######## block 1 ########
[src/rtl/fb_io_ctrl.sv]
// Memory-mapped terminal controller: keyboard receive FIFO, display valid/ack sender, sticky status.
// Optional: define FB_IO_IRQ_EN to add the registered irq output and the tx_done status bit.
module fb_io_ctrl #(
    parameter int unsigned KBD_DEPTH = 4,
    parameter int unsigned PTR_W     = 2
) (
    input  logic        clk,
    input  logic        rst,
    input  logic        io_sel,
    input  logic [1:0]  io_add,
    input  logic        io_rd,
    input  logic        io_wr,
    input  logic [7:0]  io_wdata,
    output logic [31:0] io_rdata,
    input  logic        clr_stat,
    input  logic        kbd_valid,
    input  logic [7:0]  kbd_data,
    output logic        kbd_ready,
    output logic        disp_valid,
    output logic [7:0]  disp_data,
    input  logic        disp_ack
`ifdef FB_IO_IRQ_EN
    ,
    output logic        irq
`endif
);

    typedef enum logic [0:0] {StIdle, StSend} tx_state_e;

    tx_state_e        r_state, w_state_d;
    logic [7:0]       r_mem [KBD_DEPTH];
    logic [PTR_W-1:0] r_wr_ptr, r_rd_ptr;
    logic [PTR_W:0]   r_count;
    logic             r_rx_ovf, r_tx_drop;
    logic [7:0]       r_disp_data, w_disp_data_d;

    logic             w_full, w_rx_avail, w_tx_busy;
    logic             w_pop, w_push, w_data_wr;
    logic [7:0]       w_head;
    logic [3:0]       w_cnt4;
    logic [31:0]      w_status;

    assign w_full     = (r_count == (PTR_W+1)'(KBD_DEPTH));
    assign w_rx_avail = (r_count != '0);
    assign w_tx_busy  = (r_state != StIdle);
    assign w_pop      = io_sel & io_rd & (io_add == 2'b10) & w_rx_avail;
    // Fullness is judged before any same-cycle pop, so a full FIFO never admits a push.
    assign w_push     = kbd_valid & ~w_full;
    assign w_data_wr  = io_sel & io_wr & (io_add == 2'b01);
    assign w_head     = w_rx_avail ? r_mem[r_rd_ptr] : 8'h00;
    assign w_cnt4     = 4'(r_count);

    assign kbd_ready  = ~w_full;
    assign disp_valid = (r_state == StSend);
    assign disp_data  = r_disp_data;

    always_ff @(posedge clk) begin
        if (w_push) begin
            r_mem[r_wr_ptr] <= kbd_data;
        end
    end

    always_ff @(posedge clk or posedge rst) begin
        if (rst) begin
            r_wr_ptr <= '0;
            r_rd_ptr <= '0;
            r_count  <= '0;
        end else begin
            if (w_push) r_wr_ptr <= r_wr_ptr + PTR_W'(1);
            if (w_pop)  r_rd_ptr <= r_rd_ptr + PTR_W'(1);
            case ({w_push, w_pop})
                2'b10:   r_count <= r_count + (PTR_W+1)'(1);
                2'b01:   r_count <= r_count - (PTR_W+1)'(1);
                default: r_count <= r_count;
            endcase
        end
    end

    // Set events take priority over a same-cycle clear.
    always_ff @(posedge clk or posedge rst) begin
        if (rst) begin
            r_rx_ovf  <= 1'b0;
            r_tx_drop <= 1'b0;
        end else begin
            r_rx_ovf  <= (kbd_valid & w_full) | (r_rx_ovf & ~clr_stat);
            r_tx_drop <= (w_data_wr & w_tx_busy) | (r_tx_drop & ~clr_stat);
        end
    end

    always_ff @(posedge clk or posedge rst) begin
        if (rst) begin
            r_state     <= StIdle;
            r_disp_data <= 8'h00;
        end else begin
            r_state     <= w_state_d;
            r_disp_data <= w_disp_data_d;
        end
    end

    always_comb begin
        w_state_d     = r_state;
        w_disp_data_d = r_disp_data;
        unique case (r_state)
            StIdle: begin
                if (w_data_wr) begin
                    w_state_d     = StSend;
                    w_disp_data_d = io_wdata;
                end
            end
            StSend: begin
                if (disp_ack) w_state_d = StIdle;
            end
        endcase
    end

`ifdef FB_IO_IRQ_EN
    logic r_tx_done, r_irq;

    always_ff @(posedge clk or posedge rst) begin
        if (rst) begin
            r_tx_done <= 1'b0;
            r_irq     <= 1'b0;
        end else begin
            if ((r_state == StSend) && disp_ack) r_tx_done <= 1'b1;
            else if (clr_stat || w_data_wr)      r_tx_done <= 1'b0;
            r_irq <= w_rx_avail | r_rx_ovf | r_tx_done;
        end
    end

    assign irq      = r_irq;
    assign w_status = {23'b0, w_cnt4, r_tx_done, r_tx_drop, r_rx_ovf, w_tx_busy, w_rx_avail};
`else
    assign w_status = {24'b0, w_cnt4, r_tx_drop, r_rx_ovf, w_tx_busy, w_rx_avail};
`endif

    always_comb begin
        io_rdata = 32'h0;
        if (io_sel) begin
            case (io_add)
                2'b00:   io_rdata = w_status;
                2'b01:   io_rdata = {24'b0, r_disp_data};
                2'b10:   io_rdata = {24'b0, w_head};
                default: io_rdata = 32'h0;
            endcase
        end
    end

endmodule

[config.mk]
export PLATFORM = sky130hd
export DESIGN_NAME = fb_io_ctrl
export DESIGN_NICKNAME = d
export VERILOG_FILES = /design/src/rtl/fb_io_ctrl.sv
export SDC_FILE = /design/constraint.sdc
export NUM_CORES = 1
export LEC_CHECK = 0
export CAP_MARGIN = 0
export CORE_MARGIN = 4
export CORE_UTILIZATION = 47
export CTS_CLUSTER_SIZE = 28
export DETAILED_ROUTE_END_ITERATION = 7
export GPL_ROUTABILITY_DRIVEN = 1
export PLACE_DENSITY = 0.79
export SYNTH_ARGS = -nofsm -noshare
export SYNTH_HDL_FRONTEND = slang
export SYNTH_SLANG_ARGS = --single-unit
[constraint.sdc]
create_clock -name clk -period 2.85 [get_ports clk]
set_input_delay 0.57 -clock clk [delete_from_list [all_inputs] [get_ports clk]]
set_output_delay 0.57 -clock clk [all_outputs]
set_load 0.02 [all_outputs]
######## block 2 ########
$ cat src/rtl/sum_job_scheduler_pkg.sv
// Shared constants, state encoding and the Y-qualify helper for the sum job scheduler.
package sum_job_scheduler_pkg;

    localparam int unsigned NUM_REQ = 4;
    localparam int unsigned N_W     = 32;
    localparam int unsigned SUM_W   = 64;
    localparam int unsigned ID_W    = 2;

    typedef enum logic [1:0] {
        StIdle   = 2'd0,
        StRun    = 2'd1,
        StResult = 2'd2
    } state_e;

    // Y qualifies when Y mod 8 is 2, 4 or 6.
    function automatic logic y_qualifies(input logic [N_W-1:0] y);
        return (y[0] == 1'b0) && (y[1] | y[2]);
    endfunction

endpackage

$ cat src/rtl/sum_job_scheduler_accum.sv
// Accumulator core: Y counter, 64-bit running sum X and the terminate compare.
module sum_accum_core
    import sum_job_scheduler_pkg::*;
(
    input  logic             clk_i,
    input  logic             rst_ni,
    input  logic             clear_i,
    input  logic             step_i,
    input  logic [N_W-1:0]   n_i,
    output logic [N_W-1:0]   y_o,
    output logic [SUM_W-1:0] x_o,
    output logic [SUM_W-1:0] x_nxt_o,
    output logic             last_o
);

    logic [N_W-1:0]   y_q, y_d;
    logic [N_W-1:0]   n_q, n_d;
    logic [SUM_W-1:0] x_q, x_d;
    logic [SUM_W-1:0] x_step;

    assign last_o  = (y_q == n_q);
    assign y_o     = y_q;
    assign x_o     = x_q;
    assign x_nxt_o = x_step;

    // Next-state: clear latches a new bound; step accumulates and advances Y until last.
    always_comb begin
        x_step = y_qualifies(y_q) ? (x_q + {{(SUM_W - N_W){1'b0}}, y_q}) : x_q;
        y_d    = y_q;
        x_d    = x_q;
        n_d    = n_q;
        if (clear_i) begin
            y_d = '0;
            x_d = '0;
            n_d = n_i;
        end else if (step_i) begin
            x_d = x_step;
            // Holding Y at N keeps N = all-ones from wrapping.
            if (!last_o) begin
                y_d = y_q + 1'b1;
            end
        end
    end

    // State registers with synchronous active-low reset.
    always_ff @(posedge clk_i) begin
        if (!rst_ni) begin
            y_q <= '0;
            x_q <= '0;
            n_q <= '0;
        end else begin
            y_q <= y_d;
            x_q <= x_d;
            n_q <= n_d;
        end
    end

endmodule

$ cat src/rtl/sum_job_scheduler.sv
// Round-robin job scheduler: arbitrates requesters, runs one sum job, holds result until ack.
module sum_job_scheduler
    import sum_job_scheduler_pkg::*;
(
    input  logic                   clk,
    input  logic                   rst_n,
    input  logic [NUM_REQ-1:0]     req,
    input  logic [NUM_REQ*N_W-1:0] n_bus,
    output logic [NUM_REQ-1:0]     gnt,
    output logic                   busy,
    output logic                   res_valid,
    output logic [ID_W-1:0]        res_id,
    output logic [SUM_W-1:0]       res_sum,
    input  logic                   res_ack
);

    state_e           state_q, state_d;
    logic [ID_W-1:0]  last_q, last_d;
    logic [ID_W-1:0]  owner_q, owner_d;
    logic             first_q, first_d;
    logic [ID_W-1:0]  res_id_q, res_id_d;
    logic [SUM_W-1:0] res_sum_q, res_sum_d;

    logic             found;
    logic [ID_W-1:0]  winner;
    logic [ID_W-1:0]  idx;
    logic [N_W-1:0]   win_n;

    logic             core_clear;
    logic             core_step;
    logic             core_last;
    logic [N_W-1:0]   core_y;
    logic [SUM_W-1:0] core_x;
    logic [SUM_W-1:0] core_x_nxt;

    // Round-robin pick: search from last served + 1, wrapping mod NUM_REQ.
    always_comb begin
        found  = 1'b0;
        winner = '0;
        idx    = '0;
        for (int k = 0; k < NUM_REQ; k++) begin
            idx = last_q + ID_W'(k + 1);
            if (!found && req[idx]) begin
                found  = 1'b1;
                winner = idx;
            end
        end
        win_n = n_bus[winner*N_W +: N_W];
    end

    sum_accum_core u_core (
        .clk_i   (clk),
        .rst_ni  (rst_n),
        .clear_i (core_clear),
        .step_i  (core_step),
        .n_i     (win_n),
        .y_o     (core_y),
        .x_o     (core_x),
        .x_nxt_o (core_x_nxt),
        .last_o  (core_last)
    );

    // FSM next-state and result capture.
    always_comb begin
        state_d    = state_q;
        last_d     = last_q;
        owner_d    = owner_q;
        first_d    = 1'b0;
        res_id_d   = res_id_q;
        res_sum_d  = res_sum_q;
        core_clear = 1'b0;
        core_step  = 1'b0;
        unique case (state_q)
            StIdle: begin
                if (found) begin
                    core_clear = 1'b1;
                    owner_d    = winner;
                    last_d     = winner;
                    first_d    = 1'b1;
                    state_d    = StRun;
                end
            end
            StRun: begin
                core_step = 1'b1;
                if (core_last) begin
                    res_sum_d = core_x_nxt;
                    res_id_d  = owner_q;
                    state_d   = StResult;
                end
            end
            StResult: begin
                // req is not examined here, so the next accept is at least one cycle later.
                if (res_ack) begin
                    state_d = StIdle;
                end
            end
            default: state_d = StIdle;
        endcase
    end

    // Outputs decoded from registered state.
    always_comb begin
        gnt       = (state_q == StRun && first_q) ? (NUM_REQ'(1) << owner_q) : '0;
        busy      = (state_q != StIdle);
        res_valid = (state_q == StResult);
        res_id    = res_id_q;
        res_sum   = res_sum_q;
    end

    // State registers; reset points round-robin at requester 3 so requester 0 wins first.
    always_ff @(posedge clk) begin
        if (!rst_n) begin
            state_q   <= StIdle;
            last_q    <= ID_W'(NUM_REQ - 1);
            owner_q   <= '0;
            first_q   <= 1'b0;
            res_id_q  <= '0;
            res_sum_q <= '0;
        end else begin
            state_q   <= state_d;
            last_q    <= last_d;
            owner_q   <= owner_d;
            first_q   <= first_d;
            res_id_q  <= res_id_d;
            res_sum_q <= res_sum_d;
        end
    end

endmodule
$ cat config.mk
export PLATFORM = sky130hd
export DESIGN_NAME = sum_job_scheduler
export DESIGN_NICKNAME = d
export VERILOG_FILES = /design/src/rtl/sum_job_scheduler_pkg.sv /design/src/rtl/sum_job_scheduler_accum.sv /design/src/rtl/sum_job_scheduler.sv
export SDC_FILE = /design/constraint.sdc
export NUM_CORES = 1
export LEC_CHECK = 0
export CORE_ASPECT_RATIO = 2
export CORE_MARGIN = 3
export CORE_UTILIZATION = 42
export DETAILED_ROUTE_END_ITERATION = 8
export PLACE_DENSITY = 0.66
export SYNTH_ARGS = -nofsm -noshare
export SYNTH_HDL_FRONTEND = slang
export SYNTH_SLANG_ARGS = --single-unit
$ cat constraint.sdc
create_clock -name clk -period 6.8 [get_ports clk]
set_input_delay 0.68 -clock clk [delete_from_list [all_inputs] [get_ports clk]]
set_output_delay 0.68 -clock clk [all_outputs]
set_load 0.02 [all_outputs]
######## block 3 ########
===== config.mk =====
export PLATFORM = sky130hd
export DESIGN_NAME = outport_alloc
export DESIGN_NICKNAME = d
export VERILOG_FILES = /design/src/rtl/outport_alloc.sv
export SDC_FILE = /design/constraint.sdc
export NUM_CORES = 1
export LEC_CHECK = 0
export CELL_PAD_IN_SITES_DETAIL_PLACEMENT = 0
export CELL_PAD_IN_SITES_GLOBAL_PLACEMENT = 2
export CORE_ASPECT_RATIO = 2
export CORE_UTILIZATION = 32
export CTS_CLUSTER_DIAMETER = 30
export DETAILED_ROUTE_END_ITERATION = 16
export PLACE_DENSITY_LB_ADDON = 0.3
export SYNTH_ARGS = -nofsm -noshare
export SYNTH_HDL_FRONTEND = slang
export SYNTH_SLANG_ARGS = --single-unit

===== constraint.sdc =====
create_clock -name clk -period 8.35 [get_ports clk]
set_input_delay 1.67 -clock clk [delete_from_list [all_inputs] [get_ports clk]]
set_output_delay 1.67 -clock clk [all_outputs]
set_load 0.005 [all_outputs]

===== src/rtl/outport_alloc.sv =====
// Output-port switch allocator: round-robin head arbitration, wormhole lock until tail, credit gating.
// Zero-cycle grant (combinational from registers and inputs); a flit moves only while a downstream credit is held.
package noc_pkg;
  localparam int PORT_N = 5;
  localparam int PORT_W = (PORT_N > 1) ? $clog2(PORT_N) : 1;
endpackage

module outport_alloc
  import noc_pkg::*;
#(
  parameter  int PORTID = 0,
  parameter  int CRED_N = 4,
  localparam int CRED_W = $clog2(CRED_N + 1)
) (
  input  logic                     clk,
  input  logic                     rst_n,
  input  logic [PORT_N-1:0]        req_i,
  input  logic [PORT_N*PORT_W-1:0] port_i,
  input  logic [PORT_N-1:0]        head_i,
  input  logic [PORT_N-1:0]        tail_i,
  input  logic                     credit_i,
  output logic [PORT_N-1:0]        sel_o,
  output logic [PORT_N-1:0]        grt_o,
  output logic                     valid_o,
  output logic                     busy_o,
  output logic [CRED_W-1:0]        credits_o,
  output logic                     err_o
);

  typedef enum logic {IDLE, LOCK} state_t;

  localparam logic [PORT_W-1:0] PID  = PORT_W'(PORTID);
  localparam logic [CRED_W-1:0] CMAX = CRED_W'(CRED_N);

  state_t              state_q, state_d;
  logic [PORT_W-1:0]   owner_q, owner_d;
  logic [PORT_W-1:0]   ptr_q, ptr_d;
  logic [CRED_W-1:0]   cred_q, cred_d;
  logic                err_q, err_d;

  logic [PORT_N-1:0]   cand;
  logic                ok;
  logic                win_vld;
  logic [PORT_W-1:0]   win_idx;
  logic [PORT_N-1:0]   grt_c, sel_c;
  logic                xfer;

  // Index increment that wraps at PORT_N-1, so non-power-of-2 port counts stay in range.
  function automatic logic [PORT_W-1:0] inc_wrap(input logic [PORT_W-1:0] v);
    return (v == PORT_W'(PORT_N - 1)) ? '0 : v + 1'b1;
  endfunction

  always_comb begin
    for (int i = 0; i < PORT_N; i++) begin
      cand[i] = req_i[i] & head_i[i] & (port_i[i*PORT_W +: PORT_W] == PID);
    end
  end

  assign ok = (cred_q != '0);

  // Search starts at ptr_q and wraps; the first candidate found wins.
  always_comb begin
    int                idx;
    logic [PORT_W-1:0] idx_v;
    win_vld = 1'b0;
    win_idx = '0;
    idx     = 0;
    idx_v   = '0;
    for (int k = 0; k < PORT_N; k++) begin
      idx = int'(ptr_q) + k;
      if (idx >= PORT_N) idx = idx - PORT_N;
      idx_v = PORT_W'(idx);
      if (!win_vld && cand[idx_v]) begin
        win_vld = 1'b1;
        win_idx = idx_v;
      end
    end
  end

  always_comb begin
    grt_c = '0;
    sel_c = '0;
    if (state_q == IDLE) begin
      if (win_vld && ok) begin
        grt_c[win_idx] = 1'b1;
        sel_c[win_idx] = 1'b1;
      end
    end else begin
      sel_c[owner_q] = 1'b1;
      grt_c[owner_q] = req_i[owner_q] & ok;
    end
  end

  assign grt_o   = rst_n ? grt_c : '0;
  assign sel_o   = rst_n ? sel_c : '0;
  assign valid_o = |grt_o;
  assign xfer    = valid_o;

  always_comb begin
    state_d = state_q;
    owner_d = owner_q;
    ptr_d   = ptr_q;
    cred_d  = cred_q;
    err_d   = err_q;
    case (state_q)
      IDLE: begin
        if (xfer) begin
          if (tail_i[win_idx]) begin
            ptr_d = inc_wrap(win_idx);
          end else begin
            state_d = LOCK;
            owner_d = win_idx;
          end
        end
      end
      LOCK: begin
        if (xfer && tail_i[owner_q]) begin
          state_d = IDLE;
          ptr_d   = inc_wrap(owner_q);
        end
      end
      default: state_d = IDLE;
    endcase
    // A return while already full means the downstream and this counter disagree.
    case ({xfer, credit_i})
      2'b10:   cred_d = cred_q - 1'b1;
      2'b01: begin
        if (cred_q == CMAX) err_d  = 1'b1;
        else                cred_d = cred_q + 1'b1;
      end
      default: cred_d = cred_q;
    endcase
  end

  always_ff @(posedge clk or negedge rst_n) begin
    if (!rst_n) begin
      state_q <= IDLE;
      owner_q <= '0;
      ptr_q   <= '0;
      cred_q  <= CMAX;
      err_q   <= 1'b0;
    end else begin
      state_q <= state_d;
      owner_q <= owner_d;
      ptr_q   <= ptr_d;
      cred_q  <= cred_d;
      err_q   <= err_d;
    end
  end

  assign busy_o    = (state_q == LOCK);
  assign credits_o = cred_q;
  assign err_o     = err_q;

endmodule


Figure 1. M2 wires (block 1).
Cells faint in the background.
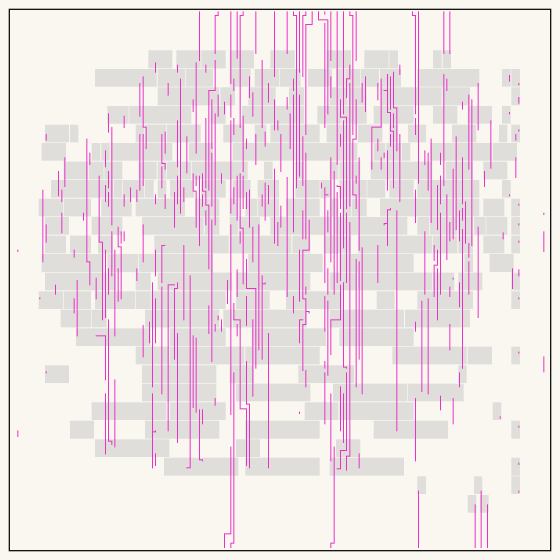
wire length on this layer: 2270 um
longest straight run: 34.3 um
share of all routed wire: 52%
main direction: vertical
nets with wire on the layer: 226
Via Count: 1363
met2 layer usage reported by global route: 0.2517
Final Routed Wirelength: 4.349 mm

==> results.toml, block 1 <==
# synthesis and place-and-route metrics
[outcome]
status = "finished, final reports clean"

[power]
switching_share = 0.3146
pwr-share-seq = 0.460
finalPower_uw = 2347
clock_power_share = 0.209

[clocking]
tritoncts = "yes"
cts-root-buf = "clkbuf_8"
cts_buffers = 5

[worst_setup_path]
crit_start = "io_sel"
setup.worst_path.class = "in -> out"
path_depth = 5
required_ns = 2.28
cp-endpoint = "io_rdata[5]"

[final_timing]
period_minus_slack_ns = 2.720
setup_viol = 0

[global_routing]
grtUsageTotal = 0.1464
grt_pass1_wl_mm = 6.789

[yosys]
synth-edff-count = 32
avgSynthCellArea_um2 = 14.23

[routing]
drt-initial-drc-count = 57
drc = 0

[final_layout]
regMostFlops = "r_mem"

[die]
std_cell_rows = 25

[placement]
dp_cells = 281
dpl_cell_area_mm2 = 0.002850
[block 1: layer usage]
layer / part of all wire / vias to the layer above / track usage
met1: 0.40 / 661 / 0.1746
met4: 0.014 / 0 / 0.05498
li1: - / 649 / -
met2: 0.52 / 47 / 0.2517
met3: 0.066 / 6 / 0.04082
met5: 0 / - / 0
[block 1: final cells by class]
type                       instances  area [um2]  area share
multi-input combinational         93       785.8      0.2664
clock buffer                       5       68.82     0.02333
sequential                        50        1411      0.4786
inverter                          19       71.32     0.02418
tap                               67       83.83     0.02843
clock inverter                     3       40.04     0.01358
timing repair buffer              52       488.0      0.1655
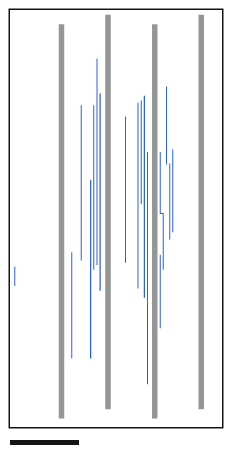
Figure 2: block 3, metal 4.
Bar = 20 um. Supply wires on this layer in gray.
wire length on this layer: 673 um
main direction: vertical
longest straight run: 67.3 um
share of all routed wire: 8.2%

==> results.toml, block 3 <==
# synthesis and place-and-route metrics
[outcome]
status = "finished, final reports clean"

[worst_setup_path]
crit_chain = "inv_2 -> ha_1 -> ha_1 -> a21o_1 -> mux2i_1 -> nor4b_2 -> nor2_1 -> a32oi_1 -> nor2_1 -> nor3b_4 -> inv_4 -> o41a_1 -> o211a_2 -> inv_1 -> clkdlybuf4s50_1"
crit_arrival_ns = 5.56
required_ns = 6.68

[yosys]
ys_seq_share = 0.1214
async_flop_share = 1.000
synth.largest_area_cell = "dfrtp_1"
top_logic_kind = "simple AND/OR/NAND/NOR gates"
ys_sh_mux = 0.09061
simple_gate_area_frac = 0.3251
syn_nets = 342

[clocking]
cts.sinks = 11

[final_timing]
period_minus_slack_ns = 7.232

[power]
pg_seq_uw = 167
pg_clk_uw = 87.3
power_per_cell_area_mw_per_mm2 = 518.3
==> block 3: layer usage <==
metal	vias up	track usage
li1	1200	-
met1	1161	0.2275
met2	84	0.4200
met3	36	0.02878
met4	0	0.1653
met5	-	0
==> block 3: layout make-up <==
| cell class | instances | area (um2) |
|---|---|---|
| Tap cell | 90 | 112.6 |
| Multi-Input combinational cell | 252 | 1859 |
| Sequential cell | 11 | 276.5 |
| Clock inverter | 1 | 5.005 |
| Clock buffer | 3 | 75.07 |
| Inverter | 21 | 81.33 |
| Timing Repair Buffer | 48 | 480.5 |
| Fill cell | 767 | 3996 |
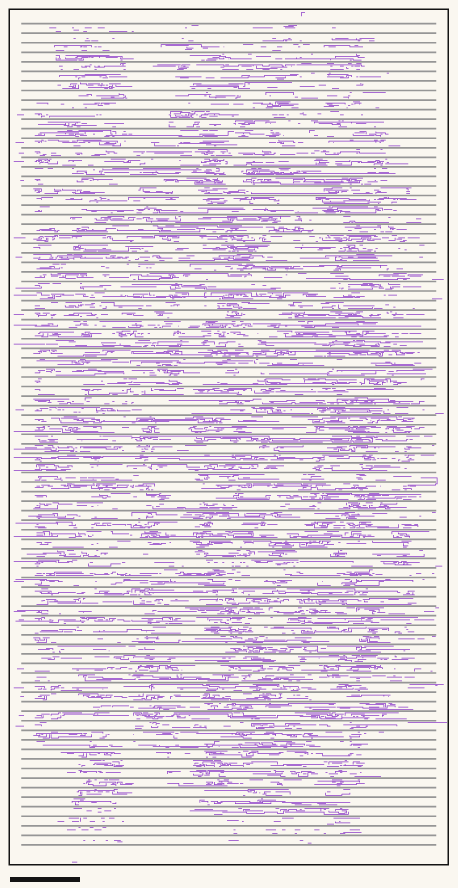
Figure 3: block 2, metal 1.
Bar = 20 um. Supply wires on this layer in gray.
wire length on this layer: 13400 um
share of all routed wire: 35%

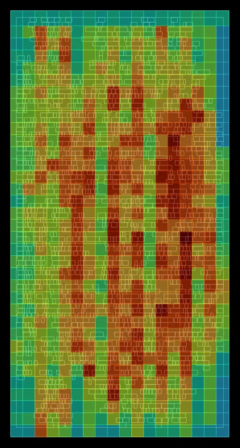
Figure 4: block 2, congestion heat map.
met2 layer usage reported by global route: 0.4853
grt peak-use layer: met2

==> results.toml, block 2 <==
# synthesis and place-and-route metrics
[clocking]
clk_latency_ns = 0.51
cts_max_path_buffers = 3
cts_buffers = 19

[worst_setup_path]
path_depth = 10
critPathMaxStageDelay_ns = 0.60

[hold_path]
hp-class = "reg -> reg"

[die]
std_cell_rows = 86

[final_timing]
worst_pin_slew_ns = 1.152
finalMaxSlewViolations = 0

[yosys]
ys_sh_mux = 0.01111
ys_cells = 1600

[final_layout]
fill_cells = 2657

[power]
clock_power_share = 0.395

[outcome]
status = "finished, final reports clean"

[routing]
m1WireLength_mm = 13.43
[block 2: flip-flops by register name (all words and copies together) (netlist names)]
signal / flops
first_q: 1
last_q: 2
owner_q: 2
res_id: 2
res_sum: 64
state_q: 2
u_core.n_q: 32
u_core.x_o: 64
u_core.y_o: 32
[block 2: through the flow]
step	instances	instance area, um2
2_1_floorplan	1600	11820
3_3_place_gp	2071	14070
3_5_place_dp	2071	14070
4_1_cts	2104	14680
5_1_grt	2104	14680
6_report	2104	14680

==> screenshots <==
Met3 routing.
image #1
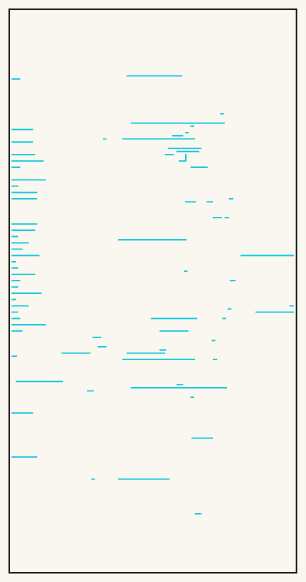
image #2
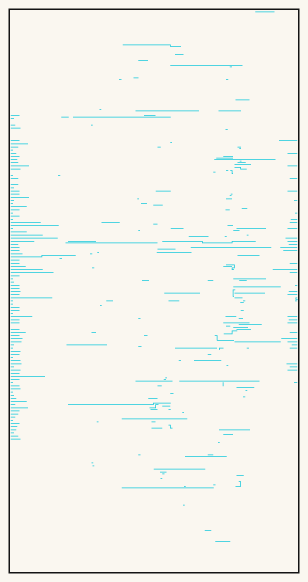
image #3
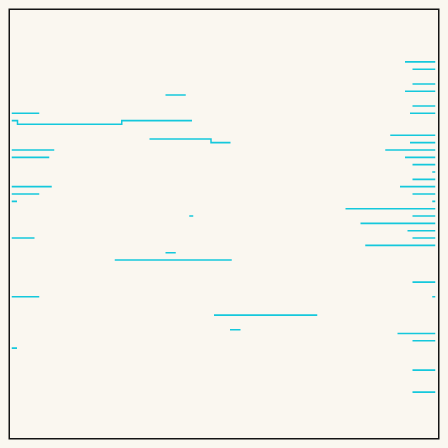
| from | picture |
|---|---|
| block 1 | image #3 |
| block 3 | image #1 |
| block 2 | image #2 |


######## block 4 ########
Figure 5. Metal 1 (block 4).
Bar = 20 um. Supply wires on this layer in gray.
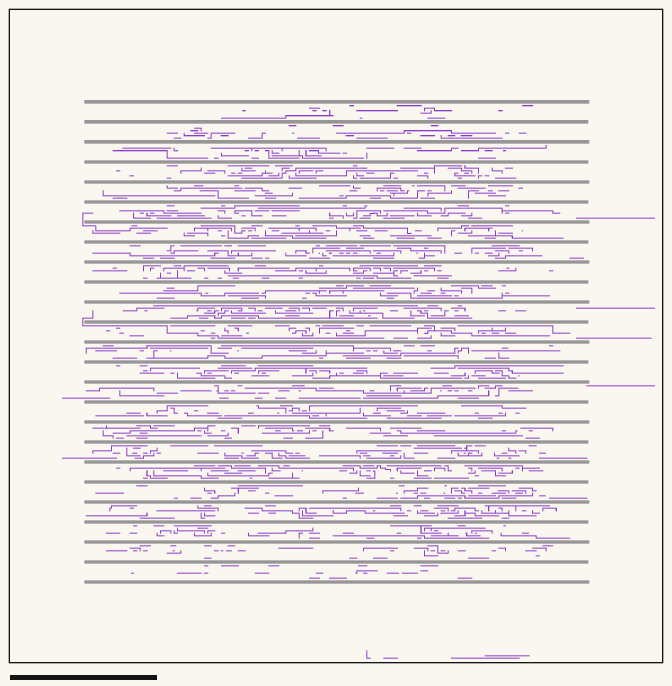

`config.mk`:
```
export PLATFORM = sky130hd
export DESIGN_NAME = rc4_key_search_ctrl
export DESIGN_NICKNAME = d
export VERILOG_FILES = /design/src/rtl/rc4_pkg.sv /design/src/rtl/rc4_msg_checker.sv /design/src/rtl/rc4_key_search_ctrl.sv
export SDC_FILE = /design/constraint.sdc
export NUM_CORES = 1
export LEC_CHECK = 0
export ABC_AREA = 1
export CORE_MARGIN = 10
export CORE_UTILIZATION = 56
export CTS_CLUSTER_SIZE = 24
export DETAILED_ROUTE_END_ITERATION = 8
export PLACE_DENSITY = 0.9
export SLEW_MARGIN = 20
export SYNTH_ARGS = -nofsm -noshare
export SYNTH_HDL_FRONTEND = slang
export SYNTH_SLANG_ARGS = --single-unit
```
`constraint.sdc`:
```
create_clock -name clk -period 5.2 [get_ports clk]
set_input_delay 1.3 -clock clk [delete_from_list [all_inputs] [get_ports clk]]
set_output_delay 1.3 -clock clk [all_outputs]
set_load 0.02 [all_outputs]
```
`src/rtl/rc4_pkg.sv`:
```
// Shared types and constants for the RC4 key-search controller and its message checker.
package rc4_pkg;

  typedef enum logic [3:0] {
    S_IDLE, S_INIT_GO, S_INIT_WAIT, S_INIT_ACK,
    S_KSA_GO, S_KSA_WAIT, S_KSA_ACK,
    S_PRGA_GO, S_PRGA_WAIT, S_PRGA_ACK,
    S_CHK_GO, S_CHK_WAIT, S_NEXT_KEY, S_FOUND, S_FAIL
  } state_t;

  typedef enum logic [1:0] {CK_IDLE, CK_ADDR, CK_WAIT, CK_EVAL} chk_state_t;

  localparam logic [1:0] MSEL_INIT  = 2'd0;
  localparam logic [1:0] MSEL_SHUFA = 2'd1;
  localparam logic [1:0] MSEL_SHUFB = 2'd2;
  localparam logic [1:0] MSEL_CHK   = 2'd3;

  localparam logic [7:0] CHAR_LO = 8'h61;
  localparam logic [7:0] CHAR_HI = 8'h7A;
  localparam logic [7:0] CHAR_SP = 8'h20;

  localparam int MSG_LEN_DEF = 32;

  function automatic logic is_msg_char(input logic [7:0] b);
    return ((b >= CHAR_LO) && (b <= CHAR_HI)) || (b == CHAR_SP);
  endfunction

endpackage

```
`src/rtl/rc4_msg_checker.sv`:
```
// Scans decrypted RAM byte by byte (2-cycle read latency), aborting on the first byte
// that is not lowercase/space; reports chk_done with chk_pass one cycle after the verdict.
module rc4_msg_checker
  import rc4_pkg::*;
#(
  parameter int MSG_LEN = MSG_LEN_DEF
) (
  input  logic       clk,
  input  logic       rst,
  input  logic       chk_start,
  input  logic [7:0] q_D,
  output logic [4:0] chk_addr_D,
  output logic       chk_done,
  output logic       chk_pass
);

  localparam logic [4:0] LAST_IDX = 5'(MSG_LEN - 1);

  chk_state_t st, st_nxt;
  logic [4:0] addr, addr_nxt;
  logic       done_nxt, pass_nxt;

  always_ff @(posedge clk) begin
    if (rst) begin
      st       <= CK_IDLE;
      addr     <= '0;
      chk_done <= 1'b0;
      chk_pass <= 1'b0;
    end else begin
      st       <= st_nxt;
      addr     <= addr_nxt;
      chk_done <= done_nxt;
      chk_pass <= pass_nxt;
    end
  end

  always_comb begin
    st_nxt   = st;
    addr_nxt = addr;
    done_nxt = 1'b0;
    pass_nxt = 1'b0;
    case (st)
      CK_IDLE: if (chk_start) begin
        st_nxt   = CK_ADDR;
        addr_nxt = '0;
      end
      CK_ADDR: st_nxt = CK_WAIT;
      CK_WAIT: st_nxt = CK_EVAL;
      CK_EVAL: begin
        // Address parks at 0 once a verdict is reached so the next scan starts clean.
        if (!is_msg_char(q_D)) begin
          st_nxt   = CK_IDLE;
          addr_nxt = '0;
          done_nxt = 1'b1;
        end else if (addr == LAST_IDX) begin
          st_nxt   = CK_IDLE;
          addr_nxt = '0;
          done_nxt = 1'b1;
          pass_nxt = 1'b1;
        end else begin
          st_nxt   = CK_ADDR;
          addr_nxt = addr + 5'd1;
        end
      end
      default: st_nxt = CK_IDLE;
    endcase
  end

  assign chk_addr_D = addr;

endmodule

```
`src/rtl/rc4_key_search_ctrl.sv`:
```
// RC4 brute-force sequencer: per key runs S-init, KSA, PRGA handshakes then the message checker.
// Optional handshake watchdog enabled by defining RC4_HANDSHAKE_TIMEOUT_EN.
module rc4_key_search_ctrl
  import rc4_pkg::*;
#(
  parameter int               KEY_W     = 24,
  parameter logic [KEY_W-1:0] KEY_START = 24'h000000,
  parameter logic [KEY_W-1:0] KEY_END   = 24'h3FFFFF,
  parameter int               MSG_LEN   = MSG_LEN_DEF
) (
  input  logic             clk,
  input  logic             rst,
  input  logic             start,
  output logic             init_start,
  input  logic             init_finish,
  output logic             init_ack,
  output logic             shufA_start,
  input  logic             shufA_finish,
  output logic             shufA_ack,
  output logic             shufB_start,
  input  logic             shufB_finish,
  output logic             shufB_ack,
  output logic [1:0]       mem_sel,
  output logic [KEY_W-1:0] secret_key,
  output logic [4:0]       chk_addr_D,
  input  logic [7:0]       q_D,
  output logic             busy,
  output logic             done,
  output logic             key_found,
  output logic             timeout_err
);

  state_t           st, st_nxt;
  logic [1:0]       msel_nxt;
  logic [KEY_W-1:0] key_nxt;
  logic             wait_fin, tmo_hit;
  logic             chk_start, chk_done, chk_pass;

  rc4_msg_checker #(.MSG_LEN(MSG_LEN)) u_chk (
    .clk        (clk),
    .rst        (rst),
    .chk_start  (chk_start),
    .q_D        (q_D),
    .chk_addr_D (chk_addr_D),
    .chk_done   (chk_done),
    .chk_pass   (chk_pass)
  );

  assign wait_fin = ((st == S_INIT_WAIT) && init_finish) ||
                    ((st == S_KSA_WAIT)  && shufA_finish) ||
                    ((st == S_PRGA_WAIT) && shufB_finish);

  always_ff @(posedge clk) begin
    if (rst) begin
      st         <= S_IDLE;
      mem_sel    <= MSEL_INIT;
      secret_key <= KEY_START;
    end else begin
      st         <= st_nxt;
      mem_sel    <= msel_nxt;
      secret_key <= key_nxt;
    end
  end

`ifdef RC4_HANDSHAKE_TIMEOUT_EN
  logic [15:0] tmo_cnt;
  logic        in_wait;

  assign in_wait = st inside {S_INIT_WAIT, S_KSA_WAIT, S_PRGA_WAIT};
  assign tmo_hit = in_wait && !wait_fin && (tmo_cnt == 16'hFFFF);

  always_ff @(posedge clk) begin
    if (rst) begin
      tmo_cnt     <= '0;
      timeout_err <= 1'b0;
    end else begin
      if (st inside {S_INIT_GO, S_KSA_GO, S_PRGA_GO}) tmo_cnt <= '0;
      else if (in_wait)                               tmo_cnt <= tmo_cnt + 16'd1;
      if (tmo_hit)            timeout_err <= 1'b1;
      else if (start && !busy) timeout_err <= 1'b0;
    end
  end
`else
  assign tmo_hit     = 1'b0;
  assign timeout_err = 1'b0;
`endif

  // mem_sel moves only on entry to a *_GO state, so an engine never loses its RAM mid-run.
  always_comb begin
    st_nxt   = st;
    msel_nxt = mem_sel;
    key_nxt  = secret_key;
    case (st)
      S_IDLE, S_FOUND, S_FAIL: if (start) begin
        st_nxt   = S_INIT_GO;
        msel_nxt = MSEL_INIT;
        key_nxt  = KEY_START;
      end
      S_INIT_GO:   st_nxt = S_INIT_WAIT;
      S_INIT_WAIT: if (wait_fin) st_nxt = S_INIT_ACK;
      S_INIT_ACK: begin
        st_nxt   = S_KSA_GO;
        msel_nxt = MSEL_SHUFA;
      end
      S_KSA_GO:    st_nxt = S_KSA_WAIT;
      S_KSA_WAIT:  if (wait_fin) st_nxt = S_KSA_ACK;
      S_KSA_ACK: begin
        st_nxt   = S_PRGA_GO;
        msel_nxt = MSEL_SHUFB;
      end
      S_PRGA_GO:   st_nxt = S_PRGA_WAIT;
      S_PRGA_WAIT: if (wait_fin) st_nxt = S_PRGA_ACK;
      S_PRGA_ACK: begin
        st_nxt   = S_CHK_GO;
        msel_nxt = MSEL_CHK;
      end
      S_CHK_GO:    st_nxt = S_CHK_WAIT;
      S_CHK_WAIT:  if (chk_done) st_nxt = chk_pass ? S_FOUND : S_NEXT_KEY;
      S_NEXT_KEY: begin
        if (secret_key == KEY_END) begin
          st_nxt = S_FAIL;
        end else begin
          st_nxt   = S_INIT_GO;
          msel_nxt = MSEL_INIT;
          key_nxt  = secret_key + 1'b1;
        end
      end
      default: st_nxt = S_IDLE;
    endcase
    if (tmo_hit) begin
      st_nxt  = S_FAIL;
      key_nxt = KEY_END;
    end
  end

  assign init_start  = (st == S_INIT_GO);
  assign init_ack    = (st == S_INIT_ACK);
  assign shufA_start = (st == S_KSA_GO);
  assign shufA_ack   = (st == S_KSA_ACK);
  assign shufB_start = (st == S_PRGA_GO);
  assign shufB_ack   = (st == S_PRGA_ACK);
  assign chk_start   = (st == S_CHK_GO);
  assign done        = (st == S_FOUND) || (st == S_FAIL);
  assign key_found   = (st == S_FOUND);
  assign busy        = !((st == S_IDLE) || done);

endmodule

```
######## block 5 ########
## config.mk

```make
export PLATFORM = sky130hd
export DESIGN_NAME = ext_arbiter
export DESIGN_NICKNAME = d
export VERILOG_FILES = /design/src/rtl/ext_arbiter.sv
export SDC_FILE = /design/constraint.sdc
export NUM_CORES = 1
export LEC_CHECK = 0
export CORE_ASPECT_RATIO = 1.4
export CORE_MARGIN = 5
export CORE_UTILIZATION = 39
export DETAILED_ROUTE_END_ITERATION = 8
export GPL_TIMING_DRIVEN = 0
export PLACE_DENSITY = 0.77
export SLEW_MARGIN = 15
export SYNTH_ARGS = -nofsm -noshare
export SYNTH_HDL_FRONTEND = slang
export SYNTH_SLANG_ARGS = --single-unit
```

## constraint.sdc

```tcl
create_clock -name clk -period 1.76 [get_ports clk]
set_clock_uncertainty 0.2 [all_clocks]
set_input_delay 0.176 -clock clk [delete_from_list [all_inputs] [get_ports clk]]
set_output_delay 0.176 -clock clk [all_outputs]
set_load 0.01 [all_outputs]
```

## src/rtl/ext_arbiter.sv

```systemverilog
// ext_arbiter: round-robin share of one 16->32 extension unit.
// Optional grant counters under `define EXT_ARB_STATS_EN.
module ext_arbiter #(
   parameter int IN_W  = 16,
   parameter int OUT_W = 32,
   parameter int CNT_W = 8
) (
   input  logic             clk,
   input  logic             rst_n,
   input  logic             req0_valid,
   output logic             req0_ready,
   input  logic [IN_W-1:0]  req0_data,
   input  logic [1:0]       req0_mode,
   input  logic             req1_valid,
   output logic             req1_ready,
   input  logic [IN_W-1:0]  req1_data,
   input  logic [1:0]       req1_mode,
`ifdef EXT_ARB_STATS_EN
   input  logic             stats_clr,
   output logic [CNT_W-1:0] grant_cnt0,
   output logic [CNT_W-1:0] grant_cnt1,
`endif
   output logic             out_valid,
   input  logic             out_ready,
   output logic [OUT_W-1:0] out_data,
   output logic             out_id
);

   typedef enum logic {EMPTY, FULL} state_t;

   state_t           state;
   logic             last_grant;
   logic             grant0;
   logic             grant1;
   logic             slot_free;
   logic             take0;
   logic             take1;
   logic [IN_W-1:0]  sel_data;
   logic [1:0]       sel_mode;
   logic [OUT_W-1:0] ext_data;

   assign out_valid = (state == FULL);
   assign slot_free = !out_valid || out_ready;

   // Round-robin pick: last_grant=1 means req 0 has priority next.
   always_comb begin
      grant0 = 1'b0;
      grant1 = 1'b0;
      priority case (1'b1)
         req0_valid && req1_valid: begin
            grant0 = last_grant;
            grant1 = !last_grant;
         end
         req0_valid: grant0 = 1'b1;
         req1_valid: grant1 = 1'b1;
         default: ;
      endcase
   end

   assign req0_ready = rst_n && grant0 && slot_free;
   assign req1_ready = rst_n && grant1 && slot_free;
   assign take0      = req0_valid && req0_ready;
   assign take1      = req1_valid && req1_ready;

   assign sel_data = take1 ? req1_data : req0_data;
   assign sel_mode = take1 ? req1_mode : req0_mode;

   // Extension of the granted operand by its mode.
   always_comb begin
      ext_data = '0;
      case (sel_mode)
         2'b00: ext_data = {{16{sel_data[15]}}, sel_data};
         2'b01: ext_data = {16'h0, sel_data};
         2'b10: ext_data = {{24{sel_data[7]}}, sel_data[7:0]};
         2'b11: ext_data = {sel_data, 16'h0};
         default: ext_data = '0;
      endcase
   end

   // Result slot FSM with registered data/id and arbitration memory.
   always_ff @(posedge clk or negedge rst_n) begin
      if (!rst_n) begin
         state      <= EMPTY;
         out_data   <= '0;
         out_id     <= 1'b0;
         last_grant <= 1'b1;
      end else begin
         if (take0 || take1) begin
            out_data   <= ext_data;
            out_id     <= take1;
            last_grant <= take1;
         end
         case (state)
            EMPTY: if (take0 || take1) state <= FULL;
            FULL:  if (out_ready && !(take0 || take1)) state <= EMPTY;
            default: state <= EMPTY;
         endcase
      end
   end

`ifdef EXT_ARB_STATS_EN
   // Saturating per-requester grant counters; clear has priority.
   always_ff @(posedge clk or negedge rst_n) begin
      if (!rst_n) begin
         grant_cnt0 <= '0;
         grant_cnt1 <= '0;
      end else if (stats_clr) begin
         grant_cnt0 <= '0;
         grant_cnt1 <= '0;
      end else begin
         if (take0 && (grant_cnt0 != '1)) grant_cnt0 <= grant_cnt0 + 1'b1;
         if (take1 && (grant_cnt1 != '1)) grant_cnt1 <= grant_cnt1 + 1'b1;
      end
   end
`else
   logic [CNT_W-1:0] unused_cnt;
   assign unused_cnt = '0;
`endif

endmodule

```

######## block 6 ########
--- src/rtl/neopixel_buffered_ctrl.sv ---
// WS2812 strip driver: 24-bit pixel buffer with a host write port, serialised
// one frame at a time (or continuously in loop mode) with a latch gap after each frame.
module neopixel_buffered_ctrl #(
  parameter int PIXELS_MAX  = 8,
  parameter int PIXELS_BITS = 3,
  parameter int T_BIT       = 12,
  parameter int T0_HIGH     = 3,
  parameter int T1_HIGH     = 8,
  parameter int RESET_DELAY = 500
) (
  input  logic                   CLK_10MHZ,
  input  logic                   RESET,
  input  logic                   WR_EN,
  input  logic [PIXELS_BITS-1:0] WR_ADDR,
  input  logic [23:0]            WR_DATA,
  input  logic [PIXELS_BITS:0]   PIXEL_COUNT,
  input  logic                   START,
  input  logic                   LOOP,
  output logic                   NEO_DATA,
  output logic                   BUSY,
  output logic                   DONE,
  output logic [1:0]             VERBOSE_STATE
);

  localparam int TW = (T_BIT > 1) ? $clog2(T_BIT) : 1;
  localparam logic [PIXELS_BITS:0] PMAX      = (PIXELS_BITS+1)'(PIXELS_MAX);
  localparam logic [TW-1:0]        TICK_LAST = TW'(T_BIT - 1);
  localparam logic [TW-1:0]        T0_TH     = TW'(T0_HIGH);
  localparam logic [TW-1:0]        T1_TH     = TW'(T1_HIGH);
  localparam logic [15:0]          GAP_LAST  = 16'(RESET_DELAY);

  typedef enum logic [1:0] {
    IDLE     = 2'd0,
    TRANSMIT = 2'd1,
    GAP      = 2'd2
  } state_t;

  state_t state, state_next;

  logic [23:0]            buffer [PIXELS_MAX];
  logic [23:0]            shift_reg;
  logic [TW-1:0]          tick;
  logic [4:0]             bit_idx;
  logic [PIXELS_BITS-1:0] pix;
  logic [PIXELS_BITS-1:0] pix_inc;
  logic [PIXELS_BITS:0]   n_pix;
  logic [PIXELS_BITS:0]   n_req;
  logic [15:0]            gap_cnt;
  logic                   neo_q, neo_next;
  logic                   done_q, done_next;
  logic                   launch, bit_end, pix_end, frame_end, gap_end;

  assign n_req     = (PIXEL_COUNT > PMAX) ? PMAX : PIXEL_COUNT;
  assign pix_inc   = pix + 1'b1;
  assign bit_end   = (tick == TICK_LAST);
  assign pix_end   = bit_end && (bit_idx == 5'd23);
  assign frame_end = pix_end && ({1'b0, pix} == n_pix - 1'b1);
  // The gap state lasts RESET_DELAY+1 cycles so DONE lines up with the registered wire.
  assign gap_end   = (gap_cnt == GAP_LAST);
  assign launch    = ((state == IDLE) && (START || LOOP)) ||
                     ((state == GAP) && gap_end && LOOP);

  always_ff @(posedge CLK_10MHZ) begin
    if (RESET) state <= IDLE;
    else       state <= state_next;
  end

  always_comb begin
    state_next = state;
    case (state)
      IDLE:     if (launch) state_next = (n_req == '0) ? GAP : TRANSMIT;
      TRANSMIT: if (frame_end) state_next = GAP;
      GAP: begin
        if (gap_end) begin
          if (launch) state_next = (n_req == '0) ? GAP : TRANSMIT;
          else        state_next = IDLE;
        end
      end
      default:  state_next = IDLE;
    endcase
  end

  always_comb begin
    neo_next  = 1'b0;
    done_next = 1'b0;
    case (state)
      TRANSMIT: neo_next  = (tick < (shift_reg[23] ? T1_TH : T0_TH));
      GAP:      done_next = gap_end;
      default:  ;
    endcase
  end

  assign NEO_DATA      = neo_q;
  assign DONE          = done_q;
  assign BUSY          = (state != IDLE);
  assign VERBOSE_STATE = state;

  always_ff @(posedge CLK_10MHZ) begin
    if (RESET) begin
      tick      <= '0;
      bit_idx   <= '0;
      pix       <= '0;
      n_pix     <= '0;
      gap_cnt   <= '0;
      shift_reg <= '0;
      neo_q     <= 1'b0;
      done_q    <= 1'b0;
      for (int i = 0; i < PIXELS_MAX; i++) buffer[i] <= '0;
    end else begin
      neo_q  <= neo_next;
      done_q <= done_next;
      if (WR_EN && ({1'b0, WR_ADDR} < PMAX)) buffer[WR_ADDR] <= WR_DATA;
      // Reloads read the buffer before this cycle's write lands, so they see the old word.
      if (launch) begin
        n_pix     <= n_req;
        tick      <= '0;
        bit_idx   <= '0;
        pix       <= '0;
        gap_cnt   <= '0;
        shift_reg <= buffer[0];
      end else if (state == TRANSMIT) begin
        if (frame_end) begin
          tick    <= '0;
          bit_idx <= '0;
          pix     <= '0;
          gap_cnt <= '0;
        end else if (pix_end) begin
          tick      <= '0;
          bit_idx   <= '0;
          pix       <= pix_inc;
          shift_reg <= buffer[pix_inc];
        end else if (bit_end) begin
          tick      <= '0;
          bit_idx   <= bit_idx + 1'b1;
          shift_reg <= {shift_reg[22:0], 1'b0};
        end else begin
          tick <= tick + 1'b1;
        end
      end else if (state == GAP) begin
        gap_cnt <= gap_end ? '0 : gap_cnt + 1'b1;
      end
    end
  end

endmodule

--- config.mk ---
export PLATFORM = sky130hd
export DESIGN_NAME = neopixel_buffered_ctrl
export DESIGN_NICKNAME = d
export VERILOG_FILES = /design/src/rtl/neopixel_buffered_ctrl.sv
export SDC_FILE = /design/constraint.sdc
export NUM_CORES = 1
export LEC_CHECK = 0
export CORE_MARGIN = 8
export CORE_UTILIZATION = 50
export CTS_CLUSTER_SIZE = 40
export DETAILED_ROUTE_END_ITERATION = 12
export PLACE_DENSITY_LB_ADDON = 0.2
export SLEW_MARGIN = 10
export SYNTH_ARGS = -nofsm -noshare
export SYNTH_HDL_FRONTEND = slang
export SYNTH_SLANG_ARGS = --single-unit
--- constraint.sdc ---
create_clock -name CLK_10MHZ -period 5.06 [get_ports CLK_10MHZ]
set_clock_uncertainty 0.15 [all_clocks]
set_input_delay 1.012 -clock CLK_10MHZ [delete_from_list [all_inputs] [get_ports CLK_10MHZ]]
set_output_delay 1.012 -clock CLK_10MHZ [all_outputs]
set_load 0.01 [all_outputs]
######## block 7 ########
## config.mk

```make
export PLATFORM = sky130hd
export DESIGN_NAME = conv3x3_engine
export DESIGN_NICKNAME = d
export VERILOG_FILES = /design/src/rtl/conv3x3_engine.sv
export SDC_FILE = /design/constraint.sdc
export NUM_CORES = 1
export LEC_CHECK = 0
export ABC_AREA = 1
export CAP_MARGIN = 20
export CORE_UTILIZATION = 58
export DETAILED_ROUTE_END_ITERATION = 12
export GPL_TIMING_DRIVEN = 0
export HOLD_SLACK_MARGIN = 0.05
export MAX_ROUTING_LAYER = met4
export PLACE_DENSITY = 0.82
export RECOVER_POWER = 25
export REMOVE_ABC_BUFFERS = 1
export SLEW_MARGIN = 20
export SYNTH_ARGS = -nofsm -noshare
export SYNTH_HDL_FRONTEND = slang
export SYNTH_SLANG_ARGS = --single-unit
export TNS_END_PERCENT = 5
```

## constraint.sdc

```tcl
create_clock -name clk -period 5.26 [get_ports clk]
set_input_delay 0.789 -clock clk [delete_from_list [all_inputs] [get_ports clk]]
set_output_delay 0.789 -clock clk [all_outputs]
set_load 0.02 [all_outputs]
```

## src/rtl/conv3x3_engine.sv

```systemverilog
// 3x3 window filter engine: streams one frame of window reads, applies a Gaussian
// or Sobel-magnitude filter through a two-stage pipeline and writes each result back.
module conv3x3_engine #(
  parameter int IMG_W    = 256,
  parameter int IMG_ROWS = 32
) (
  input  logic       clk,
  input  logic       rst,
  input  logic       start,
  input  logic       mode,
  input  logic [7:0] pixelr1,
  input  logic [7:0] pixelr2,
  input  logic [7:0] pixelr3,
  input  logic [7:0] pixelr4,
  input  logic [7:0] pixelr5,
  input  logic [7:0] pixelr6,
  input  logic [7:0] pixelr7,
  input  logic [7:0] pixelr8,
  input  logic [7:0] pixelr9,
  output logic       rd,
  output logic       wr,
  output logic [7:0] pixelw,
  output logic       busy,
  output logic       done
);

  localparam int CW = (IMG_W > 1) ? $clog2(IMG_W) : 1;
  localparam int RW = (IMG_ROWS > 1) ? $clog2(IMG_ROWS) : 1;

  localparam logic [1:0] S_IDLE  = 2'd0;
  localparam logic [1:0] S_READ  = 2'd1;
  localparam logic [1:0] S_DRAIN = 2'd2;
  localparam logic [1:0] S_DONE  = 2'd3;

  logic [1:0]        state_q, state_d;
  logic [CW-1:0]     col_q, col_d;
  logic [RW-1:0]     row_q, row_d;
  logic [1:0]        drain_q, drain_d;
  logic              mode_q, mode_d;
  logic [2:0]        vld_q;
  logic [11:0]       g_q;
  logic signed [10:0] gx_q, gy_q;
  logic [7:0]        pix_q;

  logic              lastWin;
  logic [11:0]       gSum;
  logic [10:0]       xPos, xNeg, yPos, yNeg;
  logic signed [10:0] gxSum, gySum;
  logic [10:0]       absX, absY, sobSum;
  logic [7:0]        pixNext;

  assign lastWin = (row_q == RW'(IMG_ROWS - 1)) && (col_q == CW'(IMG_W - 1));

  always_comb begin
    state_d = state_q;
    col_d   = col_q;
    row_d   = row_q;
    drain_d = drain_q;
    mode_d  = mode_q;
    case (state_q)
      S_IDLE: begin
        if (start) begin
          state_d = S_READ;
          mode_d  = mode;
          col_d   = '0;
          row_d   = '0;
        end
      end
      S_READ: begin
        if (lastWin) begin
          state_d = S_DRAIN;
          col_d   = '0;
          row_d   = '0;
          drain_d = '0;
        end else if (col_q == CW'(IMG_W - 1)) begin
          col_d = '0;
          row_d = row_q + 1'b1;
        end else begin
          col_d = col_q + 1'b1;
        end
      end
      S_DRAIN: begin
        if (drain_q == 2'd2) state_d = S_DONE;
        else                 drain_d = drain_q + 2'd1;
      end
      default: begin
        state_d = S_IDLE;
        drain_d = '0;
      end
    endcase
  end

  // Stage-1 sums; Sobel differences fit 11-bit two's complement since |G| <= 1020.
  always_comb begin
    gSum = 12'(pixelr1) + (12'(pixelr2) << 1) + 12'(pixelr3)
         + (12'(pixelr4) << 1) + (12'(pixelr5) << 2) + (12'(pixelr6) << 1)
         + 12'(pixelr7) + (12'(pixelr8) << 1) + 12'(pixelr9);
    xPos  = 11'(pixelr3) + (11'(pixelr6) << 1) + 11'(pixelr9);
    xNeg  = 11'(pixelr1) + (11'(pixelr4) << 1) + 11'(pixelr7);
    yPos  = 11'(pixelr7) + (11'(pixelr8) << 1) + 11'(pixelr9);
    yNeg  = 11'(pixelr1) + (11'(pixelr2) << 1) + 11'(pixelr3);
    gxSum = xPos - xNeg;
    gySum = yPos - yNeg;
  end

  always_comb begin
    absX    = gx_q[10] ? 11'(-gx_q) : 11'(gx_q);
    absY    = gy_q[10] ? 11'(-gy_q) : 11'(gy_q);
    sobSum  = absX + absY;
    pixNext = mode_q ? ((sobSum > 11'd255) ? 8'hFF : sobSum[7:0]) : 8'(g_q >> 4);
  end

  always_ff @(posedge clk) begin
    if (rst) begin
      state_q <= S_IDLE;
      col_q   <= '0;
      row_q   <= '0;
      drain_q <= '0;
      mode_q  <= 1'b0;
      vld_q   <= '0;
      g_q     <= '0;
      gx_q    <= '0;
      gy_q    <= '0;
      pix_q   <= '0;
    end else begin
      state_q <= state_d;
      col_q   <= col_d;
      row_q   <= row_d;
      drain_q <= drain_d;
      mode_q  <= mode_d;
      vld_q   <= {vld_q[1:0], rd};
      if (vld_q[0]) begin
        g_q  <= gSum;
        gx_q <= gxSum;
        gy_q <= gySum;
      end
      if (vld_q[1]) pix_q <= pixNext;
    end
  end

  assign rd     = (state_q == S_READ);
  assign busy   = (state_q == S_READ) || (state_q == S_DRAIN);
  assign done   = (state_q == S_DONE);
  assign wr     = vld_q[2];
  assign pixelw = pix_q;

endmodule

```

Figure 6. Met3 routing (block 7).
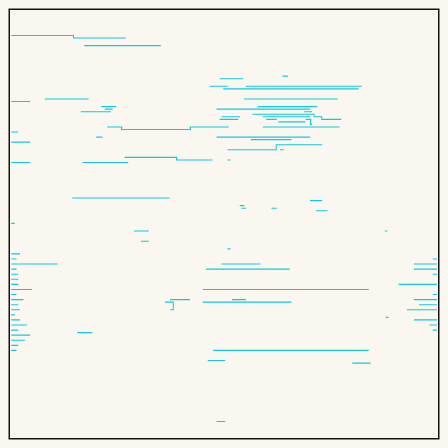
longest straight run: 44.2 um
wire length on this layer: 765 um
nets with wire on the layer: 77
main direction: horizontal
share of all routed wire: 4.9%
Via Count: 6059
Final Routed Wirelength: 15.76 mm

==> results.toml, block 7 <==
# synthesis and place-and-route metrics
[worst_setup_path]
setup.worst_path.class = "in -> reg"
r2r_slack_ns = 2.27
crit_start = "pixelr1[3]"
crit_path_end_kind = "flip-flop"
cp-endpoint = "g_q[9]"

[hold_path]
whs_path_depth = 2

[outcome]
status = "finished with violations"
violations = "capacitance limit, slew limit"

[clocking]
cts-htree-levels = 3
hold_buffers = 0
clkTransAtPathRegs_ns = 0.06
cts_max_path_buffers = 2
cts.sinks = 59

[final_timing]
finalMaxSlewViolations = 31
final_hold_viol_count = 0

[power]
intPower_uw = 1994
p_leak_uw = 0.004341
pwr-share-seq = 0.151

[global_routing]
met3_usage = 0.03441
grtUsageTotal = 0.2784
antenna_found_initial = 0

[final_layout]
lay_top_count = "inv_1"
largestRegisters = "gx_q (11), gy_q (11)"

[placement]
dpl_cell_area_mm2 = 0.008399

[job]
maxCapViolations = 1

[yosys]
ys_seq_share = 0.1606

[routing]
met3_length_um = 764
drc = 0
## block 7: area by class of cell
class,instances,area [um2]
Sequential cell,59,1181
Multi-Input combinational cell,612,5157
Fill cell,966,3477
Timing Repair Buffer,88,868.3
Clock inverter,7,77.57
Clock buffer,9,225.2
Tap cell,168,210.2
Inverter,257,964.7
## block 7: worst register-to-register path, delay by kind of cell, from the launching register on
family | cells | cell delay [ns]
AND/OR/NAND/NOR | 11 | 1.63
flip-flops | 1 | 0.34
adder cells (fa/ha/maj) | 1 | 0.32
AND-OR/OR-AND | 3 | 0.31
XOR/XNOR | 1 | 0.22
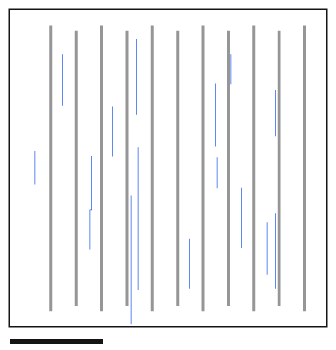
Figure 7: block 6, metal 4.
Bar = 50 um. Supply wires on this layer in gray.
nets with wire on the layer: 4
main direction: vertical
share of all routed wire: 2.0%

==> results.toml, block 6 <==
# synthesis and place-and-route metrics
[outcome]
status = "finished, final reports clean"

[final_layout]
fin_nets = 966
n_clock_buffer = 40
final-clk-cell-share = 0.06841
n_sequential_cell = 252
seq_area_frac = 0.5199

[final_timing]
finalMaxSlewViolations = 0
setup_viol = 0
fin_setup_tns_ns = 0

[yosys]
ys_sh_mux = 0.1139
ys_cells = 880
yosysMostFrequentCell = "and2_1"
yosys_warnings = 0
top_logic_kind = "simple AND/OR/NAND/NOR gates"
topCellsByArea = "edfxtp_1 (49%), and2_1 (10%), dfxtp_1 (10%)"

[global_routing]
grt_pass1_vias = 7199

[worst_setup_path]
cp_slowest_cell = "clkdlybuf4s50_1"
crit_path_end_kind = "flip-flop"
cp-endpoint = "buffer[1][7]"
crit_arrival_ns = 3.39

[placement]
gp_congestion = 0.8074

[clocking]
cts.sinks = 252
cts-htree-levels = 1
cts-root-buf = "clkbuf_16"

[routing]
drc = 0
avgViaCountPerCell = 5.642

[power]
clock_power_share = 0.392
switching_share = 0.2460

[hold_path]
hp-class = "reg -> reg"
-- block 6: worst max-delay path: cells and delay by family --
kind	cells	cell delay, ns
simple gates	3	1.38
buf+inv	2	0.97
-- block 6: power by group through the flow --
stage | sequential, uW | clock (uW) | combinational (uW)
floorplan | 2490 | 0 | 401
global placement | 2520 | 0 | 602
detailed placement | 2520 | 0 | 613
CTS | 2480 | 2030 | 614
global route | 2490 | 2110 | 675
finish | 2480 | 1990 | 610
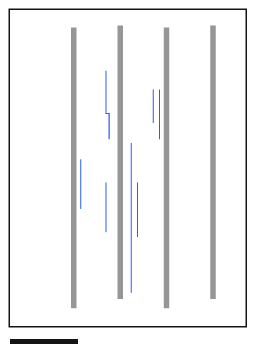
Figure 8: block 5, metal 4.
Bar = 20 um. Supply wires on this layer in gray.
share of all routed wire: 1.8%
main direction: vertical
wire length on this layer: 132 um
Via Count: 1977
Final Routed Wirelength: 7.145 mm

==> results.toml, block 5 <==
# synthesis and place-and-route metrics
[routing]
m1WireLength_mm = 2.608
drc = 0
met3_length_um = 495
wire_per_inst_um = 20.53
highest_layer = "met4"

[yosys]
ys_seq_share = 0.4639
top_logic_kind = "AND-OR/OR-AND gates"
syn_nets = 217
ys_sh_mux = 0.02449

[final_timing]
fin_ws_ns = -0.1815
setup_viol = 35
fmax_mhz = 515.1
finalMaxSlewViolations = 0

[worst_setup_path]
start_kind = "flip-flop"
cp_common_cell = "buf_6"
crit_path_end_kind = "primary output"
r2r_cells = 7
cp_slowest_cell = "dfstp_2"

[outcome]
violations = "setup timing"
status = "finished with violations"

[final_layout]
final-clk-cell-share = 0.03455
bufAreaShareNonClock = 0.3480
lay_top_count = "clkdlybuf4s50_1"
stdcell_count = 348

[global_routing]
grtUsageTotal = 0.2133

[power]
intPower_uw = 2161
switching_share = 0.3044
p_comb_frac = 0.403

[placement]
portBuffers = 76

[die]
fp.dieH_um = 92.38
==> block 5: power groups by stage <==
| stage | Combinational [uW] | Clock [uW] | Sequential, uW |
|---|---|---|---|
| finish | 1250 | 766 | 1090 |
| global route | 1330 | 814 | 1110 |
| CTS | 1130 | 777 | 1090 |
| detailed placement | 1020 | 0 | 1100 |
| global placement | 992 | 0 | 1090 |
| floorplan | 376 | 0 | 1170 |
==> block 5: flip-flops by register name, indices dropped and copies added, names as in the netlist <==
signal      count
out_data       32
last_grant      1
out_valid       1
out_id          1
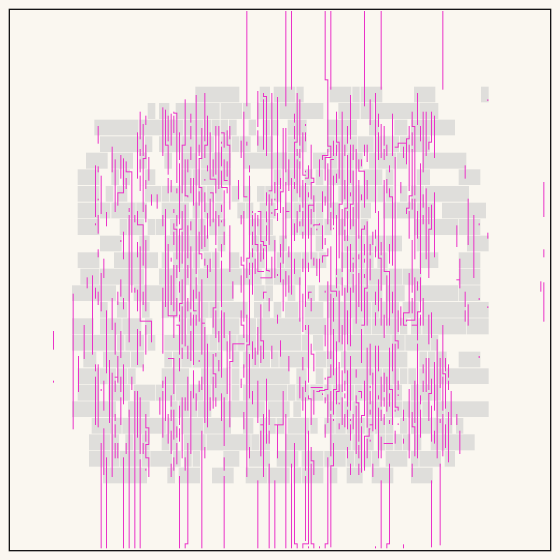
Figure 9: block 4, M2 wires.
Cells faint in the background.
share of all routed wire: 49%
wire length on this layer: 3540 um
main direction: vertical
nets with wire on the layer: 415
longest straight run: 30.1 um
met2 layer usage reported by global route: 0.3378
Final Routed Wirelength: 7.215 mm
Via Count: 2875

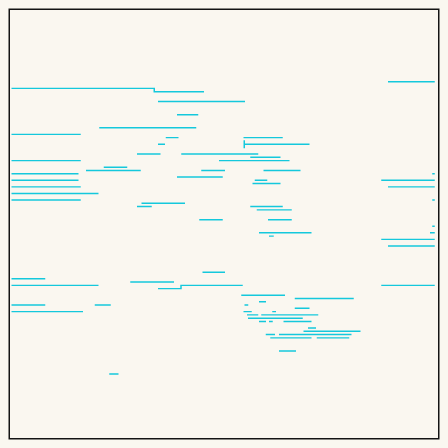
Figure 10: block 4, met3 routing.
wire length on this layer: 588 um
nets with wire on the layer: 61
GRT met3 Usage: 0.05331

## Picture notes: Figure 5
wire length on this layer: 2970 um
main direction: horizontal
longest straight run: 35.9 um
M1 GR Usage: 0.2299

==> results.toml, block 4 <==
# synthesis and place-and-route metrics
[final_timing]
finalCritPeriodShare = 0.6335
holdWs_ns = 0.4654
period_minus_slack_ns = 3.294

[job]
tool_warnings = 28

[placement]
post-place-ws_ns = 1.913
portBuffers = 53
gp_congestion = 0.9305

[die]
taps = 52

[yosys]
synth-main-ff-cell = "dfxtp_1"
ys_seq_share = 0.2957
top_cells_by_count = "nand2_1 (100), nor2_1 (84), dfxtp_1 (39), inv_1 (39), nand3_1 (24)"
ys_types = 36
avgSynthCellArea_um2 = 6.392
top_area_frac = 0.2957
syn_nets = 433

[outcome]
status = "finished, final reports clean"

[worst_setup_path]
start_kind = "flip-flop"
setup.worst_path.class = "reg -> out"
r2r_slack_ns = 2.50
crit_arrival_ns = 1.99

[routing]
m1WireLength_mm = 2.968
wire_per_inst_um = 13.93

[final_layout]
comb_area_mm2 = 0.001624

[clocking]
clk_latency_ns = 0.30
hold_buffers = 0
-- block 4: power groups by stage --
stage               logic (uW)  clock network, uW  registers [uW]
finish                     501                259             372
global placement           474                  0             376
CTS                        498                262             372
global route               560                275             382
detailed placement         491                  0             377
floorplan                  389                  0             391
-- block 4: cell families after synthesis --
logic type / Yosys count / synth area share
buf+inv: 52 / 0.08909
flops: 39 / 0.2957
mux: 1 / 0.003792
fa+ha+maj: 6 / 0.02844
simple gates: 254 / 0.4308
xor+xnor: 11 / 0.03650
other cells: 1 / 0.001420
compound gates: 49 / 0.1142

==> layout pictures side by side <==
Metal 1.
panel A
Bar = 20 um. Supply wires on this layer in gray.
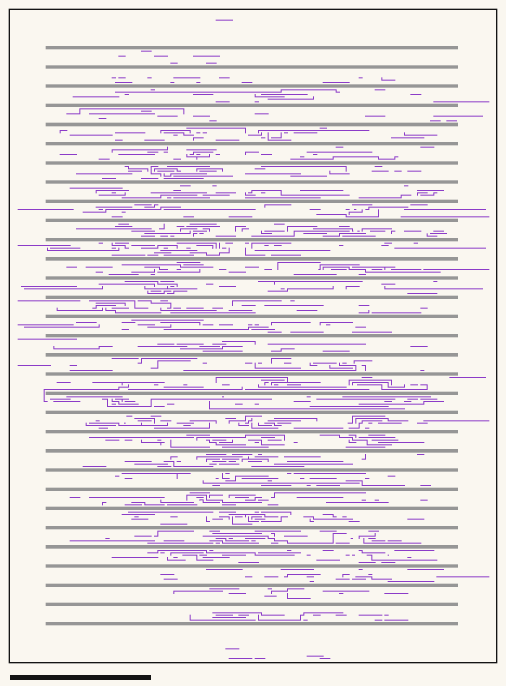
panel B
Bar = 20 um. Supply wires on this layer in gray.
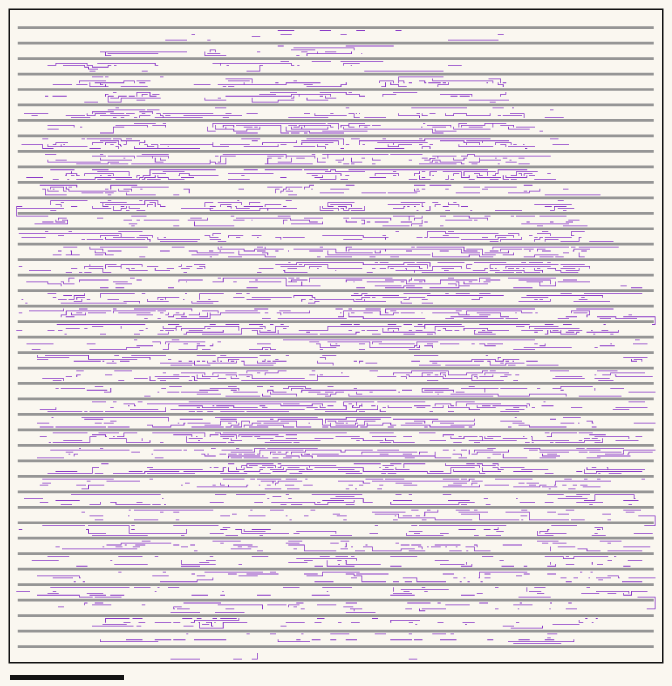
panel C
Bar = 50 um. Supply wires on this layer in gray.
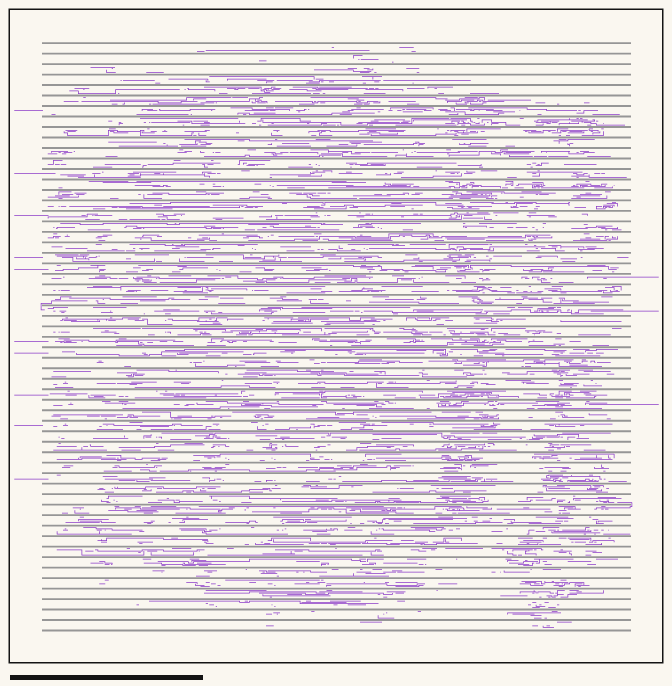
- block 7 = panel B
- block 6 = panel C
- block 5 = panel A
The one with the largest die is panel C.
The one with the smallest die is panel A.



==> gallery <==
M2 wires.
Cells faint in the background.
shot_01.png
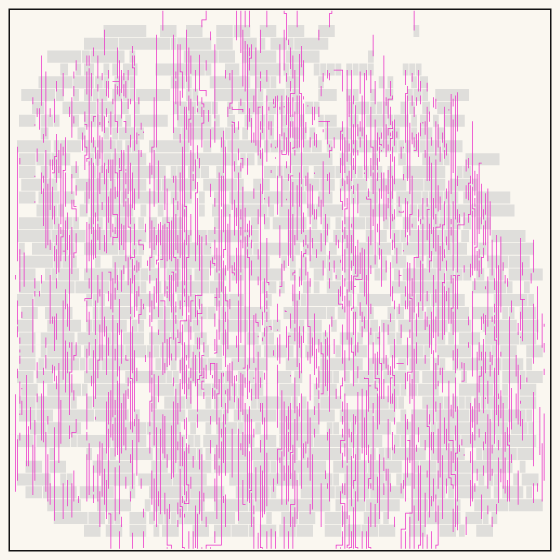
shot_02.png
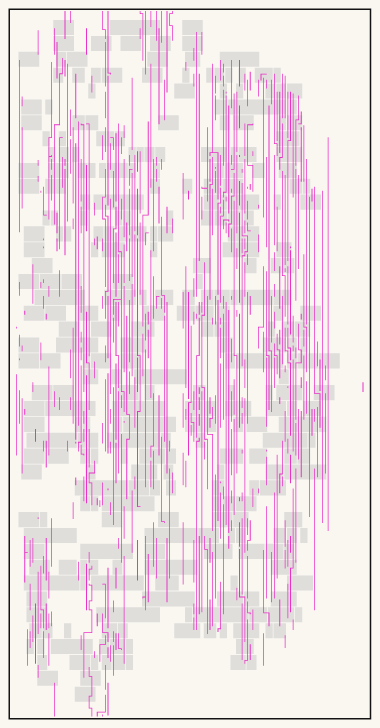
shot_03.png
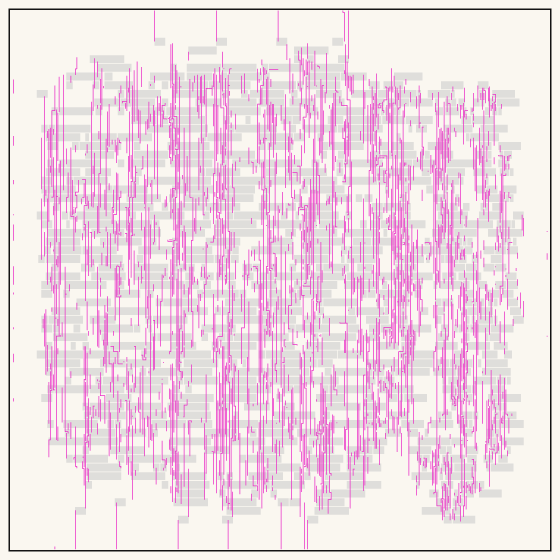
shot_04.png
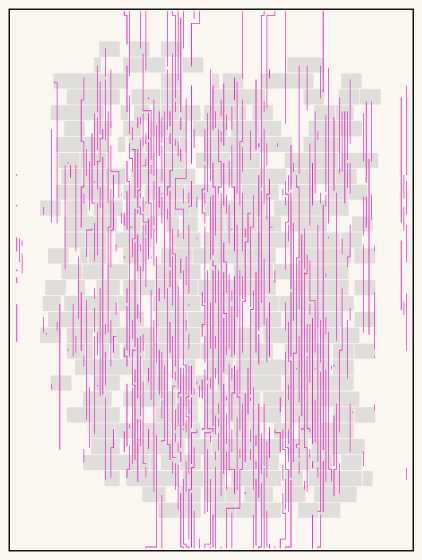
shot_05.png
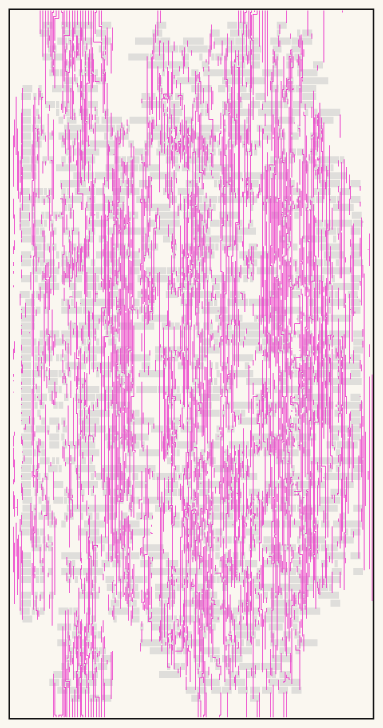
- shot_05.png = block 2
- shot_01.png = block 7
- shot_03.png = block 6
- shot_02.png = block 3
- shot_04.png = block 5


==> layout pictures side by side <==
Congestion heat map.
Plate I
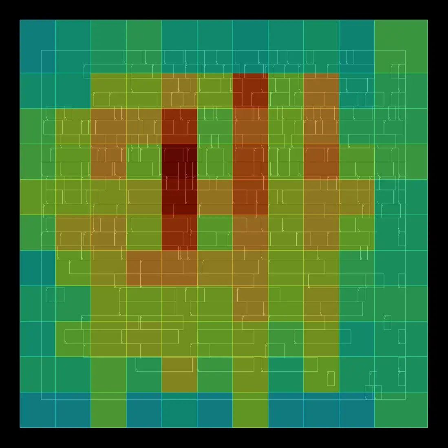
Plate II
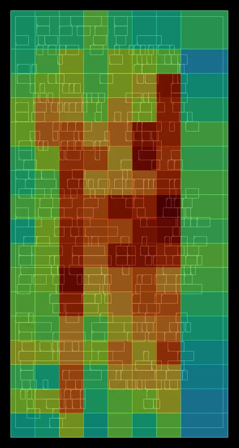
Plate III
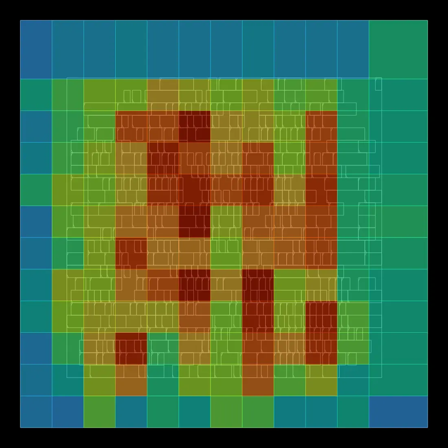
Plate IV
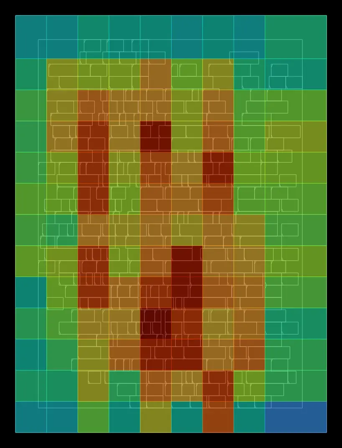
Plate V
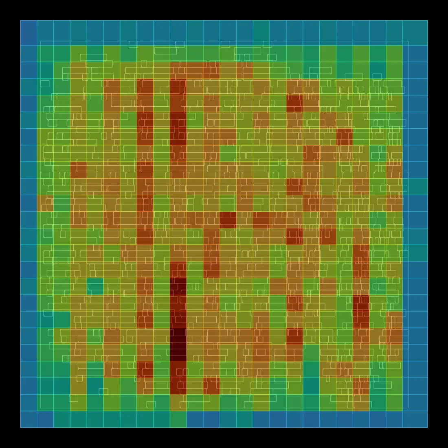
Plate VI
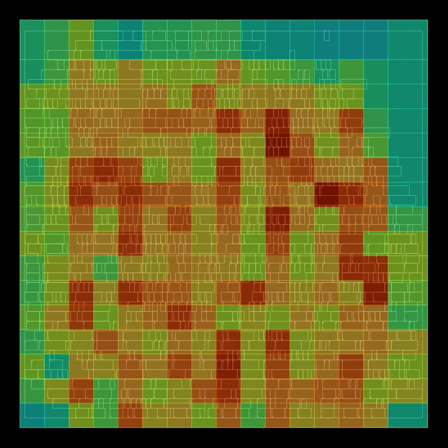
block 6: Plate V
block 7: Plate VI
block 5: Plate IV
block 1: Plate I
block 4: Plate III
block 3: Plate II
Of these, lowest track usage: Plate I
Of these, lowest utilization: Plate II

No activity file was given, so power comes from the tool's default toggle rates.
